######## ysyx22041405_ifid_buf ########
## config.mk

```make
export PLATFORM = sky130hd
export DESIGN_NAME = ysyx22041405_ifid_buf
export DESIGN_NICKNAME = d
export VERILOG_FILES = /design/src/rtl/ysyx22041405_ifid_buf.sv
export SDC_FILE = /design/constraint.sdc
export NUM_CORES = 1
export LEC_CHECK = 0
export ABC_AREA = 1
export CORE_MARGIN = 1
export CORE_UTILIZATION = 46
export CTS_CLUSTER_DIAMETER = 100
export CTS_CLUSTER_SIZE = 40
export DETAILED_ROUTE_END_ITERATION = 6
export PLACE_DENSITY = 0.76
export SETUP_SLACK_MARGIN = 0.02
export SKIP_CTS_REPAIR_TIMING = 1
export SYNTH_ARGS = -nofsm -noshare
export SYNTH_HDL_FRONTEND = slang
export SYNTH_SLANG_ARGS = --single-unit
```

## constraint.sdc

```tcl
create_clock -name clk -period 3.8 [get_ports clk]
set_clock_uncertainty 0.2 [all_clocks]
set_input_delay 0.76 -clock clk [delete_from_list [all_inputs] [get_ports clk]]
set_output_delay 0.76 -clock clk [all_outputs]
set_load 0.02 [all_outputs]
```

## src/rtl/ysyx22041405_ifid_buf.sv

```systemverilog
// IF/ID skid buffer: 2-entry in-order FIFO between fetch and decode.
// Define YSYX22041405_IFID_PERF_EN to add stall/bubble performance counters.
module ysyx22041405_ifid_buf #(
  parameter int               WIDTH    = 32,
  parameter logic [31:0]      RST_PC   = 32'h8000_0000,
  parameter logic [WIDTH-1:0] NOP_INST = 32'h0000_0013
) (
  input  logic             clk,
  input  logic             rst_n,
  input  logic             in_valid,
  input  logic [31:0]      in_pc,
  input  logic [WIDTH-1:0] in_inst,
  output logic             in_ready,
  output logic             out_valid,
  input  logic             out_ready,
  output logic [31:0]      out_pc,
  output logic [WIDTH-1:0] out_inst,
  input  logic             flush
`ifdef YSYX22041405_IFID_PERF_EN
  ,
  output logic [31:0]      stall_cnt,
  output logic [31:0]      bubble_cnt
`endif
);

  typedef enum logic [1:0] {EMPTY, ONE, FULL} state_t;

  state_t           state, state_nxt;
  logic             wr_ptr, rd_ptr;
  logic [31:0]      mem_pc   [2];
  logic [WIDTH-1:0] mem_inst [2];
  logic [31:0]      last_pc;
  logic             push, pop;

  // Handshakes depend only on registered state, so no ready-to-ready path.
  assign in_ready  = (state != FULL);
  assign out_valid = (state != EMPTY);
  assign push      = in_valid & in_ready;
  assign pop       = out_valid & out_ready;

  assign out_pc   = out_valid ? mem_pc[rd_ptr]   : last_pc;
  assign out_inst = out_valid ? mem_inst[rd_ptr] : NOP_INST;

  always_comb begin
    state_nxt = state;
    if (flush) begin
      state_nxt = EMPTY;
    end else begin
      case (state)
        EMPTY:   if (push) state_nxt = ONE;
        ONE:     if (push & ~pop) state_nxt = FULL;
                 else if (pop & ~push) state_nxt = EMPTY;
        FULL:    if (pop) state_nxt = ONE;
        default: state_nxt = EMPTY;
      endcase
    end
  end

  always_ff @(posedge clk or negedge rst_n) begin
    if (!rst_n) begin
      state   <= EMPTY;
      wr_ptr  <= 1'b0;
      rd_ptr  <= 1'b0;
      last_pc <= RST_PC;
    end else begin
      state <= state_nxt;
      if (flush) begin
        wr_ptr <= 1'b0;
        rd_ptr <= 1'b0;
      end else begin
        if (push) wr_ptr <= ~wr_ptr;
        if (pop) begin
          rd_ptr  <= ~rd_ptr;
          last_pc <= mem_pc[rd_ptr];
        end
      end
    end
  end

  // Storage needs no reset: it is only observed through a non-empty state.
  always_ff @(posedge clk) begin
    if (push & ~flush) begin
      mem_pc[wr_ptr]   <= in_pc;
      mem_inst[wr_ptr] <= in_inst;
    end
  end

`ifdef YSYX22041405_IFID_PERF_EN
  always_ff @(posedge clk or negedge rst_n) begin
    if (!rst_n) begin
      stall_cnt  <= 32'd0;
      bubble_cnt <= 32'd0;
    end else begin
      if (out_valid & ~out_ready)          stall_cnt  <= stall_cnt + 32'd1;
      if (~out_valid & out_ready & ~flush) bubble_cnt <= bubble_cnt + 32'd1;
    end
  end
`endif

endmodule

```

==> deck_impl_summary.md <==
Flow Results at a Glance

Route
  – Routed wire length per instance: about 15 um
  – Wire length on met3: around 840 um

Synthesis
  – Most used standard cells in the synthesized netlist: sky130_fd_sc_hd__nand2_1 (234), sky130_fd_sc_hd__edfxtp_1 (128), sky130_fd_sc_hd__o21ai_0 (64)
  – Area fraction in and, or, nand and nor cells: between 10% and 20%
  – Yosys adder share: 0%
  – Number of distinct library cell variants in the gate-level netlist after synthesis: 22

Die
  – Die extent in x: ~120 um

Finish
  – Sequential cell count: around 160
  – Sequential share of cell area: roughly 55%
  – Data buffer area share: 16.4%
  – ClkCell Share: 7.14%

Clocking
  – Clock input transition at the sequential cells of the worst setup and hold paths: about 0.060 ns

GRT
  – Global-route wire length before repair: 21700 um

Worst setup path
  – Kind of start point of the critical path: flip-flop

Status
  – Status: complete, no violations

Final timing
  – Actual slew at the worst max-slew pin: 0.883 ns
  – Relative slew margins: 41.1%
ysyx22041405_ifid_buf/m1.png
(3 px per um)
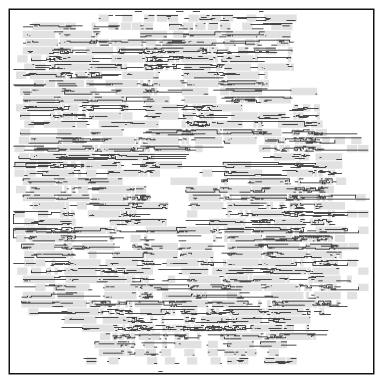
main direction	horizontal
longest straight run	27.6 um
share of all routed wire	41%
aggregate routed wire length: 13900 um
via count: 4506
global-route track usage on met1: 23.2%

ysyx22041405_ifid_buf/m2.png
(4 px per um)
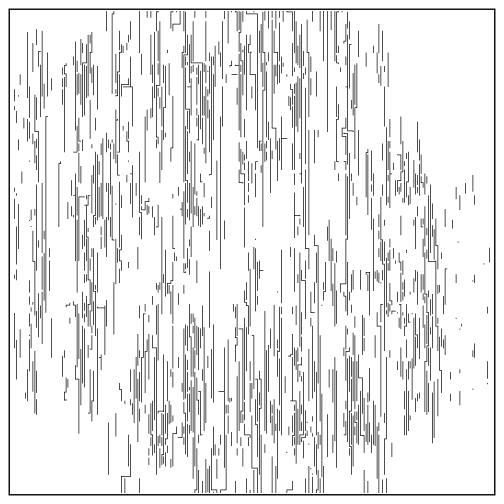
nets with wire on the layer	624
share of all routed wire	51%
main direction	vertical
wire length on this layer	7010 um
met2 Use GR: 33.4%

ysyx22041405_ifid_buf/m3.png
(2 px per um)
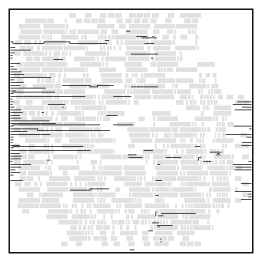
main direction	horizontal
share of all routed wire	6.0%
wire length on this layer	837 um
longest straight run	43.5 um
nets with wire on the layer	91
GR Layer Usage met3: 6.53%


######## spi_slave_frame_engine ########
spi_slave_frame_engine/m1.png
(4 px per um)
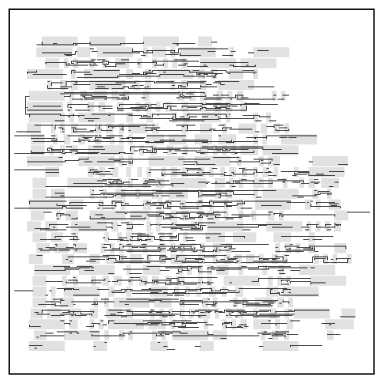
## src/rtl/spi_slave_frame_engine.sv

```systemverilog
// rtl/spi_slave_frame_engine.sv - parametrised SPI slave frame engine
//
// Purpose: deserialises DATA_W+2 bit MOSI frames ({cmd[1:0], payload}) for the
// register/RAM back-end. On a read-data command it serialises tx_data back
// onto MISO. Also flags mid-frame aborts and read-wait timeouts.
// clk is the SPI serial clock; all logic runs on its rising edge.
//
// Ports:
//   clk        in   serial clock
//   rst_n      in   asynchronous active-low reset
//   ss_n       in   slave select, active low
//   MOSI       in   serial data in
//   tx_valid   in   tx_data valid from back-end
//   tx_data    in   read data to serialise (DATA_W)
//   MISO       out  serial data out
//   rx_valid   out  one-cycle pulse, rx_data holds a completed frame
//   rx_data    out  {cmd[1:0], payload}, held until the next completed frame
//   busy       out  high whenever the engine is not idle
//   frame_err  out  one-cycle pulse on abort or tx wait timeout
module spi_slave_frame_engine #(
   parameter int DATA_W      = 8,
   parameter bit MSB_FIRST   = 1'b1,
   parameter int TX_WAIT_MAX = 16
) (
   input  logic              clk,
   input  logic              rst_n,
   input  logic              ss_n,
   input  logic              MOSI,
   input  logic              tx_valid,
   input  logic [DATA_W-1:0] tx_data,
   output logic              MISO,
   output logic              rx_valid,
   output logic [DATA_W+1:0] rx_data,
   output logic              busy,
   output logic              frame_err
);

   localparam int FW = DATA_W + 2;
   localparam int CW = $clog2(FW + 1);
   localparam int PW = $clog2(FW);
   localparam int WW = $clog2(TX_WAIT_MAX + 1);

   typedef enum logic [2:0] {
      IDLE      = 3'b000,
      CHK_CMD   = 3'b001,
      WRITE     = 3'b011,
      READ_ADD  = 3'b010,
      READ_DATA = 3'b110
   } state_t;

   // Progress inside a data state: receiving, waiting for tx_valid,
   // shifting MISO, or finished and holding until ss_n rises.
   typedef enum logic [1:0] {
      PH_RX    = 2'd0,
      PH_WAIT  = 2'd1,
      PH_SHIFT = 2'd2,
      PH_DONE  = 2'd3
   } phase_t;

   state_t            state;
   phase_t            ph;
   logic              addr_sent;
   logic [CW-1:0]     bit_cnt;
   logic [CW-1:0]     tx_cnt;
   logic [WW-1:0]     wait_cnt;
   logic [FW-1:0]     rx_sr;
   logic [DATA_W-1:0] tx_sr;
   logic [FW-1:0]     rx_asm;
   logic [PW-1:0]     pos;
   logic              shift_done;

   // Frame position of the k-th bit on the wire. The two cmd bits always lead
   // (cmd[1] then cmd[0]); the payload follows in the configured bit order.
   function automatic logic [PW-1:0] frame_pos(input logic [CW-1:0] k);
      logic [CW-1:0] p;
      if (MSB_FIRST || (k < CW'(2)))
         p = CW'(FW - 1) - k;
      else
         p = k - CW'(2);
      return p[PW-1:0];
   endfunction

   // Frame contents including the bit being sampled on this edge, so the
   // completing edge can publish rx_data directly.
   always_comb begin
      pos         = frame_pos(bit_cnt);
      rx_asm      = rx_sr;
      rx_asm[pos] = MOSI;
   end

   assign shift_done = (ph == PH_SHIFT) && (tx_cnt == CW'(DATA_W));

   always_ff @(posedge clk or negedge rst_n) begin
      if (!rst_n) begin
         state     <= IDLE;
         ph        <= PH_RX;
         addr_sent <= 1'b0;
         bit_cnt   <= '0;
         tx_cnt    <= '0;
         wait_cnt  <= '0;
         rx_sr     <= '0;
         tx_sr     <= '0;
         MISO      <= 1'b0;
         rx_valid  <= 1'b0;
         rx_data   <= '0;
         busy      <= 1'b0;
         frame_err <= 1'b0;
      end else begin
         rx_valid  <= 1'b0;
         frame_err <= 1'b0;
         case (state)
            IDLE: begin
               MISO     <= 1'b0;
               ph       <= PH_RX;
               bit_cnt  <= '0;
               tx_cnt   <= '0;
               wait_cnt <= '0;
               rx_sr    <= '0;
               busy     <= ~ss_n;
               if (!ss_n)
                  state <= CHK_CMD;
            end

            CHK_CMD: begin
               if (ss_n) begin
                  state <= IDLE;
                  busy  <= 1'b0;
               end else begin
                  rx_sr   <= rx_asm;
                  bit_cnt <= CW'(1);
                  if (!MOSI)
                     state <= WRITE;
                  else if (!addr_sent)
                     state <= READ_ADD;
                  else
                     state <= READ_DATA;
               end
            end

            WRITE, READ_ADD, READ_DATA: begin
               if (ss_n) begin
                  state <= IDLE;
                  busy  <= 1'b0;
                  MISO  <= 1'b0;
                  if (!((ph == PH_DONE) || shift_done))
                     frame_err <= 1'b1;
                  // Leaving once the read has moved past its own frame ends the
                  // read transaction, whether or not the data went out.
                  if ((state == READ_DATA) && ((ph == PH_WAIT) || (ph == PH_SHIFT)))
                     addr_sent <= 1'b0;
               end else begin
                  case (ph)
                     PH_RX: begin
                        rx_sr   <= rx_asm;
                        bit_cnt <= bit_cnt + CW'(1);
                        if (bit_cnt == CW'(FW - 1)) begin
                           rx_valid <= 1'b1;
                           if (state == READ_DATA) begin
                              rx_data  <= {2'b11, rx_asm[DATA_W-1:0]};
                              // This edge is already the first wait cycle.
                              wait_cnt <= WW'(1);
                              if (tx_valid) begin
                                 tx_sr <= tx_data;
                                 ph    <= PH_SHIFT;
                              end else if (TX_WAIT_MAX == 1) begin
                                 frame_err <= 1'b1;
                                 addr_sent <= 1'b0;
                                 ph        <= PH_DONE;
                              end else begin
                                 ph <= PH_WAIT;
                              end
                           end else begin
                              rx_data <= rx_asm;
                              if (state == READ_ADD)
                                 addr_sent <= 1'b1;
                              ph <= PH_DONE;
                           end
                        end
                     end

                     PH_WAIT: begin
                        wait_cnt <= wait_cnt + WW'(1);
                        if (tx_valid) begin
                           tx_sr <= tx_data;
                           ph    <= PH_SHIFT;
                        end else if (wait_cnt == WW'(TX_WAIT_MAX - 1)) begin
                           frame_err <= 1'b1;
                           addr_sent <= 1'b0;
                           ph        <= PH_DONE;
                        end
                     end

                     PH_SHIFT: begin
                        if (tx_cnt == CW'(DATA_W)) begin
                           MISO      <= 1'b0;
                           addr_sent <= 1'b0;
                           ph        <= PH_DONE;
                        end else begin
                           MISO   <= MSB_FIRST ? tx_sr[DATA_W-1] : tx_sr[0];
                           tx_sr  <= MSB_FIRST ? (tx_sr << 1) : (tx_sr >> 1);
                           tx_cnt <= tx_cnt + CW'(1);
                        end
                     end

                     default: begin
                        MISO <= 1'b0;
                     end
                  endcase
               end
            end

            default: begin
               state <= IDLE;
               busy  <= 1'b0;
               MISO  <= 1'b0;
            end
         endcase
      end
   end

endmodule
```

## config.mk

```make
export PLATFORM = sky130hd
export DESIGN_NAME = spi_slave_frame_engine
export DESIGN_NICKNAME = d
export VERILOG_FILES = /design/src/rtl/spi_slave_frame_engine.sv
export SDC_FILE = /design/constraint.sdc
export NUM_CORES = 1
export LEC_CHECK = 0
export ABC_AREA = 1
export CELL_PAD_IN_SITES_DETAIL_PLACEMENT = 1
export CELL_PAD_IN_SITES_GLOBAL_PLACEMENT = 1
export CORE_MARGIN = 4
export CORE_UTILIZATION = 43
export DETAILED_ROUTE_END_ITERATION = 8
export PLACE_DENSITY = 0.84
export SYNTH_ARGS = -nofsm -noshare
export SYNTH_HDL_FRONTEND = slang
export SYNTH_SLANG_ARGS = --single-unit
```

## constraint.sdc

```tcl
create_clock -name clk -period 2.2 [get_ports clk]
set_clock_uncertainty 0.05 [all_clocks]
set_input_delay 0.33 -clock clk [delete_from_list [all_inputs] [get_ports clk]]
set_output_delay 0.33 -clock clk [all_outputs]
set_load 0.005 [all_outputs]
```

==> deck_impl_summary.md <==
Flow Results at a Glance

Power and ir drop
  – Clock share of power: between 20% and 30%
  – Total power: roughly 2800 uW
  – P_seq: 1180 uW
  – Sequential Power Share: between 40% and 50%
  – Leakage: 0.00167 uW

Finish
  – Count of multi-input gates: about 270
  – Final instance area: approximately 0.0034 sq mm
  – Layout fillers: a little over 800

Run
  – OpenROAD warning count: 35

Status
  – Status: complete, no violations

Clocking
  – H-tree levels: 2
  – Post-cts hold buffer count: 1
  – Post-CTS Resized: 0
  – TritonCTS clock tree: built

Final timing
  – Aggregate negative setup slack: 0 ns

Synthesis
  – Number of distinct library cell variants in the gate-level netlist after synthesis: 30
  – Aoi share: between 10% and 20%
  – Most used standard cells in the synthesized netlist: sky130_fd_sc_hd__nand2_1 (96), sky130_fd_sc_hd__inv_1 (54), sky130_fd_sc_hd__dfrtp_1 (51), sky130_fd_sc_hd__nand3_1 (51), sky130_fd_sc_hd__o21ai_0 (31)
  – XOR/XNOR Area Share: 1.19%
  – Number of nets at floorplan: roughly 400

Route
  – Routed wire length per instance: approximately 15 um

Die
  – I/O pin total: 27
  – Core Area: roughly 0.0065 sq mm

GRT
  – Vias in the first global route: between 2000 and 3000
  – Most congested layer reported by global routing: met2
  – All-Layer GR Usage: 19.5%

Worst setup path
  – R2r endpoint: tx_sr[3]
  – Crit-path max cell delay: about 0.43 ns

Worst hold path
  – Terminating pin of the worst hold path: addr_sent
Notes on spi_slave_frame_engine/m1.png above:
longest straight run	38.6 um
main direction	horizontal
nets with wire on the layer	396
global-route track usage on met1: 27.9%
via count: 2587
aggregate routed wire length: 7470 um


######## cdb_arbiter ########
--- config.mk ---
export PLATFORM = sky130hd
export DESIGN_NAME = cdb_arbiter
export DESIGN_NICKNAME = d
export VERILOG_FILES = /design/src/rtl/cdb_arbiter_pkg.sv /design/src/rtl/cdb_src_fifo.sv /design/src/rtl/cdb_arbiter.sv
export SDC_FILE = /design/constraint.sdc
export NUM_CORES = 1
export LEC_CHECK = 0
export ABC_AREA = 1
export CAP_MARGIN = 40
export CORE_MARGIN = 2
export CORE_UTILIZATION = 55
export CTS_CLUSTER_DIAMETER = 50
export DETAILED_ROUTE_END_ITERATION = 10
export PLACE_DENSITY = 0.8
export SYNTH_ARGS = -nofsm -noshare
export SYNTH_HDL_FRONTEND = slang
export SYNTH_HIERARCHICAL = 1
export SYNTH_SLANG_ARGS = --single-unit
--- constraint.sdc ---
create_clock -name clk -period 3.6 [get_ports clk]
set_input_delay 0.72 -clock clk [delete_from_list [all_inputs] [get_ports clk]]
set_output_delay 0.72 -clock clk [all_outputs]
set_load 0.005 [all_outputs]
--- src/rtl/cdb_arbiter_pkg.sv ---
// Shared types and constants for the common data bus arbiter.
// cdb_bus is the result record every execution unit places on the CDB.
package cdb_arbiter_pkg;

    localparam int CDB_TAG_W   = 5;
    localparam int CDB_DATA_W  = 32;
    localparam int CDB_NUM_SRC = 4;
    localparam int CDB_QDEPTH  = 2;

    // Source index assignment on the shared bus
    localparam int SRC_INT  = 0;
    localparam int SRC_MULT = 1;
    localparam int SRC_DIV  = 2;
    localparam int SRC_LS   = 3;

    typedef struct packed {
        logic                  cdb_valid;
        logic [CDB_TAG_W-1:0]  tag;
        logic [CDB_DATA_W-1:0] data;
        logic                  branch;
        logic                  branch_taken;
    } cdb_bus;

endpackage

--- src/rtl/cdb_src_fifo.sv ---
// Small per-source holding FIFO for CDB results. A push while full is
// refused; flush empties the queue and discards any push in that cycle.
module cdb_src_fifo
    import cdb_arbiter_pkg::*;
#(
    parameter int QDEPTH = CDB_QDEPTH
) (
    input  logic   clk,
    input  logic   rst,
    input  logic   flush,
    input  logic   push,
    input  cdb_bus push_data,
    input  logic   pop,
    output cdb_bus head,
    output logic   empty,
    output logic   full
);

    localparam int AW = $clog2(QDEPTH);
    localparam int CW = $clog2(QDEPTH + 1);

    cdb_bus         mem [QDEPTH];
    logic [AW-1:0]  wr_ptr;
    logic [AW-1:0]  rd_ptr;
    logic [CW-1:0]  count;
    logic           do_push;
    logic           do_pop;

    assign full    = (count == CW'(QDEPTH));
    assign empty   = (count == '0);
    assign head    = mem[rd_ptr];
    assign do_push = push && !full;
    assign do_pop  = pop && !empty;

    // Entry storage: written on an accepted push, never reset
    always_ff @(posedge clk) begin
        if (do_push && !flush) begin
            mem[wr_ptr] <= push_data;
        end
    end

    // Pointer and occupancy tracking; push and pop together keep count steady
    always_ff @(posedge clk or posedge rst) begin
        if (rst) begin
            wr_ptr <= '0;
            rd_ptr <= '0;
            count  <= '0;
        end else if (flush) begin
            wr_ptr <= '0;
            rd_ptr <= '0;
            count  <= '0;
        end else begin
            if (do_push) begin
                wr_ptr <= wr_ptr + 1'b1;
            end
            if (do_pop) begin
                rd_ptr <= rd_ptr + 1'b1;
            end
            case ({do_push, do_pop})
                2'b10:   count <= count + 1'b1;
                2'b01:   count <= count - 1'b1;
                default: count <= count;
            endcase
        end
    end

endmodule

--- src/rtl/cdb_arbiter.sv ---
// Common data bus arbiter: every execution unit has a holding FIFO and a
// round-robin arbiter drains one result per cycle onto the registered CDB.
// Optional build macro CDB_PRIO_MULT_EN gives source MULT_IDX fixed priority
// without advancing the round-robin pointer.
module cdb_arbiter
    import cdb_arbiter_pkg::*;
#(
    parameter int NUM_SRC  = CDB_NUM_SRC,
    parameter int QDEPTH   = CDB_QDEPTH,
    parameter int MULT_IDX = SRC_MULT
) (
    input  logic                       clk,
    input  logic                       rst,
    input  logic                       flush,
    input  cdb_bus [NUM_SRC-1:0]       src_cdb,
    output logic   [NUM_SRC-1:0]       src_ready,
    output cdb_bus                     cdb_out,
    output logic [$clog2(NUM_SRC)-1:0] cdb_src,
    output logic                       overflow
);

    localparam int SW = $clog2(NUM_SRC);

`ifdef CDB_PRIO_MULT_EN
    localparam bit PRIO_EN = 1'b1;
`else
    localparam bit PRIO_EN = 1'b0;
`endif

    cdb_bus              head [NUM_SRC];
    logic [NUM_SRC-1:0]  empty;
    logic [NUM_SRC-1:0]  full;
    logic [NUM_SRC-1:0]  push;
    logic [NUM_SRC-1:0]  pop;
    logic [SW-1:0]       rr_ptr;
    logic [SW-1:0]       win_idx;
    logic [SW-1:0]       next_ptr;
    logic                have_win;

    assign src_ready = ~full;

    for (genvar i = 0; i < NUM_SRC; i++) begin : g_fifo
        assign push[i] = src_cdb[i].cdb_valid;
        assign pop[i]  = have_win && (win_idx == SW'(i));

        cdb_src_fifo #(
            .QDEPTH(QDEPTH)
        ) u_fifo (
            .clk       (clk),
            .rst       (rst),
            .flush     (flush),
            .push      (push[i]),
            .push_data (src_cdb[i]),
            .pop       (pop[i]),
            .head      (head[i]),
            .empty     (empty[i]),
            .full      (full[i])
        );
    end

    // Pick the first non-empty FIFO at or after the pointer, or the multiplier if prioritised
    always_comb begin
        have_win = 1'b0;
        win_idx  = '0;
        for (int k = 0; k < NUM_SRC; k++) begin
            int cand;
            cand = int'(rr_ptr) + k;
            if (cand >= NUM_SRC) begin
                cand = cand - NUM_SRC;
            end
            if (!have_win && !empty[cand]) begin
                have_win = 1'b1;
                win_idx  = SW'(cand);
            end
        end
        next_ptr = (win_idx == SW'(NUM_SRC - 1)) ? '0 : win_idx + 1'b1;
        if (PRIO_EN && !empty[MULT_IDX]) begin
            have_win = 1'b1;
            win_idx  = SW'(MULT_IDX);
            next_ptr = rr_ptr;
        end
        if (!have_win) begin
            next_ptr = rr_ptr;
        end
    end

    // Register the winning head onto the CDB and track the sticky overflow flag
    always_ff @(posedge clk or posedge rst) begin
        if (rst) begin
            cdb_out  <= '0;
            cdb_src  <= '0;
            rr_ptr   <= '0;
            overflow <= 1'b0;
        end else begin
            overflow <= overflow | (|(push & full));
            if (flush) begin
                cdb_out <= '0;
            end else if (have_win) begin
                cdb_out           <= head[win_idx];
                cdb_out.cdb_valid <= 1'b1;
                cdb_src           <= win_idx;
                rr_ptr            <= next_ptr;
            end else begin
                cdb_out <= '0;
            end
        end
    end

endmodule

cdb_arbiter/m1.png
(2 px per um)
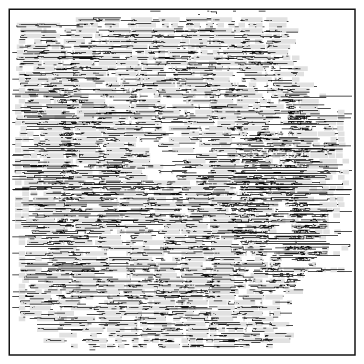
share of all routed wire	39%
longest straight run	47.8 um
main direction	horizontal
nets with wire on the layer	1379
via count: 9370
aggregate routed wire length: 34800 um

cdb_arbiter/m2.png
(3 px per um)
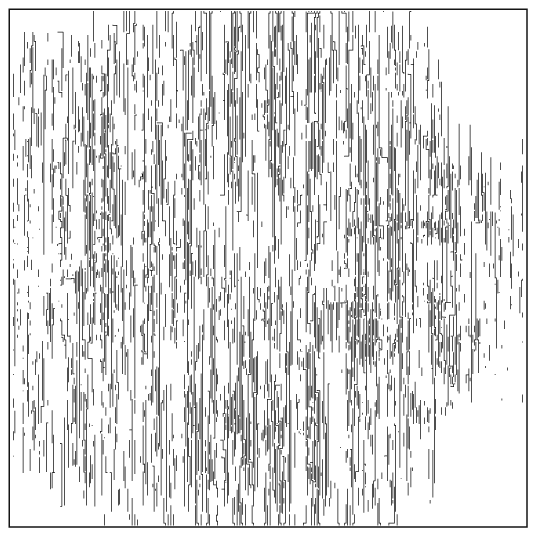
longest straight run	69.4 um
share of all routed wire	50%
main direction	vertical
nets with wire on the layer	1294
met2 Use GR: 40.5%

==> deck_impl_summary.md <==
Flow Results at a Glance

Power and ir drop
  – Clock share of power: between 20% and 30%
  – Leakage: roughly 0.0073 uW

Route
  – Top Layer Used: met4
  – Via density: around 5.3
  – First DRT Iteration DRCs: roughly 900

Finish
  – Sequential share of cell area: 56.4%
  – Final instance area: a little under 0.02 sq mm

Worst setup path
  – Crit Reg-Reg Startpoint: rr_ptr[0]

GRT
  – GR Layer Usage met3: around 4.7%

Status
  – Status: complete, no violations

Worst hold path
  – Hold path depth: 1
  – Terminating pin of the worst hold path: cdb_src[0]

Final timing
  – Relative slew margins: 53.8%

Clocking
  – Post-CTS Resized: 0

Place
  – Placed Cells incl. Taps: between 1500 and 2000

######## l2_ddr_refill_ctrl ########
l2_ddr_refill_ctrl/m1.png
(2 px per um)
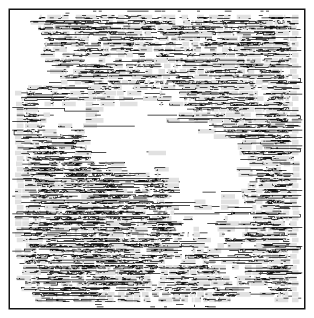
l2_ddr_refill_ctrl/m2.png
(3 px per um)
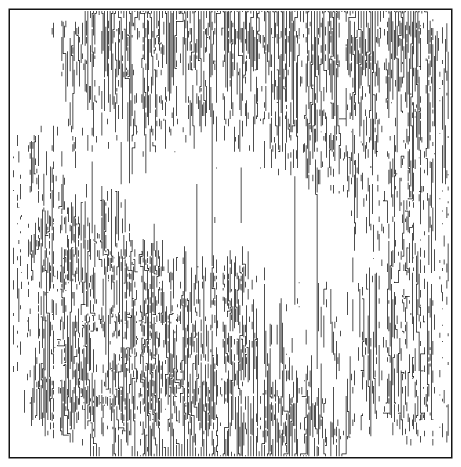
===== config.mk =====
export PLATFORM = sky130hd
export DESIGN_NAME = l2_ddr_refill_ctrl
export DESIGN_NICKNAME = d
export VERILOG_FILES = /design/src/rtl/l2_ddr_refill_ctrl.sv
export SDC_FILE = /design/constraint.sdc
export NUM_CORES = 1
export LEC_CHECK = 0
export CAP_MARGIN = 20
export CORE_AREA = 2 2 145 147
export DETAILED_ROUTE_END_ITERATION = 10
export DIE_AREA = 0 0 147 149
export PLACE_DENSITY = 0.88
export SYNTH_ARGS = -nofsm -noshare
export SYNTH_HDL_FRONTEND = slang
export SYNTH_SLANG_ARGS = --single-unit

===== constraint.sdc =====
create_clock -name clk_166M66 -period 4.1 [get_ports clk_166M66]
set_clock_uncertainty 0.05 [all_clocks]
set_input_delay 1.025 -clock clk_166M66 [delete_from_list [all_inputs] [get_ports clk_166M66]]
set_output_delay 1.025 -clock clk_166M66 [all_outputs]
set_load 0.02 [all_outputs]

===== src/rtl/l2_ddr_refill_ctrl.sv =====
// DDR-to-L2 refill controller: fetches a run of 128-bit lines in bursts and writes them into L2.
// Optional watchdog in DATA and the o_timeout port are enabled with `define L2_REFILL_TIMEOUT_EN.

// state      | meaning
// S_IDLE     | waiting for i_start
// S_WAIT_SPC | waiting until L2 has room for the next burst
// S_REQ      | DDR read request held until acknowledged
// S_DATA     | accepting beats and writing them into L2
// S_DONE     | one-cycle completion pulse
module l2_ddr_refill_ctrl #(
   parameter int BURST_LINES    = 8,
   parameter int L2_DEPTH_WORDS = 4095,
   parameter int TIMEOUT_CYCLES = 1024
) (
   input  logic          clk_166M66,
   input  logic          mcu_sys_rst_n,
   input  logic          i_start,
   input  logic [27:0]   i_base_addr,
   input  logic [15:0]   i_line_count,
   output logic          o_busy,
   output logic          o_done,
   input  logic [11:0]   i_l2_unread_size,
   input  logic          i_l1ddr_rw_confilicts,
   output logic          o_ddr_operate_enable,
   output logic          o_ddr_rw,
   output logic [127:0]  o_ddr_data,
   output logic          o_rd_req,
   output logic [27:0]   o_rd_addr,
   output logic [4:0]    o_rd_len,
   input  logic          i_rd_ack,
   input  logic          i_rd_valid,
   input  logic [127:0]  i_rd_data,
   output logic          o_rd_ready
`ifdef L2_REFILL_TIMEOUT_EN
   ,
   output logic          o_timeout
`endif
);

   typedef enum logic [2:0] {
      S_IDLE,
      S_WAIT_SPC,
      S_REQ,
      S_DATA,
      S_DONE
   } state_t;

   localparam logic [4:0]  BURST_L   = 5'(BURST_LINES);
   localparam logic [12:0] DEPTH_L   = 13'(L2_DEPTH_WORDS);

   if (BURST_LINES < 1 || BURST_LINES > 16 || TIMEOUT_CYCLES < 1) begin : g_param_check
      $error("l2_ddr_refill_ctrl: illegal parameter value");
   end

   state_t         r_state;
   state_t         w_state_nxt;
   logic [27:0]    r_addr;
   logic [15:0]    r_rem;
   logic [4:0]     r_beat;
   logic           r_hold_v;
   logic [127:0]   r_hold_d;
   logic [4:0]     w_len;
   logic [12:0]    w_space_sum;
   logic           w_space_ok;
   logic           w_wr_fire;
   logic           w_accept;
   logic           w_start_ok;
   logic           w_ack_ok;
   logic           w_tmo;

   assign w_start_ok  = (r_state == S_IDLE) && i_start;
   assign w_ack_ok    = (r_state == S_REQ) && i_rd_ack;
   assign w_len       = (r_rem >= 16'(BURST_LINES)) ? BURST_L : r_rem[4:0];
   // 13-bit sum so a nearly full L2 can never wrap into an apparent free space
   assign w_space_sum = {1'b0, i_l2_unread_size} + {5'b0, w_len, 3'b000};
   assign w_space_ok  = (w_space_sum <= DEPTH_L);

   assign w_wr_fire   = r_hold_v && !i_l1ddr_rw_confilicts;
   assign o_rd_ready  = (r_state == S_DATA) && (r_beat != 5'd0) && (!r_hold_v || w_wr_fire);
   assign w_accept    = i_rd_valid && o_rd_ready;

   assign o_ddr_operate_enable = w_wr_fire;
   assign o_ddr_rw             = w_wr_fire;
   assign o_ddr_data           = w_wr_fire ? r_hold_d : 128'd0;
   assign o_rd_addr            = (r_state == S_REQ) ? r_addr : 28'd0;
   assign o_rd_len             = (r_state == S_REQ) ? w_len : 5'd0;

   always_ff @(posedge clk_166M66) begin
      if (!mcu_sys_rst_n) begin
         r_state <= S_IDLE;
      end else begin
         r_state <= w_state_nxt;
      end
   end

   always_comb begin
      w_state_nxt = r_state;
      o_busy      = 1'b0;
      o_done      = 1'b0;
      o_rd_req    = 1'b0;
      unique case (r_state)
         S_IDLE: begin
            if (i_start) begin
               w_state_nxt = (i_line_count == 16'd0) ? S_DONE : S_WAIT_SPC;
            end
         end
         S_WAIT_SPC: begin
            o_busy = 1'b1;
            if (w_space_ok) begin
               w_state_nxt = S_REQ;
            end
         end
         S_REQ: begin
            o_busy   = 1'b1;
            o_rd_req = 1'b1;
            if (i_rd_ack) begin
               w_state_nxt = S_DATA;
            end
         end
         S_DATA: begin
            o_busy = 1'b1;
            if (w_tmo) begin
               w_state_nxt = S_DONE;
            end else if ((r_beat == 5'd0) && !r_hold_v) begin
               w_state_nxt = (r_rem == 16'd0) ? S_DONE : S_WAIT_SPC;
            end
         end
         S_DONE: begin
            o_done      = 1'b1;
            w_state_nxt = S_IDLE;
         end
         default: begin
            w_state_nxt = S_IDLE;
         end
      endcase
   end

   always_ff @(posedge clk_166M66) begin
      if (!mcu_sys_rst_n) begin
         r_addr   <= 28'd0;
         r_rem    <= 16'd0;
         r_beat   <= 5'd0;
         r_hold_v <= 1'b0;
         r_hold_d <= 128'd0;
      end else begin
         if (w_start_ok) begin
            r_addr <= i_base_addr;
            r_rem  <= i_line_count;
         end
         if (w_ack_ok) begin
            r_beat <= w_len;
            r_addr <= r_addr + 28'(w_len);
            r_rem  <= r_rem - 16'(w_len);
         end
         // a same-cycle accept and write simply reloads the holding register
         if (w_accept) begin
            r_beat   <= r_beat - 5'd1;
            r_hold_v <= 1'b1;
            r_hold_d <= i_rd_data;
         end else if (w_wr_fire) begin
            r_hold_v <= 1'b0;
         end
         if (w_tmo) begin
            r_hold_v <= 1'b0;
            r_beat   <= 5'd0;
         end
      end
   end

`ifdef L2_REFILL_TIMEOUT_EN
   localparam int TW = $clog2(TIMEOUT_CYCLES + 1);

   logic [TW-1:0] r_tmo_cnt;
   logic          r_timeout;

   // down-counter: expires after TIMEOUT_CYCLES consecutive DATA cycles without a beat
   assign w_tmo     = (r_state == S_DATA) && (r_tmo_cnt == '0) && !w_accept;
   assign o_timeout = r_timeout;

   always_ff @(posedge clk_166M66) begin
      if (!mcu_sys_rst_n) begin
         r_tmo_cnt <= '0;
         r_timeout <= 1'b0;
      end else begin
         if (w_ack_ok || w_accept) begin
            r_tmo_cnt <= TW'(TIMEOUT_CYCLES - 1);
         end else if ((r_state == S_DATA) && (r_tmo_cnt != '0)) begin
            r_tmo_cnt <= r_tmo_cnt - 1'b1;
         end
         if (w_start_ok) begin
            r_timeout <= 1'b0;
         end else if (w_tmo) begin
            r_timeout <= 1'b1;
         end
      end
   end
`else
   assign w_tmo = 1'b0;
`endif

endmodule

==> deck_impl_summary.md <==
Flow Results at a Glance

Finish
  – ClkCell Share: under 10%
  – Inverters: 16
  – Cell class with the largest area share: multi-input combinational cells
  – Share of cell area taken by multi-input logic gates: approximately 36%
  – Tally of clock buffers in the finished layout: 17

Power and ir drop
  – Internal power: between 3000 and 4000 uW
  – Fraction of power spent switching nets: 28.4%
  – Clk. pwr: approximately 1700 uW

Status
  – Status: complete, no violations

Synthesis
  – Top area contributor share: 40.9%
  – Mean instance size in the synthesized netlist: 7.37 sq um
  – YS chip area: around 0.0089 sq mm
  – Number of synthesized flops with an enable pin: 0
  – Yosys adder share: under 10%
  – Most used standard cells in the synthesized netlist: sky130_fd_sc_hd__nand2_1 (309), sky130_fd_sc_hd__dfxtp_1 (181), sky130_fd_sc_hd__a21oi_1 (162)

Worst setup path
  – Crit path capture: o_ddr_data[10]
  – Arrival time reported for the critical path endpoint: roughly 2.8 ns
  – CP Capture Type: output pin
  – Crit path DRT: roughly 3.0 ns

GRT
  – Most congested layer reported by global routing: met2
  – All-Layer GR Usage: 25.8%
  – GR Layer Usage met3: roughly 5.3%

Run
  – OpenROAD warning count: 32

Place
  – DPL Wire Length: between 20000 and 25000 um

Route
  – Wire length on met3: ~2100 um
  – Routed wire length per instance: 16.3 um
  – Via density: about 5.4

Clocking
  – Clock input transition at the sequential cells of the worst setup and hold paths: ~0.070 ns
  – Clock latency reported for the late side of the worst-skew pair: roughly 0.43 ns
  – Post-CTS Resized: 0
## Picture notes: l2_ddr_refill_ctrl/m1.png
main direction	horizontal
wire length on this layer	11800 um
share of all routed wire	40%
nets with wire on the layer	1509
global-route track usage on met1: 32.1%
via count: 9648
aggregate routed wire length: 29300 um

## Picture notes: l2_ddr_refill_ctrl/m2.png
main direction	vertical
nets with wire on the layer	1399
share of all routed wire	49%
met2 Use GR: 44.0%


######## sdpram_fifo_ctrl ########
sdpram_fifo_ctrl/m1.png
(4 px per um)
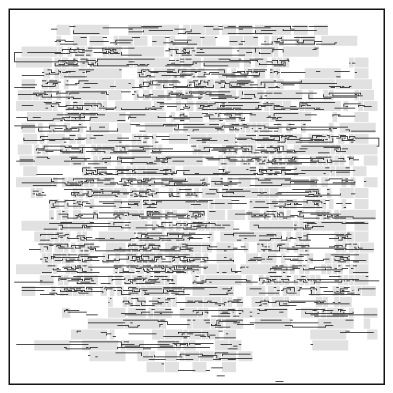
sdpram_fifo_ctrl/m2.png
(4 px per um)
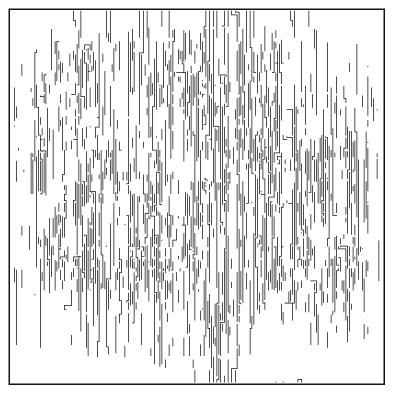
sdpram_fifo_ctrl/m3.png
(3 px per um)
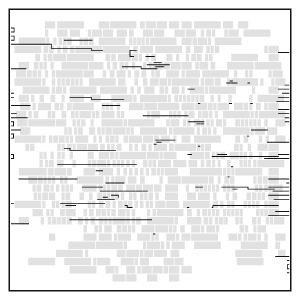
File: src/rtl/sdpram_fifo_ctrl_pkg.sv
// Shared sizing helpers and types for the SDPRAM-backed FWFT FIFO controller.
// No logic: depth and count-width derivations plus the output-buffer count type.
package sdpram_fifo_ctrl_pkg;

  localparam int OB_DEPTH = 2;

  typedef logic [1:0] ob_cnt_t;

  function automatic int fifo_depth(input int addr_width);
    return 1 << addr_width;
  endfunction

  function automatic int cnt_width(input int addr_width);
    return addr_width + 1;
  endfunction

endpackage

File: src/rtl/sdpram_fifo_ob2.sv
// 2-entry output skid buffer: captures RAM read data, head is visible the cycle after capture.
// Never refuses a capture; the parent only issues reads when a slot is guaranteed free.
module sdpram_fifo_ob2
  import sdpram_fifo_ctrl_pkg::*;
#(
  parameter int DATA_WIDTH = 9
) (
  input  logic                  clk,
  input  logic                  rst_n,
  input  logic                  clear,
  input  logic                  cap_vld,
  input  logic [DATA_WIDTH-1:0] cap_dat,
  input  logic                  pop,
  output logic [DATA_WIDTH-1:0] head,
  output ob_cnt_t               ob_cnt
);

  logic [DATA_WIDTH-1:0] ent0;
  logic [DATA_WIDTH-1:0] ent1;
  logic                  pop_ok;

  assign pop_ok = pop && (ob_cnt != 2'd0);
  assign head   = ent0;

  always_ff @(posedge clk or negedge rst_n) begin
    if (!rst_n) begin
      ent0   <= '0;
      ent1   <= '0;
      ob_cnt <= '0;
    end else if (clear) begin
      ob_cnt <= '0;
    end else if (pop_ok && cap_vld) begin
      // Count is unchanged; at one entry the captured word replaces the head directly.
      if (ob_cnt == 2'd2) begin
        ent0 <= ent1;
        ent1 <= cap_dat;
      end else begin
        ent0 <= cap_dat;
      end
    end else if (cap_vld) begin
      if (ob_cnt == 2'd0) ent0 <= cap_dat;
      else                ent1 <= cap_dat;
      ob_cnt <= ob_cnt + 2'd1;
    end else if (pop_ok) begin
      ent0   <= ent1;
      ob_cnt <= ob_cnt - 2'd1;
    end
  end

endmodule

File: src/rtl/sdpram_fifo_ctrl.sv
// FWFT FIFO controller around a 1-cycle-latency SDPRAM; first word valid 3 cycles after push.
// s_ready drops only when the RAM itself is full; full throughput of one word per clock.
module sdpram_fifo_ctrl
  import sdpram_fifo_ctrl_pkg::*;
#(
  parameter int ADDR_WIDTH    = 11,
  parameter int DATA_WIDTH    = 9,
  parameter int AFULL_THRESH  = 2040,
  parameter int AEMPTY_THRESH = 2
) (
  input  logic                  clk,
  input  logic                  rst_n,
  input  logic                  flush,
  input  logic                  s_valid,
  output logic                  s_ready,
  input  logic [DATA_WIDTH-1:0] s_data,
  output logic                  m_valid,
  input  logic                  m_ready,
  output logic [DATA_WIDTH-1:0] m_data,
  output logic [ADDR_WIDTH:0]   count,
  output logic                  almost_full,
  output logic                  almost_empty,
  output logic [DATA_WIDTH-1:0] ram_wr_data,
  output logic [ADDR_WIDTH-1:0] ram_wr_addr,
  output logic                  ram_wr_en,
  output logic [ADDR_WIDTH-1:0] ram_rd_addr,
  output logic                  ram_rd_clk_en,
  input  logic [DATA_WIDTH-1:0] ram_rd_data,
  output logic                  ram_rst
);

  localparam int DEPTH = fifo_depth(ADDR_WIDTH);
  localparam int CW    = cnt_width(ADDR_WIDTH);

  logic [ADDR_WIDTH-1:0] wptr;
  logic [ADDR_WIDTH-1:0] rptr;
  logic [CW-1:0]         ram_cnt;
  logic [CW-1:0]         ram_cnt_next;
  logic [CW-1:0]         count_next;
  logic                  pend;
  logic                  full_r;
  ob_cnt_t               ob_cnt;
  ob_cnt_t               ob_cnt_next;
  logic                  push;
  logic                  pop;
  logic                  issue;
  logic                  capture;

  assign ram_rst = ~rst_n;
  assign s_ready = ~full_r;
  assign m_valid = (ob_cnt != 2'd0);

  assign push    = s_valid & s_ready & ~flush;
  assign pop     = m_valid & m_ready;
  assign capture = pend & ~flush;
  // Read ahead only if the word will have a buffer slot once it lands next cycle.
  assign issue   = ~flush & (ram_cnt != '0) &
                   ((3'(ob_cnt) + 3'(pend)) <= (3'd1 + 3'(pop)));

  assign ram_wr_en     = push;
  assign ram_wr_addr   = wptr;
  assign ram_wr_data   = s_data;
  assign ram_rd_clk_en = issue;
  assign ram_rd_addr   = rptr;

  assign count = ram_cnt + CW'(pend) + CW'(ob_cnt);

  always_comb begin
    ram_cnt_next = ram_cnt + CW'(push) - CW'(issue);
    ob_cnt_next  = ob_cnt + ob_cnt_t'(capture) - ob_cnt_t'(pop);
    if (flush) begin
      ram_cnt_next = '0;
      ob_cnt_next  = '0;
    end
    count_next = ram_cnt_next + CW'(issue) + CW'(ob_cnt_next);
  end

  always_ff @(posedge clk or negedge rst_n) begin
    if (!rst_n) begin
      wptr         <= '0;
      rptr         <= '0;
      ram_cnt      <= '0;
      pend         <= 1'b0;
      full_r       <= 1'b0;
      almost_full  <= 1'b0;
      almost_empty <= 1'b1;
    end else begin
      if (flush) begin
        wptr <= '0;
        rptr <= '0;
      end else begin
        if (push)  wptr <= wptr + ADDR_WIDTH'(1);
        if (issue) rptr <= rptr + ADDR_WIDTH'(1);
      end
      ram_cnt      <= ram_cnt_next;
      pend         <= issue;
      full_r       <= (ram_cnt_next == CW'(DEPTH));
      almost_full  <= (ram_cnt_next >= CW'(AFULL_THRESH));
      almost_empty <= (count_next <= CW'(AEMPTY_THRESH));
    end
  end

  sdpram_fifo_ob2 #(
    .DATA_WIDTH (DATA_WIDTH)
  ) u_ob (
    .clk     (clk),
    .rst_n   (rst_n),
    .clear   (flush),
    .cap_vld (capture),
    .cap_dat (ram_rd_data),
    .pop     (pop),
    .head    (m_data),
    .ob_cnt  (ob_cnt)
  );

endmodule

File: config.mk
export PLATFORM = sky130hd
export DESIGN_NAME = sdpram_fifo_ctrl
export DESIGN_NICKNAME = d
export VERILOG_FILES = /design/src/rtl/sdpram_fifo_ctrl_pkg.sv /design/src/rtl/sdpram_fifo_ob2.sv /design/src/rtl/sdpram_fifo_ctrl.sv
export SDC_FILE = /design/constraint.sdc
export NUM_CORES = 1
export LEC_CHECK = 0
export ABC_AREA = 1
export CORE_UTILIZATION = 55
export DETAILED_ROUTE_END_ITERATION = 8
export GPL_ROUTABILITY_DRIVEN = 0
export PLACE_DENSITY = 0.83
export SLEW_MARGIN = 10
export SYNTH_ARGS = -nofsm -noshare
export SYNTH_HDL_FRONTEND = slang
export SYNTH_HIERARCHICAL = 1
export SYNTH_SLANG_ARGS = --single-unit
File: constraint.sdc
create_clock -name clk -period 11.27 [get_ports clk]
set_input_delay 2.254 -clock clk [delete_from_list [all_inputs] [get_ports clk]]
set_output_delay 2.254 -clock clk [all_outputs]
set_load 0.03 [all_outputs]
==> deck_impl_summary.md <==
Flow Results at a Glance

Route
  – Top Layer Used: met4

Power and ir drop
  – Total power: between 1000 and 1500 uW
  – Fraction of power spent switching nets: between 50% and 60%
  – Fraction of power consumed by combinational cells: between 60% and 70%
  – Clk. pwr: 185 uW

Die
  – Die extent in x: slightly above 90 um

Finish
  – FF+latch area: between 0.001 and 0.0015 sq mm
  – Layout fillers: about 680
  – Number of antenna diodes: 0
  – Sequential share of cell area: between 20% and 30%

Final timing
  – FMAX: around 0.14 GHz
  – Unrepaired setup endpoints after global routing: no

Status
  – Status: complete, no violations

Worst setup path
  – Crit path DRT: 9.02 ns
  – Classification of the worst setup path: input port to output pin

Synthesis
  – Aoi share: 8.56%
  – YS chip area: around 0.0046 sq mm

Clocking
  – Library cell used as clock root buffer: sky130_fd_sc_hd__clkbuf_8
Notes on sdpram_fifo_ctrl/m1.png above:
longest straight run	23.0 um
share of all routed wire	43%
nets with wire on the layer	672
main direction	horizontal
wire length on this layer	4690 um
global-route track usage on met1: 32.6%
aggregate routed wire length: 10900 um
via count: 4315

Notes on sdpram_fifo_ctrl/m2.png above:
share of all routed wire	50%
main direction	vertical
nets with wire on the layer	621
longest straight run	30.3 um
wire length on this layer	5510 um
met2 Use GR: 47.2%

Notes on sdpram_fifo_ctrl/m3.png above:
wire length on this layer	505 um
nets with wire on the layer	74
share of all routed wire	4.6%
main direction	horizontal
longest straight run	27.1 um
GR Layer Usage met3: 4.07%


######## i2c_oled_responder ########
==> src/rtl/i2c_oled_pkg.sv <==
// Shared definitions for the SSD1306-style I2C responder: FSM state
// encoding, bus address, control bytes, command codes and the status-byte
// helper used by the optional read path.
package i2c_oled_pkg;

  typedef enum logic [3:0] {
    IDLE        = 4'd0,
    ADDR        = 4'd1,
    ADDR_ACK    = 4'd2,
    CTRL        = 4'd3,
    CTRL_ACK    = 4'd4,
    PAYLOAD     = 4'd5,
    PAYLOAD_ACK = 4'd6,
    IGNORE      = 4'd7,
    RD_BYTE     = 4'd8,
    RD_ACK      = 4'd9
  } state_e;

  localparam logic [6:0] OLED_ADDR       = 7'h3C;

  localparam logic [7:0] CTRL_CMD        = 8'h00;
  localparam logic [7:0] CTRL_CMD_SINGLE = 8'h80;
  localparam logic [7:0] CTRL_DATA       = 8'h40;

  localparam logic [7:0] CMD_RESUME_RAM  = 8'hA4;
  localparam logic [7:0] CMD_ENTIRE_ON   = 8'hA5;
  localparam logic [7:0] CMD_DISPLAY_OFF = 8'hAE;
  localparam logic [7:0] CMD_DISPLAY_ON  = 8'hAF;

  // Status byte returned on reads: bit6 flags "display off".
  function automatic logic [7:0] status_byte(input logic disp_on);
    return {1'b0, ~disp_on, 6'b00_0000};
  endfunction

endpackage

==> src/rtl/i2c_line_sync.sv <==
// SCL/SDA input synchronisers followed by one edge-detect register.
// Produces single-cycle scl_rise/scl_fall and START/STOP pulses.
module i2c_line_sync #(
  parameter int SYNC_STAGES = 2
) (
  input  logic clk_i,
  input  logic rst_i,
  input  logic scl_i,
  input  logic sda_i,
  output logic scl_s_o,
  output logic sda_s_o,
  output logic scl_rise_o,
  output logic scl_fall_o,
  output logic start_o,
  output logic stop_o
);

  logic [SYNC_STAGES-1:0] scl_sync_q;
  logic [SYNC_STAGES-1:0] sda_sync_q;
  logic                   scl_prev_q;
  logic                   sda_prev_q;

  // Synchroniser chains and edge-detect register; reset to an idle (high) bus.
  always_ff @(posedge clk_i) begin
    if (rst_i) begin
      scl_sync_q <= '1;
      sda_sync_q <= '1;
      scl_prev_q <= 1'b1;
      sda_prev_q <= 1'b1;
    end else begin
      scl_sync_q <= {scl_sync_q[SYNC_STAGES-2:0], scl_i};
      sda_sync_q <= {sda_sync_q[SYNC_STAGES-2:0], sda_i};
      scl_prev_q <= scl_sync_q[SYNC_STAGES-1];
      sda_prev_q <= sda_sync_q[SYNC_STAGES-1];
    end
  end

  assign scl_s_o    = scl_sync_q[SYNC_STAGES-1];
  assign sda_s_o    = sda_sync_q[SYNC_STAGES-1];
  assign scl_rise_o = scl_s_o & ~scl_prev_q;
  assign scl_fall_o = ~scl_s_o & scl_prev_q;
  // SDA edges only count as START/STOP while SCL is stably high.
  assign start_o    = scl_s_o & scl_prev_q & sda_prev_q & ~sda_s_o;
  assign stop_o     = scl_s_o & scl_prev_q & ~sda_prev_q & sda_s_o;

endmodule

==> src/rtl/i2c_oled_responder.sv <==
// Behavioural SSD1306-style I2C target: address match + ACK, control-byte
// decode (Co, D/C#), payload strobes and display on/off tracking.
// Optional macro I2C_OLED_READ_STATUS_EN: ACK reads and return a status byte.
module i2c_oled_responder
  import i2c_oled_pkg::*;
#(
  parameter logic [6:0] SLAVE_ADDR  = OLED_ADDR,
  parameter int         SYNC_STAGES = 2
) (
  input  logic       CLK,
  input  logic       RST,
  input  logic       scl_in,
  input  logic       sda_in,
  output logic       sda_oe,
  output logic       byte_valid,
  output logic [7:0] byte_data,
  output logic       byte_dc,
  output logic       addr_match,
  output logic       frame_stop,
  output logic       display_on
);

  logic sync_scl_unused, sda_s, scl_rise, scl_fall, start, stop;

  i2c_line_sync #(.SYNC_STAGES(SYNC_STAGES)) u_sync (
    .clk_i(CLK), .rst_i(RST), .scl_i(scl_in), .sda_i(sda_in),
    .scl_s_o(sync_scl_unused), .sda_s_o(sda_s),
    .scl_rise_o(scl_rise), .scl_fall_o(scl_fall),
    .start_o(start), .stop_o(stop)
  );

  state_e     state_q, state_d;
  logic [2:0] bitcnt_q, bitcnt_d;
  logic [7:0] shreg_q, shreg_d;
  logic       ack_ph_q, ack_ph_d;
  logic       co_q, co_d, dc_q, dc_d;
  logic       oe_q, oe_d, am_q, am_d, bv_q, bv_d, fs_q, fs_d, don_q, don_d;
  logic [7:0] bdata_q, bdata_d;
  logic       bdc_q, bdc_d;
`ifdef I2C_OLED_READ_STATUS_EN
  logic       rd_q, rd_d;
  logic [7:0] status;
  assign status = status_byte(don_q);
`endif

  logic [7:0] byte_full;
  logic       byte_done;
  assign byte_full = {shreg_q[6:0], sda_s};
  assign byte_done = scl_rise && (bitcnt_q == 3'd7);

  // State and output registers.
  always_ff @(posedge CLK) begin
    if (RST) begin
      state_q  <= IDLE;
      bitcnt_q <= '0;
      shreg_q  <= '0;
      ack_ph_q <= 1'b0;
      co_q     <= 1'b0;
      dc_q     <= 1'b0;
      oe_q     <= 1'b0;
      am_q     <= 1'b0;
      bv_q     <= 1'b0;
      fs_q     <= 1'b0;
      don_q    <= 1'b0;
      bdata_q  <= '0;
      bdc_q    <= 1'b0;
`ifdef I2C_OLED_READ_STATUS_EN
      rd_q     <= 1'b0;
`endif
    end else begin
      state_q  <= state_d;
      bitcnt_q <= bitcnt_d;
      shreg_q  <= shreg_d;
      ack_ph_q <= ack_ph_d;
      co_q     <= co_d;
      dc_q     <= dc_d;
      oe_q     <= oe_d;
      am_q     <= am_d;
      bv_q     <= bv_d;
      fs_q     <= fs_d;
      don_q    <= don_d;
      bdata_q  <= bdata_d;
      bdc_q    <= bdc_d;
`ifdef I2C_OLED_READ_STATUS_EN
      rd_q     <= rd_d;
`endif
    end
  end

  // Next-state logic: bus conditions first, then per-state bit handling.
  always_comb begin
    state_d  = state_q;
    bitcnt_d = bitcnt_q;
    shreg_d  = shreg_q;
    ack_ph_d = ack_ph_q;
    co_d     = co_q;
    dc_d     = dc_q;
    oe_d     = oe_q;
    am_d     = am_q;
    bv_d     = 1'b0;
    fs_d     = 1'b0;
    don_d    = don_q;
    bdata_d  = bdata_q;
    bdc_d    = bdc_q;
`ifdef I2C_OLED_READ_STATUS_EN
    rd_d     = rd_q;
`endif
    if (stop) begin
      state_d  = IDLE;
      oe_d     = 1'b0;
      ack_ph_d = 1'b0;
      fs_d     = am_q;
      am_d     = 1'b0;
    end else if (start) begin
      state_d  = ADDR;
      bitcnt_d = '0;
      oe_d     = 1'b0;
      ack_ph_d = 1'b0;
      am_d     = 1'b0;
    end else begin
      case (state_q)
        ADDR, CTRL, PAYLOAD: begin
          if (scl_rise) begin
            shreg_d  = byte_full;
            bitcnt_d = bitcnt_q + 3'd1;
          end
          if (byte_done) begin
            state_d = PAYLOAD_ACK;
            if (state_q == ADDR) begin
`ifdef I2C_OLED_READ_STATUS_EN
              rd_d    = byte_full[0];
              state_d = (byte_full[7:1] == SLAVE_ADDR) ? ADDR_ACK : IGNORE;
`else
              state_d = (byte_full[7:1] == SLAVE_ADDR && !byte_full[0]) ? ADDR_ACK : IGNORE;
`endif
            end else if (state_q == CTRL) begin
              co_d    = byte_full[7];
              dc_d    = byte_full[6];
              state_d = CTRL_ACK;
            end else begin
              bv_d    = 1'b1;
              bdata_d = byte_full;
              bdc_d   = dc_q;
              if (!dc_q && byte_full == CMD_DISPLAY_ON)  don_d = 1'b1;
              if (!dc_q && byte_full == CMD_DISPLAY_OFF) don_d = 1'b0;
            end
          end
        end
        ADDR_ACK, CTRL_ACK, PAYLOAD_ACK: begin
          if (scl_fall) begin
            if (!ack_ph_q) begin
              oe_d     = 1'b1;
              ack_ph_d = 1'b1;
            end else begin
              oe_d     = 1'b0;
              ack_ph_d = 1'b0;
              bitcnt_d = '0;
              case (state_q)
                ADDR_ACK: begin
                  am_d    = 1'b1;
                  state_d = CTRL;
`ifdef I2C_OLED_READ_STATUS_EN
                  if (rd_q) begin
                    state_d = RD_BYTE;
                    shreg_d = status;
                    oe_d    = ~status[7];
                  end
`endif
                end
                CTRL_ACK: state_d = PAYLOAD;
                default:  state_d = co_q ? CTRL : PAYLOAD;
              endcase
            end
          end
        end
`ifdef I2C_OLED_READ_STATUS_EN
        // ack_ph marks "last bit sampled" here and "master ACKed" in RD_ACK.
        RD_BYTE: begin
          if (scl_rise) begin
            bitcnt_d = bitcnt_q + 3'd1;
            if (bitcnt_q == 3'd7) ack_ph_d = 1'b1;
          end
          if (scl_fall) begin
            if (ack_ph_q) begin
              oe_d     = 1'b0;
              ack_ph_d = 1'b0;
              state_d  = RD_ACK;
            end else begin
              shreg_d = {shreg_q[6:0], 1'b0};
              oe_d    = ~shreg_q[6];
            end
          end
        end
        RD_ACK: begin
          if (scl_rise) begin
            if (!sda_s) ack_ph_d = 1'b1;
            else        state_d  = IGNORE;
          end
          if (scl_fall && ack_ph_q) begin
            ack_ph_d = 1'b0;
            bitcnt_d = '0;
            shreg_d  = status;
            oe_d     = ~status[7];
            state_d  = RD_BYTE;
          end
        end
`endif
        default: ;
      endcase
    end
  end

  assign sda_oe     = oe_q;
  assign byte_valid = bv_q;
  assign byte_data  = bdata_q;
  assign byte_dc    = bdc_q;
  assign addr_match = am_q;
  assign frame_stop = fs_q;
  assign display_on = don_q;

endmodule

==> config.mk <==
export PLATFORM = sky130hd
export DESIGN_NAME = i2c_oled_responder
export DESIGN_NICKNAME = d
export VERILOG_FILES = /design/src/rtl/i2c_oled_pkg.sv /design/src/rtl/i2c_line_sync.sv /design/src/rtl/i2c_oled_responder.sv
export SDC_FILE = /design/constraint.sdc
export NUM_CORES = 1
export LEC_CHECK = 0
export ABC_AREA = 1
export CAP_MARGIN = 20
export CORE_MARGIN = 5
export CORE_UTILIZATION = 23
export DETAILED_ROUTE_END_ITERATION = 7
export GPL_TIMING_DRIVEN = 0
export PLACE_DENSITY = 0.43
export SKIP_LAST_GASP = 1
export SYNTH_ARGS = -nofsm -noshare
export SYNTH_HDL_FRONTEND = slang
export SYNTH_HIERARCHICAL = 1
export SYNTH_SLANG_ARGS = --single-unit
export TNS_END_PERCENT = 20
==> constraint.sdc <==
create_clock -name CLK -period 3.4 [get_ports CLK]
set_input_delay 0.68 -clock CLK [delete_from_list [all_inputs] [get_ports CLK]]
set_output_delay 0.68 -clock CLK [all_outputs]
set_load 0.1 [all_outputs]
==> deck_impl_summary.md <==
Flow Results at a Glance

Status
  – Status: complete, no violations

Clocking
  – Total setup buffers inserted after CTS: 0
  – CTS buffer count: 5

Place
  – Placed Cells incl. Taps: ~300

Worst setup path
  – Crit-path max cell delay: 1.15 ns
  – Kind of start point of the critical path: flip-flop
  – R2r endpoint: byte_data[6]
  – Classification of the worst setup path: flip-flop to output pin

Final timing
  – Worst Setup Slack, final: roughly 0.9 ns
  – Setup skew after layout: approximately 0.0029 ns

Die
  – Core Area: 0.00639 sq mm

Power and ir drop
  – Reported combinational group power: around 390 uW
  – Switching power: roughly 440 uW

Synthesis
  – Yosys adder share: 1.64%
  – Register share after synthesis: a little under half
  – Proportion of synthesized area in mux cells: 0%

Route
  – Via density: ~4.2
  – M1 WL: between 1500 and 2000 um
  – Wire length on met3: between 100 and 150 um

Finish
  – Total Nets Final: 233
  – Max FFs per register: 8

Worst hold path
  – Type of the tightest min-delay check: flip-flop to flip-flop
  – Hold path startpoint: u_sync/sda_sync_q[0]

Run
  – OpenROAD warning count: 26
i2c_oled_responder/m1.png
(4 px per um)
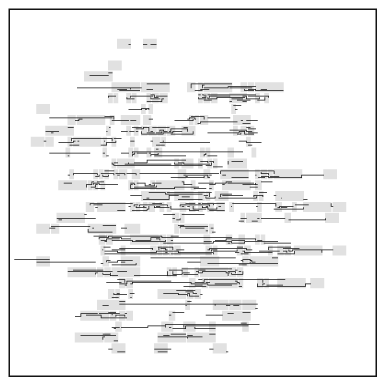
nets with wire on the layer	215
wire length on this layer	1690 um
share of all routed wire	51%
longest straight run	34.5 um
aggregate routed wire length: 3320 um
global-route track usage on met1: 11.0%
via count: 1280

i2c_oled_responder/congestion_map.png
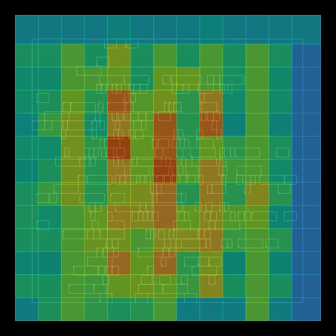
met2 Use GR: 13.3%
GR Layer Usage met3: 2.48%

i2c_oled_responder/pinout.png
(4 px per um) Pins as bars across the die edge, other pins in grey.
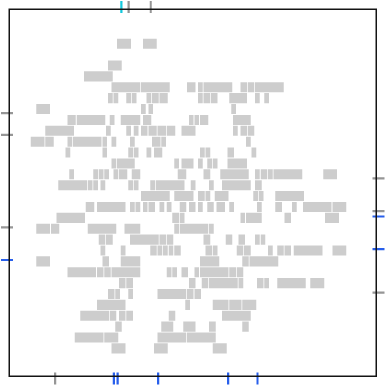
colour	port	pins	direction	edge
blue	byte_data	8	output	5 bottom, 2 right, 1 left
cyan	frame_stop	1	output	top
die extent in x: 91.4 um
vertical die dimension: 91.4 um
Buffers on Ports: 17


######## regfile_scoreboard ########
regfile_scoreboard/m1.png
(1 px per um)
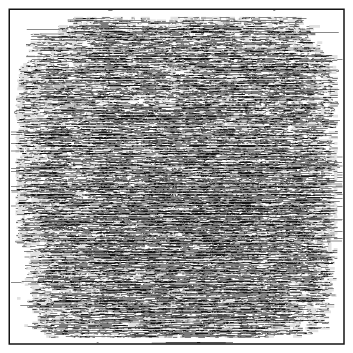
regfile_scoreboard/m2.png
(1.5 px per um)
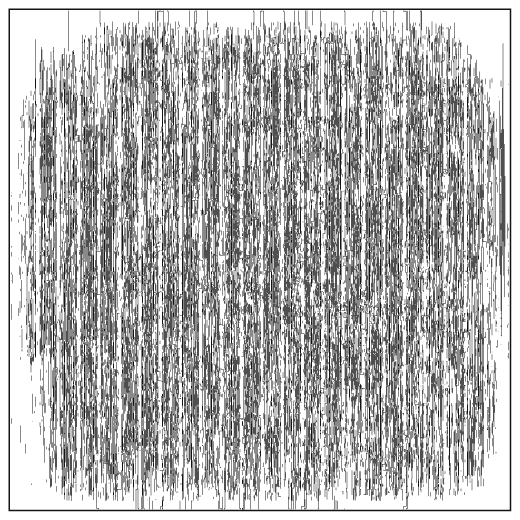
regfile_scoreboard/m3.png
(1 px per um)
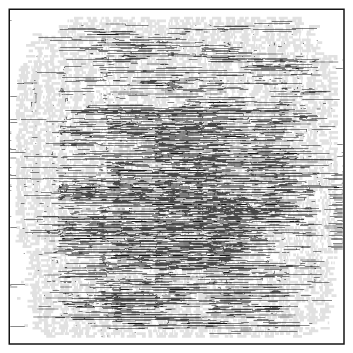
==> src/rtl/regfile_scoreboard.sv <==
// regfile_scoreboard: register file with write-to-read bypass, busy scoreboard and flush
module regfile_scoreboard #(
  parameter int XLEN = 32,
  parameter int NREGS = 32,
  parameter int NREAD = 2,
  parameter int ZERO_REG = 1,
  parameter int BYPASS = 1,
  localparam int AW = $clog2(NREGS)
) (
  input  logic                  clk,
  input  logic                  rst,
  input  logic [NREAD*AW-1:0]   rs_addr,
  output logic [NREAD*XLEN-1:0] rs_data,
  output logic [NREAD-1:0]      rs_busy,
  input  logic                  rd_en,
  input  logic [AW-1:0]         rd,
  input  logic [XLEN-1:0]       xd,
  input  logic                  alloc_en,
  input  logic [AW-1:0]         alloc_rd,
  input  logic                  flush,
  output logic [NREGS-1:0]      busy_vec
);
  logic [XLEN-1:0] regs [NREGS];
  logic [NREGS-1:0] busy, busy_nxt, wb_mask, al_mask;
  logic we;
  assign we = rd_en && !(ZERO_REG != 0 && rd == '0);
  assign wb_mask = rd_en ? NREGS'(1) << rd : '0;
  assign al_mask = (alloc_en && !(ZERO_REG != 0 && alloc_rd == '0)) ? NREGS'(1) << alloc_rd : '0;
  // a new producer supersedes a same-edge writeback; flush drops every pending producer
  always_comb busy_nxt = flush ? '0 : (busy & ~wb_mask) | al_mask;
  // architectural state and scoreboard
  always_ff @(posedge clk or posedge rst) begin
    if (rst) begin
      for (int k = 0; k < NREGS; k++) regs[k] <= '0;
      busy <= '0;
    end else begin
      if (we) regs[rd] <= xd;
      busy <= busy_nxt;
    end
  end
  assign busy_vec = rst ? '0 : busy;
  for (genvar i = 0; i < NREAD; i++) begin : g_rd
    logic [AW-1:0] a;
    logic zero, byp;
    assign a = rs_addr[i*AW +: AW];
    assign zero = ZERO_REG != 0 && a == '0;
    assign byp = BYPASS != 0 && rd_en && rd == a;
    assign rs_data[i*XLEN +: XLEN] = (rst || zero) ? '0 : byp ? xd : regs[a];
    assign rs_busy[i] = !(rst || zero || byp) && busy[a];
  end
endmodule

==> config.mk <==
export PLATFORM = sky130hd
export DESIGN_NAME = regfile_scoreboard
export DESIGN_NICKNAME = d
export VERILOG_FILES = /design/src/rtl/regfile_scoreboard.sv
export SDC_FILE = /design/constraint.sdc
export NUM_CORES = 2
export LEC_CHECK = 0
export ABC_CLOCK_PERIOD_IN_PS = 43600
export CELL_PAD_IN_SITES_DETAIL_PLACEMENT = 1
export CELL_PAD_IN_SITES_GLOBAL_PLACEMENT = 1
export CORE_MARGIN = 5
export CORE_UTILIZATION = 55
export CTS_BUF_LIST = sky130_fd_sc_hd__clkbuf_4 sky130_fd_sc_hd__clkbuf_8
export CTS_CLUSTER_DIAMETER = 50
export DETAILED_ROUTE_END_ITERATION = 10
export GPL_TIMING_DRIVEN = 0
export PLACE_DENSITY_LB_ADDON = 0.1
export RECOVER_POWER = 25
export SETUP_SLACK_MARGIN = 0.3
export SYNTH_ARGS = -nofsm -noshare
export SYNTH_HDL_FRONTEND = slang
export SYNTH_SLANG_ARGS = --single-unit
==> constraint.sdc <==
create_clock -name clk -period 43.6 [get_ports clk]
set_input_delay 6.54 -clock clk [delete_from_list [all_inputs] [get_ports clk]]
set_output_delay 6.54 -clock clk [all_outputs]
set_load 0.02 [all_outputs]
==> deck_impl_summary.md <==
Flow Results at a Glance

Finish
  – Area Growth Syn to Fin: 13.0%
  – Combinational Area: 0.0289 sq mm
  – Count of multi-input gates: between 2000 and 2500

Final timing
  – FMAX: between 0.04 and 0.05 GHz
  – Slew Limit Fails: slightly above 900
  – Worst Setup Slack, final: 20.08 ns

GRT
  – Vias in the first global route: roughly 45000
  – Number of antenna violations at the first check in global routing: 16

Worst setup path
  – CP max-delay cell: sky130_fd_sc_hd__clkbuf_1
  – Crit path capture: rs_data[29]
  – Kind of start point of the critical path: input port
  – Most common cell on crit path: sky130_fd_sc_hd__clkbuf_1

Route
  – Top Layer Used: met5

Power and ir drop
  – Clk. pwr: around 1000 uW
  – Power per Cell Area: approximately 46 mW/mm^2
  – Worst supply voltage drop on vdd: between 0.02 and 0.03 mV

Synthesis
  – Yosys adder share: 0%
  – Register share after synthesis: a little under half

Die
  – Area of the die: 0.111 sq mm
  – Core Area: 0.104 sq mm

Clocking
  – Library cell used as clock root buffer: sky130_fd_sc_hd__clkbuf_8

Place
  – Final weighted congestion of routability-driven global placement: roughly 1
  – Placed Cells incl. Taps: 5526

Status
  – Status: complete, but fails checks
  – Failing checks: capacitance limit, slew limit

Run
  – Max-capacitance violation count: 31

Worst hold path
  – Terminating pin of the worst hold path: regs[1016]
About regfile_scoreboard/m1.png:
main direction	horizontal
share of all routed wire	34%
nets with wire on the layer	4209
wire length on this layer	93.8 mm
longest straight run	112 um
aggregate routed wire length: 272000 um
global-route track usage on met1: 59.3%

About regfile_scoreboard/m2.png:
share of all routed wire	40%
main direction	vertical
nets with wire on the layer	4198
wire length on this layer	108 mm
longest straight run	165 um
via count: 45600
met2 Use GR: 64.5%

About regfile_scoreboard/m3.png:
main direction	horizontal
nets with wire on the layer	951
longest straight run	187 um
GR Layer Usage met3: 25.5%


######## mem_map_responder ########
===== src/rtl/mem_map_responder.sv =====
// Memory-mapped responder for a single-cycle core: a word RAM, a GPIO register, a free-running
// cycle counter, and a byte TX FIFO with a sticky overflow flag, all in one 512-byte window.
module mem_map_responder #(
  parameter logic [31:0] BASE_ADDR  = 32'h1001_0000,
  parameter int unsigned RAM_WORDS  = 64,
  parameter int unsigned FIFO_DEPTH = 4
) (
  input  logic        clk,
  input  logic        rst,
  input  logic        MemWrite,
  input  logic [31:0] RamAdr,
  input  logic [31:0] WriteData,
  output logic [31:0] ReadData,
  output logic [7:0]  GPIO_out,
  output logic        tx_valid,
  output logic [7:0]  tx_data,
  input  logic        tx_ready
);

  localparam int unsigned RAM_AW = $clog2(RAM_WORDS);
  localparam int unsigned PTR_W  = $clog2(FIFO_DEPTH);
  localparam int unsigned CNT_W  = PTR_W + 1;

  typedef enum logic [2:0] {
    SEL_NONE,
    SEL_RAM,
    SEL_GPIO,
    SEL_CYCLE,
    SEL_TXDATA,
    SEL_STATUS
  } sel_e;

  sel_e              sel;
  logic [5:0]        word_idx;
  logic [RAM_AW-1:0] ram_idx;
  logic              unused_addr_bits;

  assign word_idx         = RamAdr[7:2];
  assign ram_idx          = RamAdr[RAM_AW+1:2];
  assign unused_addr_bits = ^RamAdr[1:0];

  // Address decode: only the upper 23 bits select the window; RAM may be smaller than its slot.
  always_comb begin
    // NOTE: every always_comb output gets a default first, so no path can infer a latch.
    sel = SEL_NONE;
    if (RamAdr[31:9] == BASE_ADDR[31:9]) begin
      if (!RamAdr[8]) begin
        if ({26'h0, word_idx} < RAM_WORDS) sel = SEL_RAM;
      end else begin
        case (word_idx)
          6'h00:   sel = SEL_GPIO;
          6'h01:   sel = SEL_CYCLE;
          6'h02:   sel = SEL_TXDATA;
          6'h03:   sel = SEL_STATUS;
          default: sel = SEL_NONE;
        endcase
      end
    end
  end

  logic wr_ram, wr_gpio, wr_cycle, push, wr_status;

  assign wr_ram    = MemWrite && (sel == SEL_RAM);
  assign wr_gpio   = MemWrite && (sel == SEL_GPIO);
  assign wr_cycle  = MemWrite && (sel == SEL_CYCLE);
  assign push      = MemWrite && (sel == SEL_TXDATA);
  assign wr_status = MemWrite && (sel == SEL_STATUS);

  // Storage arrays
  logic [31:0] ram_q  [RAM_WORDS];
  logic [7:0]  fifo_q [FIFO_DEPTH];

  // Architectural state
  logic [7:0]       gpio_q,     gpio_d;
  logic [31:0]      cycle_q,    cycle_d;
  logic [PTR_W-1:0] head_q,     head_d;
  logic [PTR_W-1:0] tail_q,     tail_d;
  logic [CNT_W-1:0] count_q,    count_d;
  logic             overflow_q, overflow_d;

  logic full, empty, pop, push_ok, ovf_event;

  assign full      = (count_q == CNT_W'(FIFO_DEPTH));
  assign empty     = (count_q == '0);
  assign pop       = !empty && tx_ready;
  // A push into a full FIFO is still accepted when the head leaves on the same edge.
  assign push_ok   = push && (!full || pop);
  assign ovf_event = push && full && !pop;

  always_comb begin
    gpio_d     = gpio_q;
    cycle_d    = cycle_q + 32'd1;
    head_d     = head_q;
    tail_d     = tail_q;
    count_d    = count_q + CNT_W'(push_ok) - CNT_W'(pop);
    overflow_d = overflow_q;

    if (wr_gpio)  gpio_d  = WriteData[7:0];
    if (wr_cycle) cycle_d = WriteData;
    if (pop)      head_d  = head_q + PTR_W'(1);
    if (push_ok)  tail_d  = tail_q + PTR_W'(1);

    if (ovf_event)                  overflow_d = 1'b1;
    if (wr_status && WriteData[2])  overflow_d = 1'b0;
  end

  always_ff @(posedge clk) begin
    // NOTE: state flops use non-blocking assignments so every update sees pre-edge values.
    if (rst) begin
      gpio_q     <= '0;
      cycle_q    <= '0;
      head_q     <= '0;
      tail_q     <= '0;
      count_q    <= '0;
      overflow_q <= 1'b0;
    end else begin
      gpio_q     <= gpio_d;
      cycle_q    <= cycle_d;
      head_q     <= head_d;
      tail_q     <= tail_d;
      count_q    <= count_d;
      overflow_q <= overflow_d;
    end
  end

  // NOTE: the arrays are deliberately not reset; a reset port would stop them mapping onto
  // RAM macros, and RAM contents must survive rst anyway. Writes are still blocked during rst.
  always_ff @(posedge clk) begin
    if (!rst && wr_ram)  ram_q[ram_idx]  <= WriteData;
    if (!rst && push_ok) fifo_q[tail_q]  <= WriteData[7:0];
  end

  logic [5:0] status_cnt;
  assign status_cnt = 6'(count_q);

  always_comb begin
    ReadData = 32'h0;
    case (sel)
      SEL_RAM:    ReadData = ram_q[ram_idx];
      SEL_GPIO:   ReadData = {24'h0, gpio_q};
      SEL_CYCLE:  ReadData = cycle_q;
      SEL_STATUS: ReadData = {23'h0, status_cnt, overflow_q, empty, full};
      default:    ReadData = 32'h0;
    endcase
  end

  assign GPIO_out = gpio_q;
  assign tx_valid = !empty;
  // Gated so the stale head byte never shows while the FIFO is empty.
  assign tx_data  = empty ? 8'h00 : fifo_q[head_q];

endmodule

===== config.mk =====
export PLATFORM = sky130hd
export DESIGN_NAME = mem_map_responder
export DESIGN_NICKNAME = d
export VERILOG_FILES = /design/src/rtl/mem_map_responder.sv
export SDC_FILE = /design/constraint.sdc
export NUM_CORES = 2
export LEC_CHECK = 0
export CAP_MARGIN = 5
export CORE_AREA = 4 4 412 414
export DETAILED_ROUTE_END_ITERATION = 12
export DIE_AREA = 0 0 416 418
export GPL_TIMING_DRIVEN = 1
export PLACE_DENSITY = 0.66
export SLEW_MARGIN = 20
export SYNTH_ARGS = -nofsm -noshare
export SYNTH_HDL_FRONTEND = slang
export SYNTH_SLANG_ARGS = --single-unit

===== constraint.sdc =====
create_clock -name clk -period 9.75 [get_ports clk]
set_input_delay 2.4375 -clock clk [delete_from_list [all_inputs] [get_ports clk]]
set_output_delay 2.4375 -clock clk [all_outputs]
set_load 0.1 [all_outputs]

mem_map_responder/m1.png
(1 px per um)
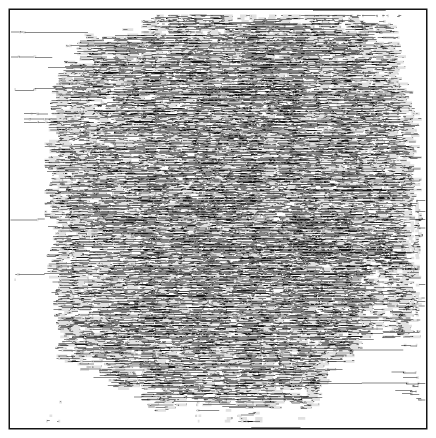
share of all routed wire	36%
longest straight run	119 um
wire length on this layer	96.2 mm
via count: 48900
global-route track usage on met1: 41.7%
aggregate routed wire length: 270000 um

mem_map_responder/m2.png
(1 px per um)
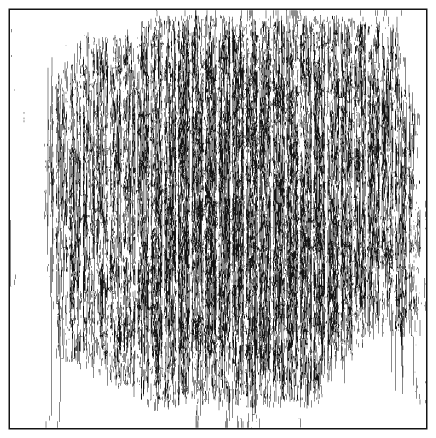
share of all routed wire	44%
nets with wire on the layer	4122
wire length on this layer	120 mm
longest straight run	158 um
met2 Use GR: 45.5%

==> deck_impl_summary.md <==
Flow Results at a Glance

Worst setup path
  – Crit path DRT: between 7 and 8 ns
  – Cell breakdown of the critical path: buf_8 > buf_12 > or2_2 > buf_4 > nor2_1 > a211oi_1 > o32ai_1 > or4b_1 > o32ai_1 > buf_4 > buf_12
  – Max Fanout on Critical Path: approximately 48

Status
  – Status: complete, no violations

Finish
  – Combinational Area: 0.0180 sq mm
  – FF+latch area: ~0.063 sq mm
  – Non-filler cells in the finished layout: ~7100
  – Max FFs per register: 2048
  – Sequential share of cell area: 67.5%
  – ClkCell Share: under 10%

Final timing
  – Relative slew margins: a little under a quarter
  – Actual slew at the worst max-slew pin: 1.15 ns
  – Share of the clock period used by the worst path: about nine tenths

GRT
  – Maximum number of pins on one net before global-route repair: approximately 89

Synthesis
  – # Cells Yosys: ~4500
  – Area fraction in and, or, nand and nor cells: under 10%
  – Asr flop ratio synth: 0%
  – Mean instance size in the synthesized netlist: ~18 sq um
  – Number of distinct library cell variants in the gate-level netlist after synthesis: between 80 and 90

Route
  – Wire length on met3: ~38000 um
  – M1 WL: around 96000 um
  – Length of the first detailed-routing pass in iterations: 6
  – Via density: approximately 6.9

Die
  – Die extent in x: between 400 and 500 um

Clocking
  – Total setup buffers inserted after CTS: 0

Run
  – Max-capacitance violation count: 0

Worst hold path
  – Type of the tightest min-delay check: flip-flop to flip-flop
mem_map_responder/m3.png
(1 px per um)
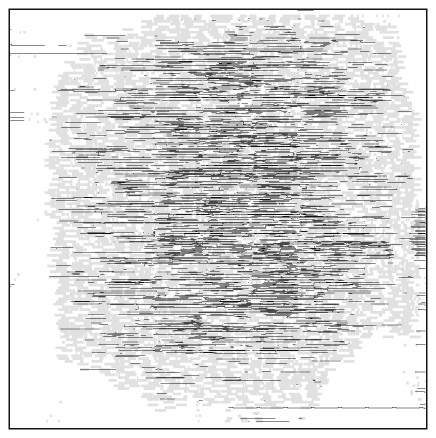
main direction	horizontal
wire length on this layer	38.2 mm
nets with wire on the layer	792
share of all routed wire	14%
GR Layer Usage met3: 8.92%


######## led_walk_decoder ########
led_walk_decoder/m1.png
(3 px per um)
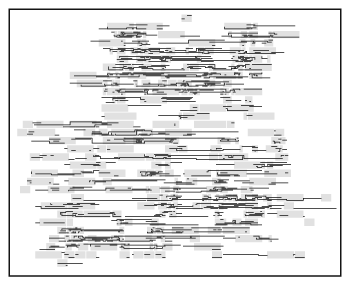
led_walk_decoder/m2.png
(4 px per um)
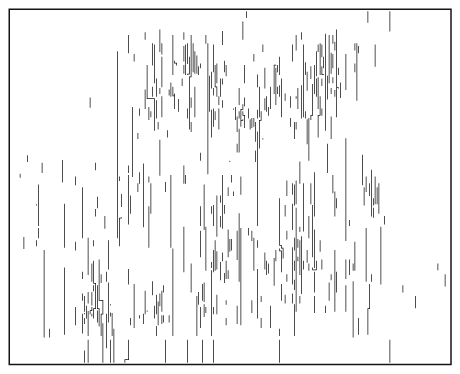
led_walk_decoder/m3.png
(2 px per um)
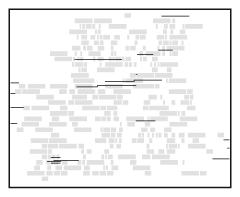
**config.mk**
```make
export PLATFORM = sky130hd
export DESIGN_NAME = led_walk_decoder
export DESIGN_NICKNAME = d
export VERILOG_FILES = /design/src/rtl/led_walk_pkg.sv /design/src/rtl/led_sync_stable.sv /design/src/rtl/led_walk_decoder.sv
export SDC_FILE = /design/constraint.sdc
export NUM_CORES = 1
export LEC_CHECK = 0
export CORE_ASPECT_RATIO = 0.8
export CORE_UTILIZATION = 30
export DETAILED_ROUTE_END_ITERATION = 7
export PLACE_DENSITY = 0.46
export SYNTH_ARGS = -nofsm -noshare
export SYNTH_HDL_FRONTEND = slang
export SYNTH_SLANG_ARGS = --single-unit
```
**constraint.sdc**
```tcl
create_clock -name clk -period 3.19 [get_ports clk]
set_input_delay 0.319 -clock clk [delete_from_list [all_inputs] [get_ports clk]]
set_output_delay 0.319 -clock clk [all_outputs]
set_load 0.005 [all_outputs]
```
**src/rtl/led_walk_pkg.sv**
```systemverilog
// Shared types and pattern decoding for the LED walking-light decoder.
// The four legal patterns are one-hot, with led1 as bit 0.
package led_walk_pkg;

  typedef enum logic [1:0] {
    IDLE   = 2'd0,
    LOCKED = 2'd1,
    TRACK  = 2'd2
  } state_t;

  typedef logic [1:0] pos_t;

  localparam logic [3:0] PAT_NONE = 4'b0000;
  localparam logic [3:0] PAT_LED1 = 4'b0001;
  localparam logic [3:0] PAT_LED2 = 4'b0010;
  localparam logic [3:0] PAT_LED3 = 4'b0100;
  localparam logic [3:0] PAT_LED4 = 4'b1000;

  typedef struct packed {
    logic legal;
    pos_t pos;
  } pat_info_t;

  function automatic pat_info_t decode_pat(input logic [3:0] pat);
    pat_info_t info;
    info = '0;
    unique case (pat)
      PAT_LED1: begin info.legal = 1'b1; info.pos = 2'd0; end
      PAT_LED2: begin info.legal = 1'b1; info.pos = 2'd1; end
      PAT_LED3: begin info.legal = 1'b1; info.pos = 2'd2; end
      PAT_LED4: begin info.legal = 1'b1; info.pos = 2'd3; end
      default:  info = '0;
    endcase
    return info;
  endfunction

endpackage

```
**src/rtl/led_sync_stable.sv**
```systemverilog
// Two-flop synchroniser per LED line followed by a stability filter that
// accepts each new pattern once, after it has been held STABLE_CYC samples.
module led_sync_stable #(
  parameter int unsigned STABLE_CYC = 4
) (
  input  logic       clk,
  input  logic       rst_n,
  input  logic [3:0] i_led,
  output logic       acc_valid,
  output logic [3:0] acc_pat
);

  localparam int unsigned CW = $clog2(STABLE_CYC + 1);
  localparam logic [CW:0] L_STABLE = (CW + 1)'(STABLE_CYC);
  localparam logic [CW:0] L_ONE    = (CW + 1)'(1);

  logic [3:0]  r_meta;
  logic [3:0]  r_sync;
  logic [3:0]  r_prev;
  logic [3:0]  r_acc;
  logic [CW:0] r_cnt;
  logic [CW:0] w_run;
  logic        w_accept;

  // w_run is the run length including the sample taken at this edge
  always_comb begin
    w_run    = (r_sync == r_prev) ? (r_cnt + 1'b1) : L_ONE;
    w_accept = (w_run >= L_STABLE) && (r_sync != r_acc);
  end

  always_ff @(posedge clk or negedge rst_n) begin
    if (!rst_n) begin
      r_meta <= '0;
      r_sync <= '0;
      r_prev <= '0;
      r_acc  <= '0;
      r_cnt  <= '0;
    end else begin
      r_meta <= i_led;
      r_sync <= r_meta;
      r_prev <= r_sync;
      r_cnt  <= (w_run >= L_STABLE) ? L_STABLE : w_run;
      if (w_accept) begin
        r_acc <= r_sync;
      end
    end
  end

  assign acc_valid = w_accept;
  assign acc_pat   = r_sync;

endmodule

```
**src/rtl/led_walk_decoder.sv**
```systemverilog
// Recovers position and rotation direction from the four LED lines and
// flags illegal patterns, two-position jumps and stalls.
module led_walk_decoder
  import led_walk_pkg::*;
#(
  parameter int unsigned STABLE_CYC = 4,
  parameter int unsigned TIMEOUT    = 1000
) (
  input  logic       clk,
  input  logic       rst_n,
  input  logic       led1,
  input  logic       led2,
  input  logic       led3,
  input  logic       led4,
  output logic [1:0] pos,
  output logic       dir_out,
  output logic       dir_valid,
  output logic       step,
  output logic       dir_change,
  output logic       err,
  output logic       stall,
  output logic [7:0] err_cnt
);

  localparam logic [15:0] L_TIMEOUT = 16'(TIMEOUT);

  logic [3:0] w_led;
  logic       w_acc_valid;
  logic [3:0] w_acc_pat;

  state_t     r_state, w_state_nx;
  pos_t       r_pos, w_pos_nx;
  logic       r_dir, w_dir_nx;
  logic       r_dv, w_dv_nx;
  logic       r_step, w_step_nx;
  logic       r_err, w_err_nx;
  logic       r_dchg, w_dchg_nx;
  logic       r_stall, w_stall_nx;
  logic [15:0] r_scnt, w_scnt_nx;
  logic [7:0] r_err_cnt, w_err_cnt_nx;

  pat_info_t  w_info;
  pos_t       w_delta;
  logic       w_dir_new;

  assign w_led = {led4, led3, led2, led1};

  led_sync_stable #(
    .STABLE_CYC(STABLE_CYC)
  ) u_sync (
    .clk      (clk),
    .rst_n    (rst_n),
    .i_led    (w_led),
    .acc_valid(w_acc_valid),
    .acc_pat  (w_acc_pat)
  );

  // 2-bit subtraction gives the position delta modulo 4 directly
  always_comb begin
    w_state_nx = r_state;
    w_pos_nx   = r_pos;
    w_dir_nx   = r_dir;
    w_dv_nx    = r_dv;
    w_step_nx  = 1'b0;
    w_err_nx   = 1'b0;
    w_dchg_nx  = 1'b0;
    w_info     = decode_pat(w_acc_pat);
    w_delta    = w_info.pos - r_pos;
    w_dir_new  = (w_delta == 2'd3);
    if (w_acc_valid) begin
      unique case (r_state)
        IDLE: begin
          if (w_acc_pat != PAT_NONE) begin
            if (w_info.legal) begin
              w_pos_nx   = w_info.pos;
              w_state_nx = LOCKED;
            end else begin
              w_err_nx = 1'b1;
            end
          end
        end
        LOCKED, TRACK: begin
          if (!w_info.legal) begin
            w_err_nx   = 1'b1;
            w_dv_nx    = 1'b0;
            w_state_nx = IDLE;
          end else if (w_delta == 2'd2) begin
            w_err_nx   = 1'b1;
            w_pos_nx   = w_info.pos;
            w_dv_nx    = 1'b0;
            w_state_nx = LOCKED;
          end else if (w_delta != 2'd0) begin
            w_step_nx = 1'b1;
            w_pos_nx  = w_info.pos;
            if (r_state == LOCKED) begin
              w_dir_nx   = w_dir_new;
              w_dv_nx    = 1'b1;
              w_state_nx = TRACK;
            end else if (w_dir_new != r_dir) begin
              w_dir_nx  = w_dir_new;
              w_dchg_nx = 1'b1;
            end
          end
        end
        default: w_state_nx = IDLE;
      endcase
    end
  end

  // An accepted pattern takes priority over the timeout in the same cycle
  always_comb begin
    w_scnt_nx    = r_scnt;
    w_stall_nx   = r_stall;
    w_err_cnt_nx = r_err_cnt;
    if (w_acc_valid || (r_state == IDLE)) begin
      w_scnt_nx  = '0;
      w_stall_nx = 1'b0;
    end else begin
      if (r_scnt != L_TIMEOUT) begin
        w_scnt_nx = r_scnt + 16'd1;
      end
      w_stall_nx = (w_scnt_nx == L_TIMEOUT);
    end
    if (w_err_nx && (r_err_cnt != '1)) begin
      w_err_cnt_nx = r_err_cnt + 8'd1;
    end
  end

  always_ff @(posedge clk or negedge rst_n) begin
    if (!rst_n) begin
      r_state   <= IDLE;
      r_pos     <= '0;
      r_dir     <= 1'b0;
      r_dv      <= 1'b0;
      r_step    <= 1'b0;
      r_err     <= 1'b0;
      r_dchg    <= 1'b0;
      r_stall   <= 1'b0;
      r_scnt    <= '0;
      r_err_cnt <= '0;
    end else begin
      r_state   <= w_state_nx;
      r_pos     <= w_pos_nx;
      r_dir     <= w_dir_nx;
      r_dv      <= w_dv_nx;
      r_step    <= w_step_nx;
      r_err     <= w_err_nx;
      r_dchg    <= w_dchg_nx;
      r_stall   <= w_stall_nx;
      r_scnt    <= w_scnt_nx;
      r_err_cnt <= w_err_cnt_nx;
    end
  end

  assign pos        = r_pos;
  assign dir_out    = r_dir;
  assign dir_valid  = r_dv;
  assign step       = r_step;
  assign dir_change = r_dchg;
  assign err        = r_err;
  assign stall      = r_stall;
  assign err_cnt    = r_err_cnt;

endmodule

```
==> deck_impl_summary.md <==
Flow Results at a Glance

Status
  – Status: complete, no violations

Route
  – Top Layer Used: met4
  – Routed wire length per instance: approximately 14 um
  – Wire length on met3: between 150 and 200 um

Synthesis
  – Most used standard cells in the synthesized netlist: sky130_fd_sc_hd__dfrtp_1 (54), sky130_fd_sc_hd__nor2_1 (27), sky130_fd_sc_hd__xnor2_1 (24)
  – Leading area contributor after synthesis: sky130_fd_sc_hd__dfrtp_1
  – # Cells Yosys: ~250
  – Synth flops: 54
  – Register share after synthesis: 48.2%

Final timing
  – Aggregate negative setup slack: 0 ns
  – Worst Setup Slack, final: between 0.4 and 0.5 ns

Worst setup path
  – Crit-path max cell delay: around 0.5 ns
  – Cell class contributing the biggest share of worst-path delay: simple AND/OR/NAND/NOR gates
  – CP Capture Type: flip-flop
  – R2r endpoint: err_cnt[1]
  – Critical Path Source: u_sync.acc_pat[3]
  – CP max-delay cell: sky130_fd_sc_hd__dfrtp_1

Die
  – Vertical die dimension: 88.4 um
  – I/O pin total: 22

Finish
  – Commonest non-fill, non-tap cells in the layout: sky130_fd_sc_hd__dfrtp_1 (54), sky130_fd_sc_hd__nor2_1 (27), sky130_fd_sc_hd__xnor2_1 (24), sky130_fd_sc_hd__clkdlybuf4s50_1 (20), sky130_fd_sc_hd__nand3_1 (19)
  – Max FFs per register: 16
  – Buffers, non-clock: 25

Place
  – DP Worst Slack: ~0.49 ns
  – Final weighted congestion of routability-driven global placement: 0.747

GRT
  – Vias in the first global route: ~1700

Run
  – OpenROAD warning count: 30

Clocking
  – Post-CTS Resized: 0
  – CTS buffer count: 5

Power and ir drop
  – Leakage: approximately 0.0014 uW
Notes on led_walk_decoder/m1.png above:
wire length on this layer	3050 um
share of all routed wire	57%
nets with wire on the layer	266
global-route track usage on met1: 19.5%
aggregate routed wire length: 5370 um
via count: 1873

Notes on led_walk_decoder/m2.png above:
longest straight run	46.6 um
wire length on this layer	2090 um
met2 Use GR: 16.1%

Notes on led_walk_decoder/m3.png above:
longest straight run	23.5 um
nets with wire on the layer	16
main direction	horizontal
wire length on this layer	176 um
GR Layer Usage met3: 2.65%


######## decoder_scan ########
[config.mk]
export PLATFORM = sky130hd
export DESIGN_NAME = decoder_scan
export DESIGN_NICKNAME = d
export VERILOG_FILES = /design/src/rtl/decoder_pkg.sv /design/src/rtl/decoder_n.sv /design/src/rtl/decoder_scan.sv
export SDC_FILE = /design/constraint.sdc
export NUM_CORES = 1
export LEC_CHECK = 0
export ABC_AREA = 1
export CORE_MARGIN = 1
export CORE_UTILIZATION = 49
export DETAILED_ROUTE_END_ITERATION = 12
export PLACE_DENSITY = 0.79
export SLEW_MARGIN = 10
export SYNTH_ARGS = -nofsm -noshare
export SYNTH_HDL_FRONTEND = slang
export SYNTH_SLANG_ARGS = --single-unit
export TNS_END_PERCENT = 50
[constraint.sdc]
create_clock -name clk -period 2.33 [get_ports clk]
set_input_delay 0.466 -clock clk [delete_from_list [all_inputs] [get_ports clk]]
set_output_delay 0.466 -clock clk [all_outputs]
set_load 0.05 [all_outputs]
[src/rtl/decoder_pkg.sv]
// -----------------------------------------------------------------------------
// decoder_pkg
// Shared types and helpers for the decoder_scan block:
//   state_e     : controller state (OFF, DIRECT, SCAN)
//   MODE_DIRECT : mode input value selecting direct decode
//   MODE_SCAN   : mode input value selecting autonomous scan
//   onehot(n)   : width of the one-hot output for an n-bit select (2^n)
// -----------------------------------------------------------------------------
package decoder_pkg;

  typedef enum logic [1:0] {
    OFF    = 2'd0,
    DIRECT = 2'd1,
    SCAN   = 2'd2
  } state_e;

  localparam logic MODE_DIRECT = 1'b0;
  localparam logic MODE_SCAN   = 1'b1;

  // Output width of an n-bit one-hot decoder.
  function automatic int unsigned onehot(input int unsigned n);
    return 32'd1 << n;
  endfunction

endpackage : decoder_pkg

[src/rtl/decoder_n.sv]
// -----------------------------------------------------------------------------
// decoder_n
// Combinational enable-gated N-to-2^N one-hot decoder.
// Ports:
//   E   in  1      enable; 0 forces Out to all zeros
//   In  in  N      select index
//   Out out 2^N    one-hot vector with bit In set (when E = 1)
// -----------------------------------------------------------------------------
module decoder_n
  import decoder_pkg::*;
#(
  parameter int N = 3
) (
  input  logic                   E,
  input  logic [N-1:0]           In,
  output logic [onehot(N)-1:0]   Out
);

  // Set exactly one bit when enabled, otherwise drive zeros.
  always_comb begin
    Out = '0;
    if (E) begin
      Out[In] = 1'b1;
    end else begin
      Out = '0;
    end
  end

endmodule : decoder_n

[src/rtl/decoder_scan.sv]
// -----------------------------------------------------------------------------
// decoder_scan
// One-hot decoder with registered output, valid/ready select input and an
// autonomous scan mode that walks the one-hot output through every position
// with a programmable dwell time.
// Ports:
//   clk       in   1        rising-edge clock
//   rst_n     in   1        synchronous reset, active low
//   E         in   1        enable; 0 clears Out on the next edge
//   mode      in   1        0 = DIRECT, 1 = SCAN
//   in_valid  in   1        select code valid (DIRECT only)
//   In        in   N        select code
//   in_ready  out  1        combinational: E & ~mode & (state == DIRECT)
//   dwell     in   DWELL_W  extra cycles each scan position is held
//   Out       out  2^N      registered one-hot output, or all zeros
//   out_idx   out  N        registered index of the current/last position
//   wrap      out  1        registered pulse on the scan step 2^N-1 -> 0
// -----------------------------------------------------------------------------
module decoder_scan
  import decoder_pkg::*;
#(
  parameter int N       = 3,
  parameter int DWELL_W = 8
) (
  input  logic                   clk,
  input  logic                   rst_n,
  input  logic                   E,
  input  logic                   mode,
  input  logic                   in_valid,
  input  logic [N-1:0]           In,
  output logic                   in_ready,
  input  logic [DWELL_W-1:0]     dwell,
  output logic [onehot(N)-1:0]   Out,
  output logic [N-1:0]           out_idx,
  output logic                   wrap
);

  localparam int              W       = onehot(N);
  localparam logic [N-1:0]    IDX_ONE = N'(1);
  localparam logic [DWELL_W-1:0] CNT_ONE = DWELL_W'(1);

  state_e               r_state;
  logic [W-1:0]         r_out;
  logic [N-1:0]         r_idx;
  logic                 r_wrap;
  logic [DWELL_W-1:0]   r_cnt;

  state_e               w_next_state;
  logic [N-1:0]         w_idx_nxt;
  logic [N-1:0]         w_idx_inc;
  logic [N-1:0]         w_dec_idx;
  logic [DWELL_W-1:0]   w_cnt_nxt;
  logic                 w_wrap_nxt;
  logic                 w_load;
  logic                 w_xfer;
  logic [W-1:0]         w_dec;
  logic [W-1:0]         w_out_nxt;

  assign in_ready  = E & (mode == MODE_DIRECT) & (r_state == DIRECT);
  assign w_xfer    = in_valid & in_ready;
  assign w_idx_inc = r_idx + IDX_ONE;

  // The decoder is gated by E, so a disabled cycle decodes to all zeros.
  decoder_n #(
    .N (N)
  ) u_decoder_n (
    .E   (E),
    .In  (w_dec_idx),
    .Out (w_dec)
  );

  // Next-state selection: E dominates, then mode picks DIRECT or SCAN.
  always_comb begin
    w_next_state = r_state;
    if (!E) begin
      w_next_state = OFF;
    end else if (mode == MODE_SCAN) begin
      w_next_state = SCAN;
    end else begin
      w_next_state = DIRECT;
    end
  end

  // Datapath next values: which index to decode, counter and wrap updates.
  always_comb begin
    w_idx_nxt  = r_idx;
    w_cnt_nxt  = r_cnt;
    w_wrap_nxt = 1'b0;
    w_load     = 1'b0;
    w_dec_idx  = r_idx;
    if (!E) begin
      // Disabled: Out clears through the gated decoder, index is retained.
      w_cnt_nxt = '0;
    end else if (mode == MODE_DIRECT) begin
      // Partial dwell counts are discarded when leaving scan.
      w_cnt_nxt = '0;
      if (w_xfer) begin
        w_load    = 1'b1;
        w_dec_idx = In;
        w_idx_nxt = In;
      end else begin
        w_load    = 1'b0;
      end
    end else begin
      case (r_state)
        SCAN: begin
          // >= rather than == so a lowered dwell advances immediately.
          if (r_cnt >= dwell) begin
            w_cnt_nxt  = '0;
            w_idx_nxt  = w_idx_inc;
            w_dec_idx  = w_idx_inc;
            w_load     = 1'b1;
            w_wrap_nxt = (r_idx == {N{1'b1}});
          end else begin
            w_cnt_nxt  = r_cnt + CNT_ONE;
          end
        end
        OFF, DIRECT: begin
          // Scan entry: show the current position on the first SCAN cycle.
          w_cnt_nxt = '0;
          w_load    = 1'b1;
          w_dec_idx = r_idx;
        end
        default: begin
          w_cnt_nxt = '0;
          w_load    = 1'b0;
        end
      endcase
    end
  end

  // Out reloads on decode events and clears whenever E is low.
  always_comb begin
    w_out_nxt = r_out;
    if (w_load || !E) begin
      w_out_nxt = w_dec;
    end else begin
      w_out_nxt = r_out;
    end
  end

  // State and output registers with synchronous active-low reset.
  always_ff @(posedge clk) begin
    if (!rst_n) begin
      r_state <= OFF;
      r_out   <= '0;
      r_idx   <= '0;
      r_wrap  <= 1'b0;
      r_cnt   <= '0;
    end else begin
      r_state <= w_next_state;
      r_out   <= w_out_nxt;
      r_idx   <= w_idx_nxt;
      r_wrap  <= w_wrap_nxt;
      r_cnt   <= w_cnt_nxt;
    end
  end

  assign Out     = r_out;
  assign out_idx = r_idx;
  assign wrap    = r_wrap;

endmodule : decoder_scan

decoder_scan/m1.png
(8 px per um)
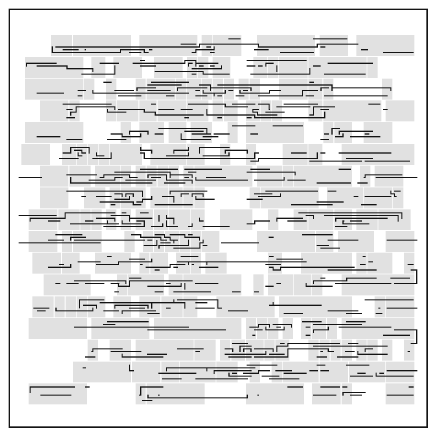
share of all routed wire	45%
wire length on this layer	1310 um
nets with wire on the layer	231
main direction	horizontal
global-route track usage on met1: 27.2%
via count: 1213
aggregate routed wire length: 2900 um

decoder_scan/m2.png
(10 px per um)
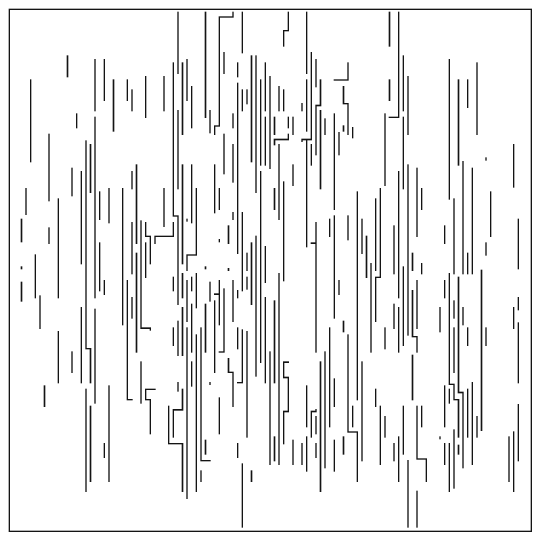
share of all routed wire	49%
main direction	vertical
met2 Use GR: 39.3%

==> deck_impl_summary.md <==
Flow Results at a Glance

Status
  – Status: complete, no violations

Final timing
  – Worst Setup Slack, final: between 0.1 and 0.15 ns
  – Unrepaired setup endpoints after global routing: yes
  – Actual slew at the worst max-slew pin: between 0.5 and 0.6 ns

Worst setup path
  – R2r endpoint: r_cnt[1]
  – Crit Reg-Reg Startpoint: r_cnt[5]
  – Setup slack on the worst flop-to-flop path: 0.31 ns
  – Crit path capture: r_cnt[1]
  – Critical Path Source: dwell[5]
  – Worst Reg-to-Reg Cells: 10

Route
  – Number of nets with antenna violations after routing: 0
  – Routed wire length per instance: 11.9 um

Finish
  – Area Growth Syn to Fin: 45.4%

Synthesis
  – Asr flop ratio synth: 0%
  – Leading cell type by number of instances after synthesis: sky130_fd_sc_hd__nand2_1
  – Number of synthesized flops with an enable pin: 0

Clocking
  – Post-cts hold buffer count: 0
  – Total setup buffers inserted after CTS: 0
  – H-tree levels: 1
  – TritonCTS clock tree: built
  – Maximum clock path buffer count: 2
  – Library cell used as clock root buffer: sky130_fd_sc_hd__clkbuf_4

Power and ir drop
  – Total power: about 830 uW
  – Leakage: about 0.0008 uW
  – P_seq: about 390 uW
  – Fraction of power consumed by combinational cells: 17.9%

Place
  – DPL Wire Length: around 2100 um
  – Placed Cells incl. Taps: 238

GRT
  – Global-route wire length before repair: approximately 4500 um

######## seg_scan_ctrl ########
seg_scan_ctrl/m1.png
(3 px per um)
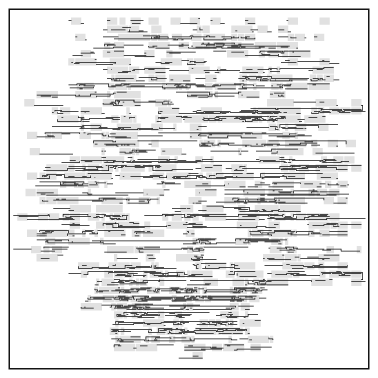
seg_scan_ctrl/m2.png
(4 px per um)
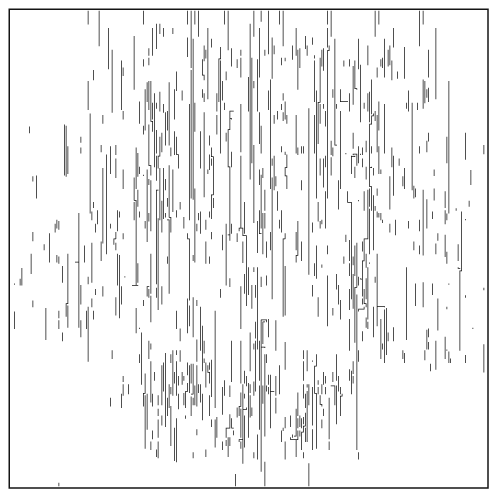
seg_scan_ctrl/m3.png
(2 px per um)
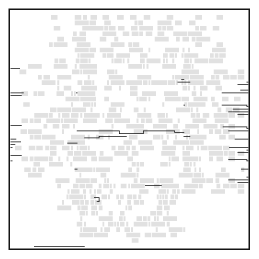
<file path="src/rtl/seg_disp_pkg.sv">
// Shared types for the seven-segment display path:
// scan state, digit geometry and buffer layout.
package seg_disp_pkg;

    localparam int NUM_DIGITS = 8;
    localparam int DIGIT_W    = 4;
    localparam int SEL_W      = 3;
    localparam int VALUE_W    = NUM_DIGITS * DIGIT_W;

    typedef enum logic {
        BLANK = 1'b0,
        SHOW  = 1'b1
    } scan_state_t;

    typedef logic [SEL_W-1:0]   sel_t;
    typedef logic [DIGIT_W-1:0] digit_t;

    typedef struct packed {
        logic [VALUE_W-1:0]    val;
        logic [NUM_DIGITS-1:0] mask;
    } disp_buf_t;

    function automatic digit_t nibble(
        input logic [VALUE_W-1:0] v,
        input sel_t               s
    );
        return v[int'(s) * DIGIT_W +: DIGIT_W];
    endfunction

endpackage

</file>
<file path="src/rtl/seg_scan_ctrl_slot_timer.sv">
// Per-slot cycle counter: flags the last cycle of a slot and
// the leading blanking interval used against ghosting.
module slot_timer
    import seg_disp_pkg::*;
#(
    parameter int TICK_DIV     = 100000,
    parameter int BLANK_CYCLES = 1000
) (
    input  logic clk,
    input  logic rst_n,
    output logic slot_end,
    output logic in_blank
);

    localparam int CW = $clog2(TICK_DIV);
    localparam logic [CW-1:0] LAST = CW'(TICK_DIV - 1);
    localparam scan_state_t START =
        (BLANK_CYCLES == 0) ? SHOW : BLANK;

    generate
        if (TICK_DIV < 2 || BLANK_CYCLES < 0 ||
            BLANK_CYCLES >= TICK_DIV) begin : g_bad_param
            $error("slot_timer: need TICK_DIV>=2, 0<=BLANK_CYCLES<TICK_DIV");
        end
    endgenerate

    logic [CW-1:0] cnt;
    logic [CW-1:0] cnt_nxt;
    scan_state_t   state;

    assign cnt_nxt  = cnt + CW'(1);
    assign slot_end = (cnt == LAST);
    assign in_blank = (state == BLANK);

    // state is registered alongside cnt so it tracks cnt < BLANK_CYCLES
    always_ff @(posedge clk) begin
        if (!rst_n) begin
            cnt   <= '0;
            state <= START;
        end else if (slot_end) begin
            cnt   <= '0;
            state <= START;
        end else begin
            cnt <= cnt_nxt;
            if (int'(cnt_nxt) < BLANK_CYCLES) begin
                state <= BLANK;
            end else begin
                state <= SHOW;
            end
        end
    end

endmodule

</file>
<file path="src/rtl/seg_scan_ctrl.sv">
// Eight-digit display scan controller with double-buffered
// value/mask; new data is applied only at frame boundaries.
module seg_scan_ctrl
    import seg_disp_pkg::*;
#(
    parameter int TICK_DIV     = 100000,
    parameter int BLANK_CYCLES = 1000
) (
    input  logic                  clk,
    input  logic                  rst_n,
    input  logic [VALUE_W-1:0]    value,
    input  logic [NUM_DIGITS-1:0] mask,
    input  logic                  load,
    output logic [DIGIT_W-1:0]    digit,
    output logic [SEL_W-1:0]      display_select,
    output logic                  blank,
    output logic                  frame_done,
    output logic                  update_pending
);

    sel_t      sel;
    disp_buf_t active;
    disp_buf_t pend;
    logic      pend_valid;
    logic      slot_end;
    logic      in_blank;
    logic      wrap;

    slot_timer #(
        .TICK_DIV    (TICK_DIV),
        .BLANK_CYCLES(BLANK_CYCLES)
    ) u_timer (
        .clk     (clk),
        .rst_n   (rst_n),
        .slot_end(slot_end),
        .in_blank(in_blank)
    );

    assign wrap = slot_end && (sel == SEL_W'(NUM_DIGITS - 1));

    // transfer reads old pending before a coincident load overwrites it
    always_ff @(posedge clk) begin
        if (!rst_n) begin
            sel        <= '0;
            active     <= '0;
            pend       <= '0;
            pend_valid <= 1'b0;
            frame_done <= 1'b0;
        end else begin
            frame_done <= wrap;
            if (slot_end) begin
                sel <= sel + SEL_W'(1);
            end
            if (wrap && pend_valid) begin
                active <= pend;
            end
            if (load) begin
                pend.val   <= value;
                pend.mask  <= mask;
                pend_valid <= 1'b1;
            end else if (wrap) begin
                pend_valid <= 1'b0;
            end
        end
    end

    assign digit          = nibble(active.val, sel);
    assign display_select = sel;
    assign blank          = in_blank | ~active.mask[sel];
    assign update_pending = pend_valid;

endmodule

</file>
<file path="config.mk">
export PLATFORM = sky130hd
export DESIGN_NAME = seg_scan_ctrl
export DESIGN_NICKNAME = d
export VERILOG_FILES = /design/src/rtl/seg_disp_pkg.sv /design/src/rtl/seg_scan_ctrl_slot_timer.sv /design/src/rtl/seg_scan_ctrl.sv
export SDC_FILE = /design/constraint.sdc
export NUM_CORES = 1
export LEC_CHECK = 0
export CORE_MARGIN = 2
export CORE_UTILIZATION = 35
export DETAILED_ROUTE_END_ITERATION = 10
export PLACE_DENSITY = 0.51
export SETUP_SLACK_MARGIN = 0.15
export SLEW_MARGIN = 0
export SYNTH_ARGS = -nofsm -noshare
export SYNTH_HDL_FRONTEND = slang
export SYNTH_SLANG_ARGS = --single-unit
</file>
<file path="constraint.sdc">
create_clock -name clk -period 4.8 [get_ports clk]
set_input_delay 0.48 -clock clk [delete_from_list [all_inputs] [get_ports clk]]
set_output_delay 0.48 -clock clk [all_outputs]
set_load 0.01 [all_outputs]
</file>
==> deck_impl_summary.md <==
Flow Results at a Glance

Status
  – Status: complete, no violations

Final timing
  – Worst Hold Margin: between 0.4 and 0.5 ns
  – Slew Limit Fails: 0

Finish
  – Tally of clock buffers in the finished layout: 9
  – Data buffer area share: just under 10%
  – ClkCell Share: under 10%
  – Final instance area: around 0.0055 sq mm

Place
  – Final weighted congestion of routability-driven global placement: between 0.8 and 0.9
  – Placed cell areas: between 0.005 and 0.006 sq mm

Power and ir drop
  – Reported combinational group power: between 100 and 150 uW

Die
  – Die extent in x: roughly 120 um
  – Floorplan Utilization: a little over a third

Synthesis
  – Asr flop ratio synth: 0%

Worst setup path
  – Cell class contributing the biggest share of worst-path delay: multiplexers

GRT
  – All-Layer GR Usage: around 14%

Worst hold path
  – Hold path startpoint: active[12]

Run
  – OpenROAD warning count: 26
## Picture notes: seg_scan_ctrl/m1.png
share of all routed wire	53%
main direction	horizontal
longest straight run	34.7 um
via count: 3273
aggregate routed wire length: 9690 um
global-route track usage on met1: 20.5%

## Picture notes: seg_scan_ctrl/m2.png
nets with wire on the layer	427
share of all routed wire	43%
main direction	vertical
longest straight run	41.5 um
wire length on this layer	4140 um
met2 Use GR: 20.2%

## Picture notes: seg_scan_ctrl/m3.png
nets with wire on the layer	33
longest straight run	25.1 um
share of all routed wire	3.2%
main direction	horizontal
wire length on this layer	306 um
GR Layer Usage met3: 2.87%


######## regpair_ctrl ########
regpair_ctrl/m1.png
(4 px per um)
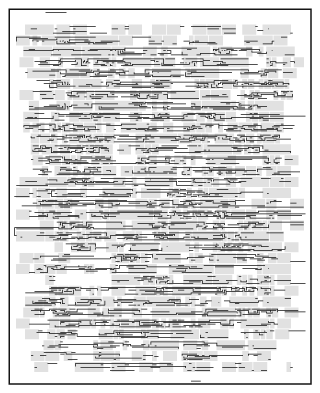
regpair_ctrl/m2.png
(4 px per um)
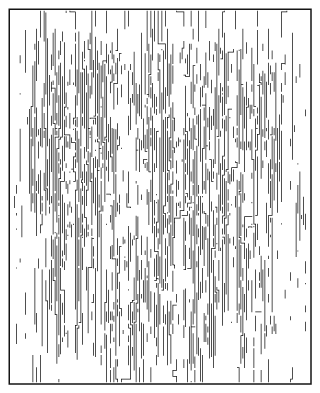
regpair_ctrl/m3.png
(3 px per um)
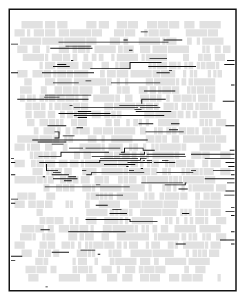
File: config.mk
export PLATFORM = sky130hd
export DESIGN_NAME = regpair_ctrl
export DESIGN_NICKNAME = d
export VERILOG_FILES = /design/src/rtl/regpair_ctrl.sv
export SDC_FILE = /design/constraint.sdc
export NUM_CORES = 1
export LEC_CHECK = 0
export CAP_MARGIN = 25
export CORE_ASPECT_RATIO = 1.25
export CORE_UTILIZATION = 51
export CTS_CLUSTER_DIAMETER = 40
export DETAILED_ROUTE_END_ITERATION = 7
export PLACE_DENSITY_LB_ADDON = 0.05
export SYNTH_ARGS = -nofsm -noshare
export SYNTH_HDL_FRONTEND = slang
export SYNTH_SLANG_ARGS = --single-unit
File: constraint.sdc
create_clock -name clk -period 3.7 [get_ports clk]
set_input_delay 0.925 -clock clk [delete_from_list [all_inputs] [get_ports clk]]
set_output_delay 0.925 -clock clk [all_outputs]
set_load 0.03 [all_outputs]
File: src/rtl/regpair_ctrl.sv
// Register-pair sequencer: turns 16-bit pair commands (READ/WRITE/INX/DCX)
// into the registerfile's read-port and write-port access sequence.
module regpair_ctrl #(
    parameter int DATASIZE = 8,
    parameter int REGBIT   = 3
) (
    input  logic                    clk,
    input  logic                    rst,
    input  logic                    cmd_valid,
    output logic                    cmd_ready,
    input  logic [1:0]              cmd_op,
    input  logic [REGBIT-2:0]       cmd_pair,
    input  logic [2*DATASIZE-1:0]   cmd_data,
    output logic                    rsp_valid,
    output logic [2*DATASIZE-1:0]   rsp_data,
    output logic                    wrenb,
    output logic [REGBIT-1:0]       waddr,
    output logic [DATASIZE-1:0]     wdata,
    output logic                    r1enb,
    output logic [REGBIT-1:0]       r1add,
    output logic                    r2enb,
    output logic [REGBIT-1:0]       r2add,
    input  logic [DATASIZE-1:0]     r1dat,
    input  logic [DATASIZE-1:0]     r2dat
);

    localparam int PW = 2 * DATASIZE;

    localparam logic [1:0] OP_READ  = 2'b00;
    localparam logic [1:0] OP_WRITE = 2'b01;
    localparam logic [1:0] OP_INX   = 2'b10;
    localparam logic [1:0] OP_DCX   = 2'b11;

    typedef enum logic [2:0] {
        S_IDLE,
        S_RDREQ,
        S_RDCAP,
        S_WRHI,
        S_WRLO,
        S_RESP
    } state_t;

    state_t                r_state;
    logic [1:0]            r_op;
    logic [REGBIT-2:0]     r_pair;
    logic [PW-1:0]         r_value;
    logic                  r_cmdReady;
    logic                  r_rspValid;
    logic [PW-1:0]         r_rspData;
    logic                  r_wrEnb;
    logic [REGBIT-1:0]     r_wAddr;
    logic [DATASIZE-1:0]   r_wData;
    logic                  r_rdEnb;
    logic [REGBIT-1:0]     r_r1Add;
    logic [REGBIT-1:0]     r_r2Add;

    logic [PW-1:0]         w_capture;
    logic [PW-1:0]         w_adjusted;
    logic [PW-1:0]         w_one;
    logic [REGBIT-1:0]     w_addrHi;
    logic [REGBIT-1:0]     w_addrLo;

    assign w_one     = PW'(1);
    assign w_capture = {r1dat, r2dat};
    assign w_addrHi  = {r_pair, 1'b0};
    assign w_addrLo  = {r_pair, 1'b1};

    always_comb begin
        w_adjusted = w_capture + w_one;
        if (r_op == OP_DCX) begin
            w_adjusted = w_capture - w_one;
        end
    end

    always_ff @(posedge clk) begin
        if (rst) begin
            r_state    <= S_IDLE;
            r_op       <= OP_READ;
            r_pair     <= '0;
            r_value    <= '0;
            r_cmdReady <= 1'b1;
            r_rspValid <= 1'b0;
            r_rspData  <= '0;
            r_wrEnb    <= 1'b0;
            r_wAddr    <= '0;
            r_wData    <= '0;
            r_rdEnb    <= 1'b0;
            r_r1Add    <= '0;
            r_r2Add    <= '0;
        end else begin
            case (r_state)
                S_IDLE: begin
                    if (cmd_valid) begin
                        r_op       <= cmd_op;
                        r_pair     <= cmd_pair;
                        r_value    <= cmd_data;
                        r_cmdReady <= 1'b0;
                        if (cmd_op == OP_WRITE) begin
                            r_state <= S_WRHI;
                            r_wrEnb <= 1'b1;
                            r_wAddr <= {cmd_pair, 1'b0};
                            r_wData <= cmd_data[PW-1:DATASIZE];
                        end else begin
                            r_state <= S_RDREQ;
                            r_rdEnb <= 1'b1;
                            r_r1Add <= {cmd_pair, 1'b0};
                            r_r2Add <= {cmd_pair, 1'b1};
                        end
                    end
                end
                S_RDREQ: begin
                    r_rdEnb <= 1'b0;
                    r_state <= S_RDCAP;
                end
                // Read data from the RDREQ cycle is on r1dat/r2dat now.
                S_RDCAP: begin
                    if (r_op == OP_READ) begin
                        r_value    <= w_capture;
                        r_rspData  <= w_capture;
                        r_rspValid <= 1'b1;
                        r_state    <= S_RESP;
                    end else begin
                        r_value <= w_adjusted;
                        r_wrEnb <= 1'b1;
                        r_wAddr <= w_addrHi;
                        r_wData <= w_adjusted[PW-1:DATASIZE];
                        r_state <= S_WRHI;
                    end
                end
                S_WRHI: begin
                    r_wAddr <= w_addrLo;
                    r_wData <= r_value[DATASIZE-1:0];
                    r_state <= S_WRLO;
                end
                S_WRLO: begin
                    r_wrEnb    <= 1'b0;
                    r_rspData  <= r_value;
                    r_rspValid <= 1'b1;
                    r_state    <= S_RESP;
                end
                S_RESP: begin
                    r_rspValid <= 1'b0;
                    r_cmdReady <= 1'b1;
                    r_state    <= S_IDLE;
                end
                default: begin
                    r_state    <= S_IDLE;
                    r_cmdReady <= 1'b1;
                    r_rspValid <= 1'b0;
                    r_wrEnb    <= 1'b0;
                    r_rdEnb    <= 1'b0;
                end
            endcase
        end
    end

    assign cmd_ready = r_cmdReady;
    assign rsp_valid = r_rspValid;
    assign rsp_data  = r_rspData;
    // Masking with rst keeps a pending write from committing on the reset edge.
    assign wrenb     = r_wrEnb & ~rst;
    assign waddr     = r_wAddr;
    assign wdata     = r_wData;
    assign r1enb     = r_rdEnb;
    assign r2enb     = r_rdEnb;
    assign r1add     = r_r1Add;
    assign r2add     = r_r2Add;

endmodule

==> deck_impl_summary.md <==
Flow Results at a Glance

Route
  – Via density: around 6.2
  – Number of nets with antenna violations after routing: 0
  – Length of the first detailed-routing pass in iterations: 8
  – Number of remaining DRC errors: 1

Finish
  – Layout fillers: ~530
  – Final instance area: 0.00447 sq mm
  – Sequential cell count: roughly 57

Synthesis
  – Most used standard cells in the synthesized netlist: sky130_fd_sc_hd__nand2_1 (66), sky130_fd_sc_hd__dfxtp_1 (57), sky130_fd_sc_hd__nor2_1 (53)
  – Synth flops: between 50 and 60
  – Cell types occupying the most area after synthesis: sky130_fd_sc_hd__dfxtp_1 (34%), sky130_fd_sc_hd__nand2_1 (7.3%), sky130_fd_sc_hd__nor2_1 (5.8%)
  – Leading cell type by number of instances after synthesis: sky130_fd_sc_hd__nand2_1
  – Top area contributor share: between 30% and 40%

Power and ir drop
  – Biggest power consumer among the groups: sequential cells
  – Fraction of power consumed by combinational cells: 34.0%

Worst setup path
  – Max Fanout on Critical Path: 7

Clocking
  – # clock sinks: around 57
  – Clock input transition at the sequential cells of the worst setup and hold paths: about 0.07 ns

Final timing
  – Actual slew at the worst max-slew pin: between 1 and 1.5 ns

Status
  – Status: complete, but fails checks
  – Failing checks: DRC

Place
  – Final weighted congestion of routability-driven global placement: around 0.95

Die
  – Tapcell count: approximately 85
## Picture notes: regpair_ctrl/m1.png
nets with wire on the layer	510
wire length on this layer	4590 um
aggregate routed wire length: 11200 um
global-route track usage on met1: 43.4%

## Picture notes: regpair_ctrl/m2.png
share of all routed wire	48%
longest straight run	48.6 um
main direction	vertical
nets with wire on the layer	461
met2 Use GR: 52.7%
via count: 3794

## Picture notes: regpair_ctrl/m3.png
wire length on this layer	905 um
nets with wire on the layer	89
share of all routed wire	8.1%
longest straight run	38.2 um
GR Layer Usage met3: 5.50%


######## perceptron_loader ########
### config.mk
export PLATFORM = sky130hd
export DESIGN_NAME = perceptron_loader
export DESIGN_NICKNAME = d
export VERILOG_FILES = /design/src/rtl/perceptron_pkg.sv /design/src/rtl/perceptron_loader.sv
export SDC_FILE = /design/constraint.sdc
export NUM_CORES = 2
export LEC_CHECK = 0
export ABC_CLOCK_PERIOD_IN_PS = 2500
export CAP_MARGIN = 20
export CORE_AREA = 2 2 649 651
export CTS_CLUSTER_DIAMETER = 30
export CTS_CLUSTER_SIZE = 16
export DETAILED_ROUTE_END_ITERATION = 7
export DIE_AREA = 0 0 651 653
export GPL_TIMING_DRIVEN = 0
export PLACE_DENSITY = 0.38
export SKIP_CTS_REPAIR_TIMING = 1
export SYNTH_ARGS = -nofsm -noshare
export SYNTH_HDL_FRONTEND = slang
export SYNTH_SLANG_ARGS = --single-unit
### constraint.sdc
create_clock -name clk -period 2.5 [get_ports clk]
set_input_delay 0.5 -clock clk [delete_from_list [all_inputs] [get_ports clk]]
set_output_delay 0.5 -clock clk [all_outputs]
set_load 0.02 [all_outputs]
### src/rtl/perceptron_pkg.sv
// Shared definitions for the perceptron datapath and its write-side loader:
// default geometry, loader state encoding and slot packing helper.
package perceptron_pkg;

    localparam int DEFAULT_N_INPUTS = 50;
    localparam int DEFAULT_DATA_W   = 16;

    typedef enum logic [1:0] {
        LOAD  = 2'd0,
        FIRE  = 2'd1,
        HOLD  = 2'd2,
        DRAIN = 2'd3
    } loader_state_e;

    function automatic int slot_lsb(input int slot, input int width);
        return slot * width;
    endfunction

endpackage

### src/rtl/perceptron_loader.sv
// Assembles serial (input, coefficient) beats into flat perceptron buses and pulses enable.
// Optional feature: define PERCEPTRON_LOADER_ZERO_PAD_EN to zero-fill and fire short frames.
module perceptron_loader
    import perceptron_pkg::*;
#(
    parameter int N_INPUTS = DEFAULT_N_INPUTS,
    parameter int DATA_W   = DEFAULT_DATA_W,
    parameter int CNT_W    = 16
) (
    input  logic                       clk,
    input  logic                       reset_n,
    input  logic                       s_valid,
    output logic                       s_ready,
    input  logic [DATA_W-1:0]          s_data,
    input  logic [DATA_W-1:0]          s_coeff,
    input  logic                       s_last,
    output logic [N_INPUTS*DATA_W-1:0] inputs_bus,
    output logic [N_INPUTS*DATA_W-1:0] coeffs_bus,
    output logic                       enable,
    output logic                       busy,
    output logic                       len_err,
    output logic [CNT_W-1:0]           frames_fired
);

    localparam int IDX_W = $clog2(N_INPUTS);

    loader_state_e    state_q, state_d;
    logic [IDX_W-1:0] idx_q, idx_d;
    logic             drain_q, drain_d;
    logic             len_err_q, len_err_d;
    logic [CNT_W-1:0] frames_q, frames_d;
    logic             load_beat;
    logic             at_last;

    assign load_beat = (state_q == LOAD) && s_valid;
    assign at_last   = (idx_q == IDX_W'(N_INPUTS - 1));

    always_comb begin
        state_d   = state_q;
        idx_d     = idx_q;
        drain_d   = drain_q;
        len_err_d = 1'b0;
        frames_d  = frames_q;
        case (state_q)
            LOAD: begin
                if (s_valid) begin
                    if (at_last) begin
                        state_d   = FIRE;
                        idx_d     = '0;
                        drain_d   = !s_last;
                        len_err_d = !s_last;
                    end else if (s_last) begin
                        idx_d = '0;
`ifdef PERCEPTRON_LOADER_ZERO_PAD_EN
                        state_d = FIRE;
`else
                        len_err_d = 1'b1;
`endif
                    end else begin
                        idx_d = idx_q + 1'b1;
                    end
                end
            end
            FIRE: begin
                state_d  = HOLD;
                frames_d = frames_q + 1'b1;
            end
            HOLD: begin
                state_d = drain_q ? DRAIN : LOAD;
                drain_d = 1'b0;
            end
            DRAIN: begin
                if (s_valid && s_last) begin
                    state_d = LOAD;
                end
            end
            default: state_d = LOAD;
        endcase
    end

    always_ff @(posedge clk or negedge reset_n) begin
        if (!reset_n) begin
            state_q   <= LOAD;
            idx_q     <= '0;
            drain_q   <= 1'b0;
            len_err_q <= 1'b0;
            frames_q  <= '0;
        end else begin
            state_q   <= state_d;
            idx_q     <= idx_d;
            drain_q   <= drain_d;
            len_err_q <= len_err_d;
            frames_q  <= frames_d;
        end
    end

    // One register pair per slot; only the slot addressed by idx captures a beat.
    for (genvar i = 0; i < N_INPUTS; i++) begin : g_slot
        localparam int LSB = slot_lsb(i, DATA_W);
        logic [DATA_W-1:0] data_q, data_d;
        logic [DATA_W-1:0] coeff_q, coeff_d;

        always_comb begin
            data_d  = data_q;
            coeff_d = coeff_q;
            if (load_beat && idx_q == IDX_W'(i)) begin
                data_d  = s_data;
                coeff_d = s_coeff;
            end
`ifdef PERCEPTRON_LOADER_ZERO_PAD_EN
            else if (load_beat && s_last && idx_q < IDX_W'(i)) begin
                data_d  = '0;
                coeff_d = '0;
            end
`endif
        end

        always_ff @(posedge clk or negedge reset_n) begin
            if (!reset_n) begin
                data_q  <= '0;
                coeff_q <= '0;
            end else begin
                data_q  <= data_d;
                coeff_q <= coeff_d;
            end
        end

        assign inputs_bus[LSB +: DATA_W] = data_q;
        assign coeffs_bus[LSB +: DATA_W] = coeff_q;
    end

    assign s_ready      = (state_q == LOAD) || (state_q == DRAIN);
    assign enable       = (state_q == FIRE);
    assign busy         = (state_q == FIRE) || (state_q == HOLD);
    assign len_err      = len_err_q;
    assign frames_fired = frames_q;

endmodule

perceptron_loader/m1.png
(1 px per um)
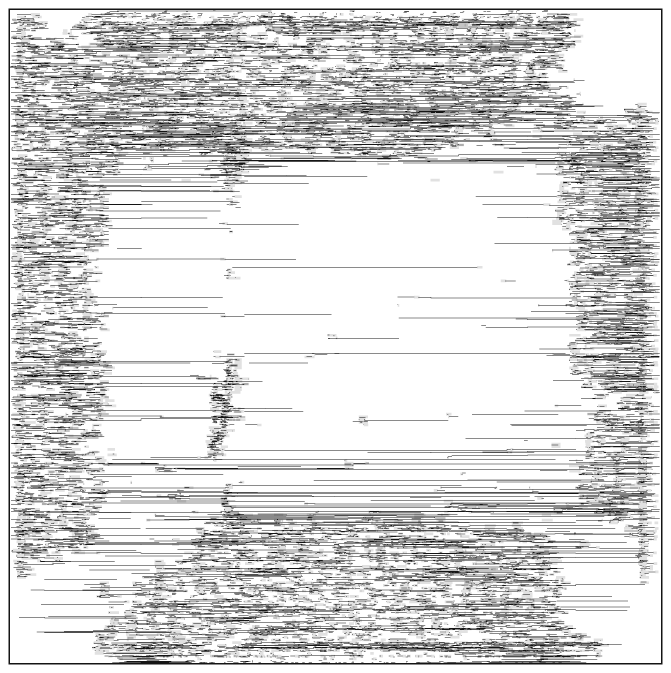
nets with wire on the layer	5448
share of all routed wire	38%
longest straight run	443 um
aggregate routed wire length: 345000 um
via count: 42700
global-route track usage on met1: 17.6%

perceptron_loader/m2.png
(1 px per um)
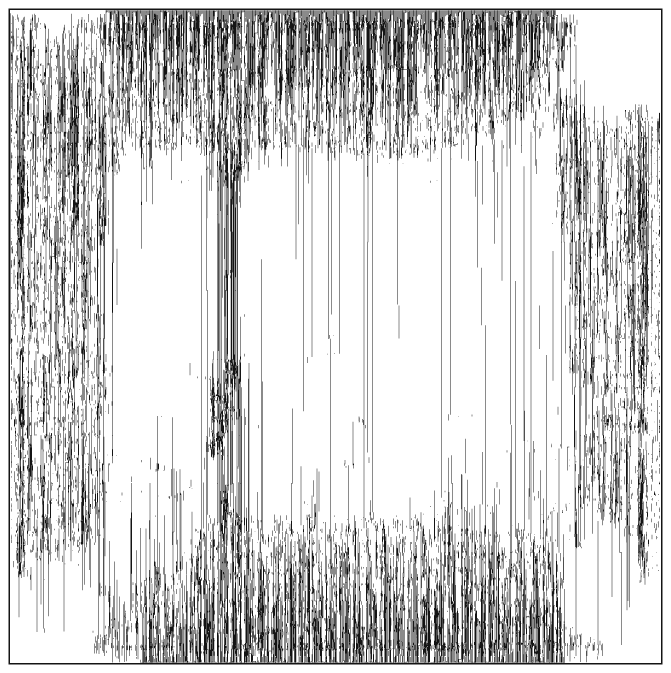
main direction	vertical
longest straight run	402 um
met2 Use GR: 26.0%

==> deck_impl_summary.md <==
Flow Results at a Glance

Synthesis
  – Post-synthesis cell count: 3715
  – Top logic cell family in the synthesized netlist: multiplexers

Final timing
  – Worst Hold Margin: -0.256 ns
  – Relative slew margins: 20.8%
  – Setup skew after layout: about 0.070 ns
  – Final count of hold timing violations: 118
  – Final setup violation count: 15
  – Worst Setup Slack, final: -0.0531 ns

Power and ir drop
  – P_seq: roughly 30000 uW

Status
  – Failing checks: hold timing, setup timing
  – Status: complete, but fails checks

Clocking
  – Library cell used as clock root buffer: sky130_fd_sc_hd__clkbuf_16

Run
  – OpenROAD warning count: about 57

Route
  – Top Layer Used: met5
  – Met2 layer wire length in the routed design: between 150000 and 200000 um

Worst setup path
  – Buffers and inverters on the worst path: 2
  – Critical Path Source: idx_q[2]

Die
  – Area of the die: 0.425 sq mm
  – I/O pin total: about 1700

Finish
  – Total Nets Final: between 5000 and 6000


==> layout pictures side by side <==
Met3 routing.
panel A
(3 px per um)
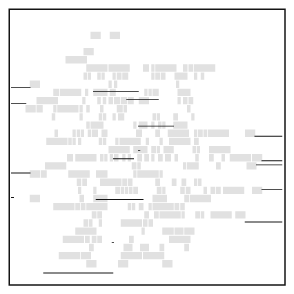
panel B
(1.5 px per um)
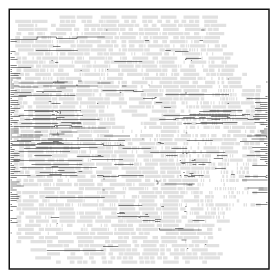
panel C
(1 px per um)
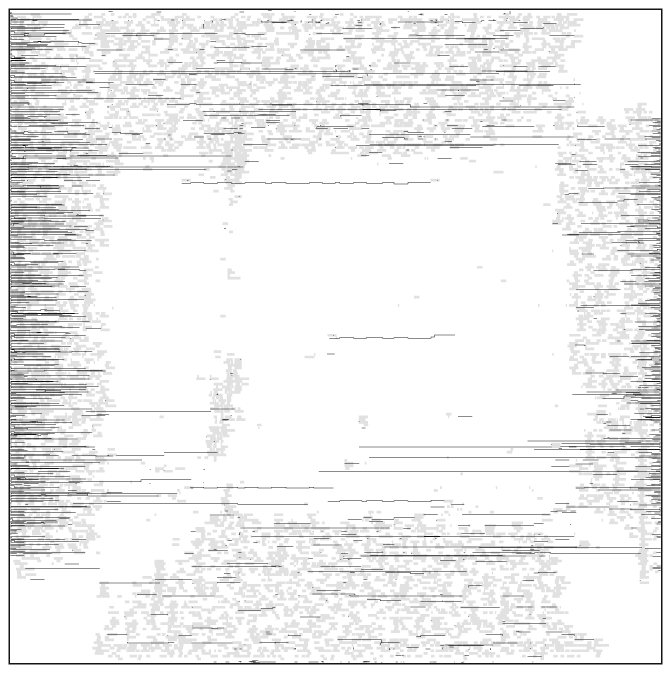
panel D
(3 px per um)
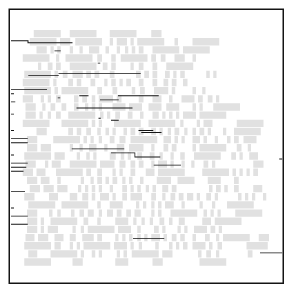
panel E
(2 px per um)
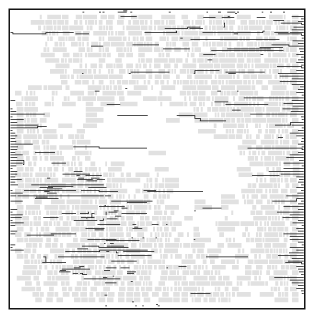
panel F
(6 px per um)
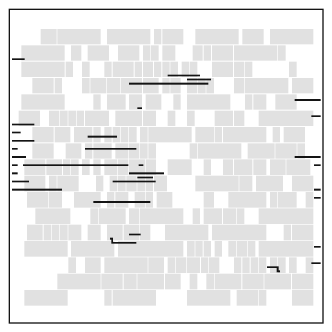
Of these, largest die: panel C
Of these, smallest die: panel F
panel E -> l2_ddr_refill_ctrl
panel A -> i2c_oled_responder
panel B -> cdb_arbiter
panel D -> spi_slave_frame_engine
panel C -> perceptron_loader
panel F -> decoder_scan

Key to panel E:
wire length on this layer	2120 um
nets with wire on the layer	262
share of all routed wire	7.2%
longest straight run	44.2 um
main direction	horizontal


==> layout pictures side by side <==
Routing congestion map.
shot_01.png
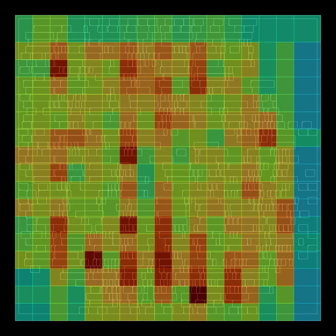
shot_02.png
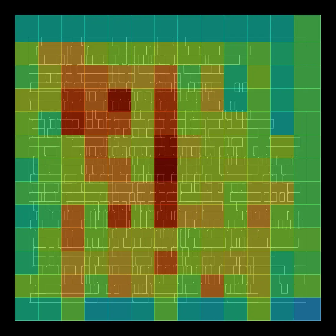
shot_03.png
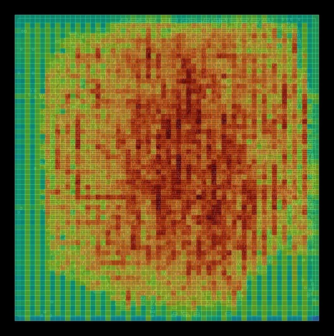
shot_04.png
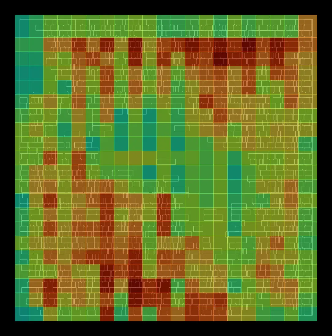
shot_05.png
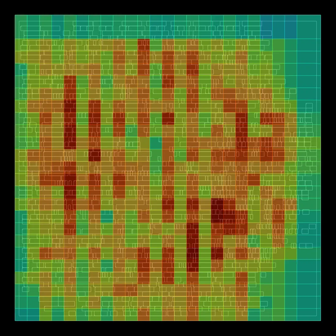
shot_06.png
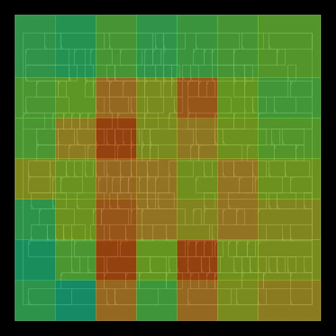
shot_05.png is cdb_arbiter.
shot_03.png is mem_map_responder.
shot_06.png is decoder_scan.
shot_04.png is l2_ddr_refill_ctrl.
shot_02.png is spi_slave_frame_engine.
shot_01.png is ysyx22041405_ifid_buf.
- least wire per cell: shot_06.png
- most wire per cell: shot_03.png

Power and IR drop assume default switching activity.
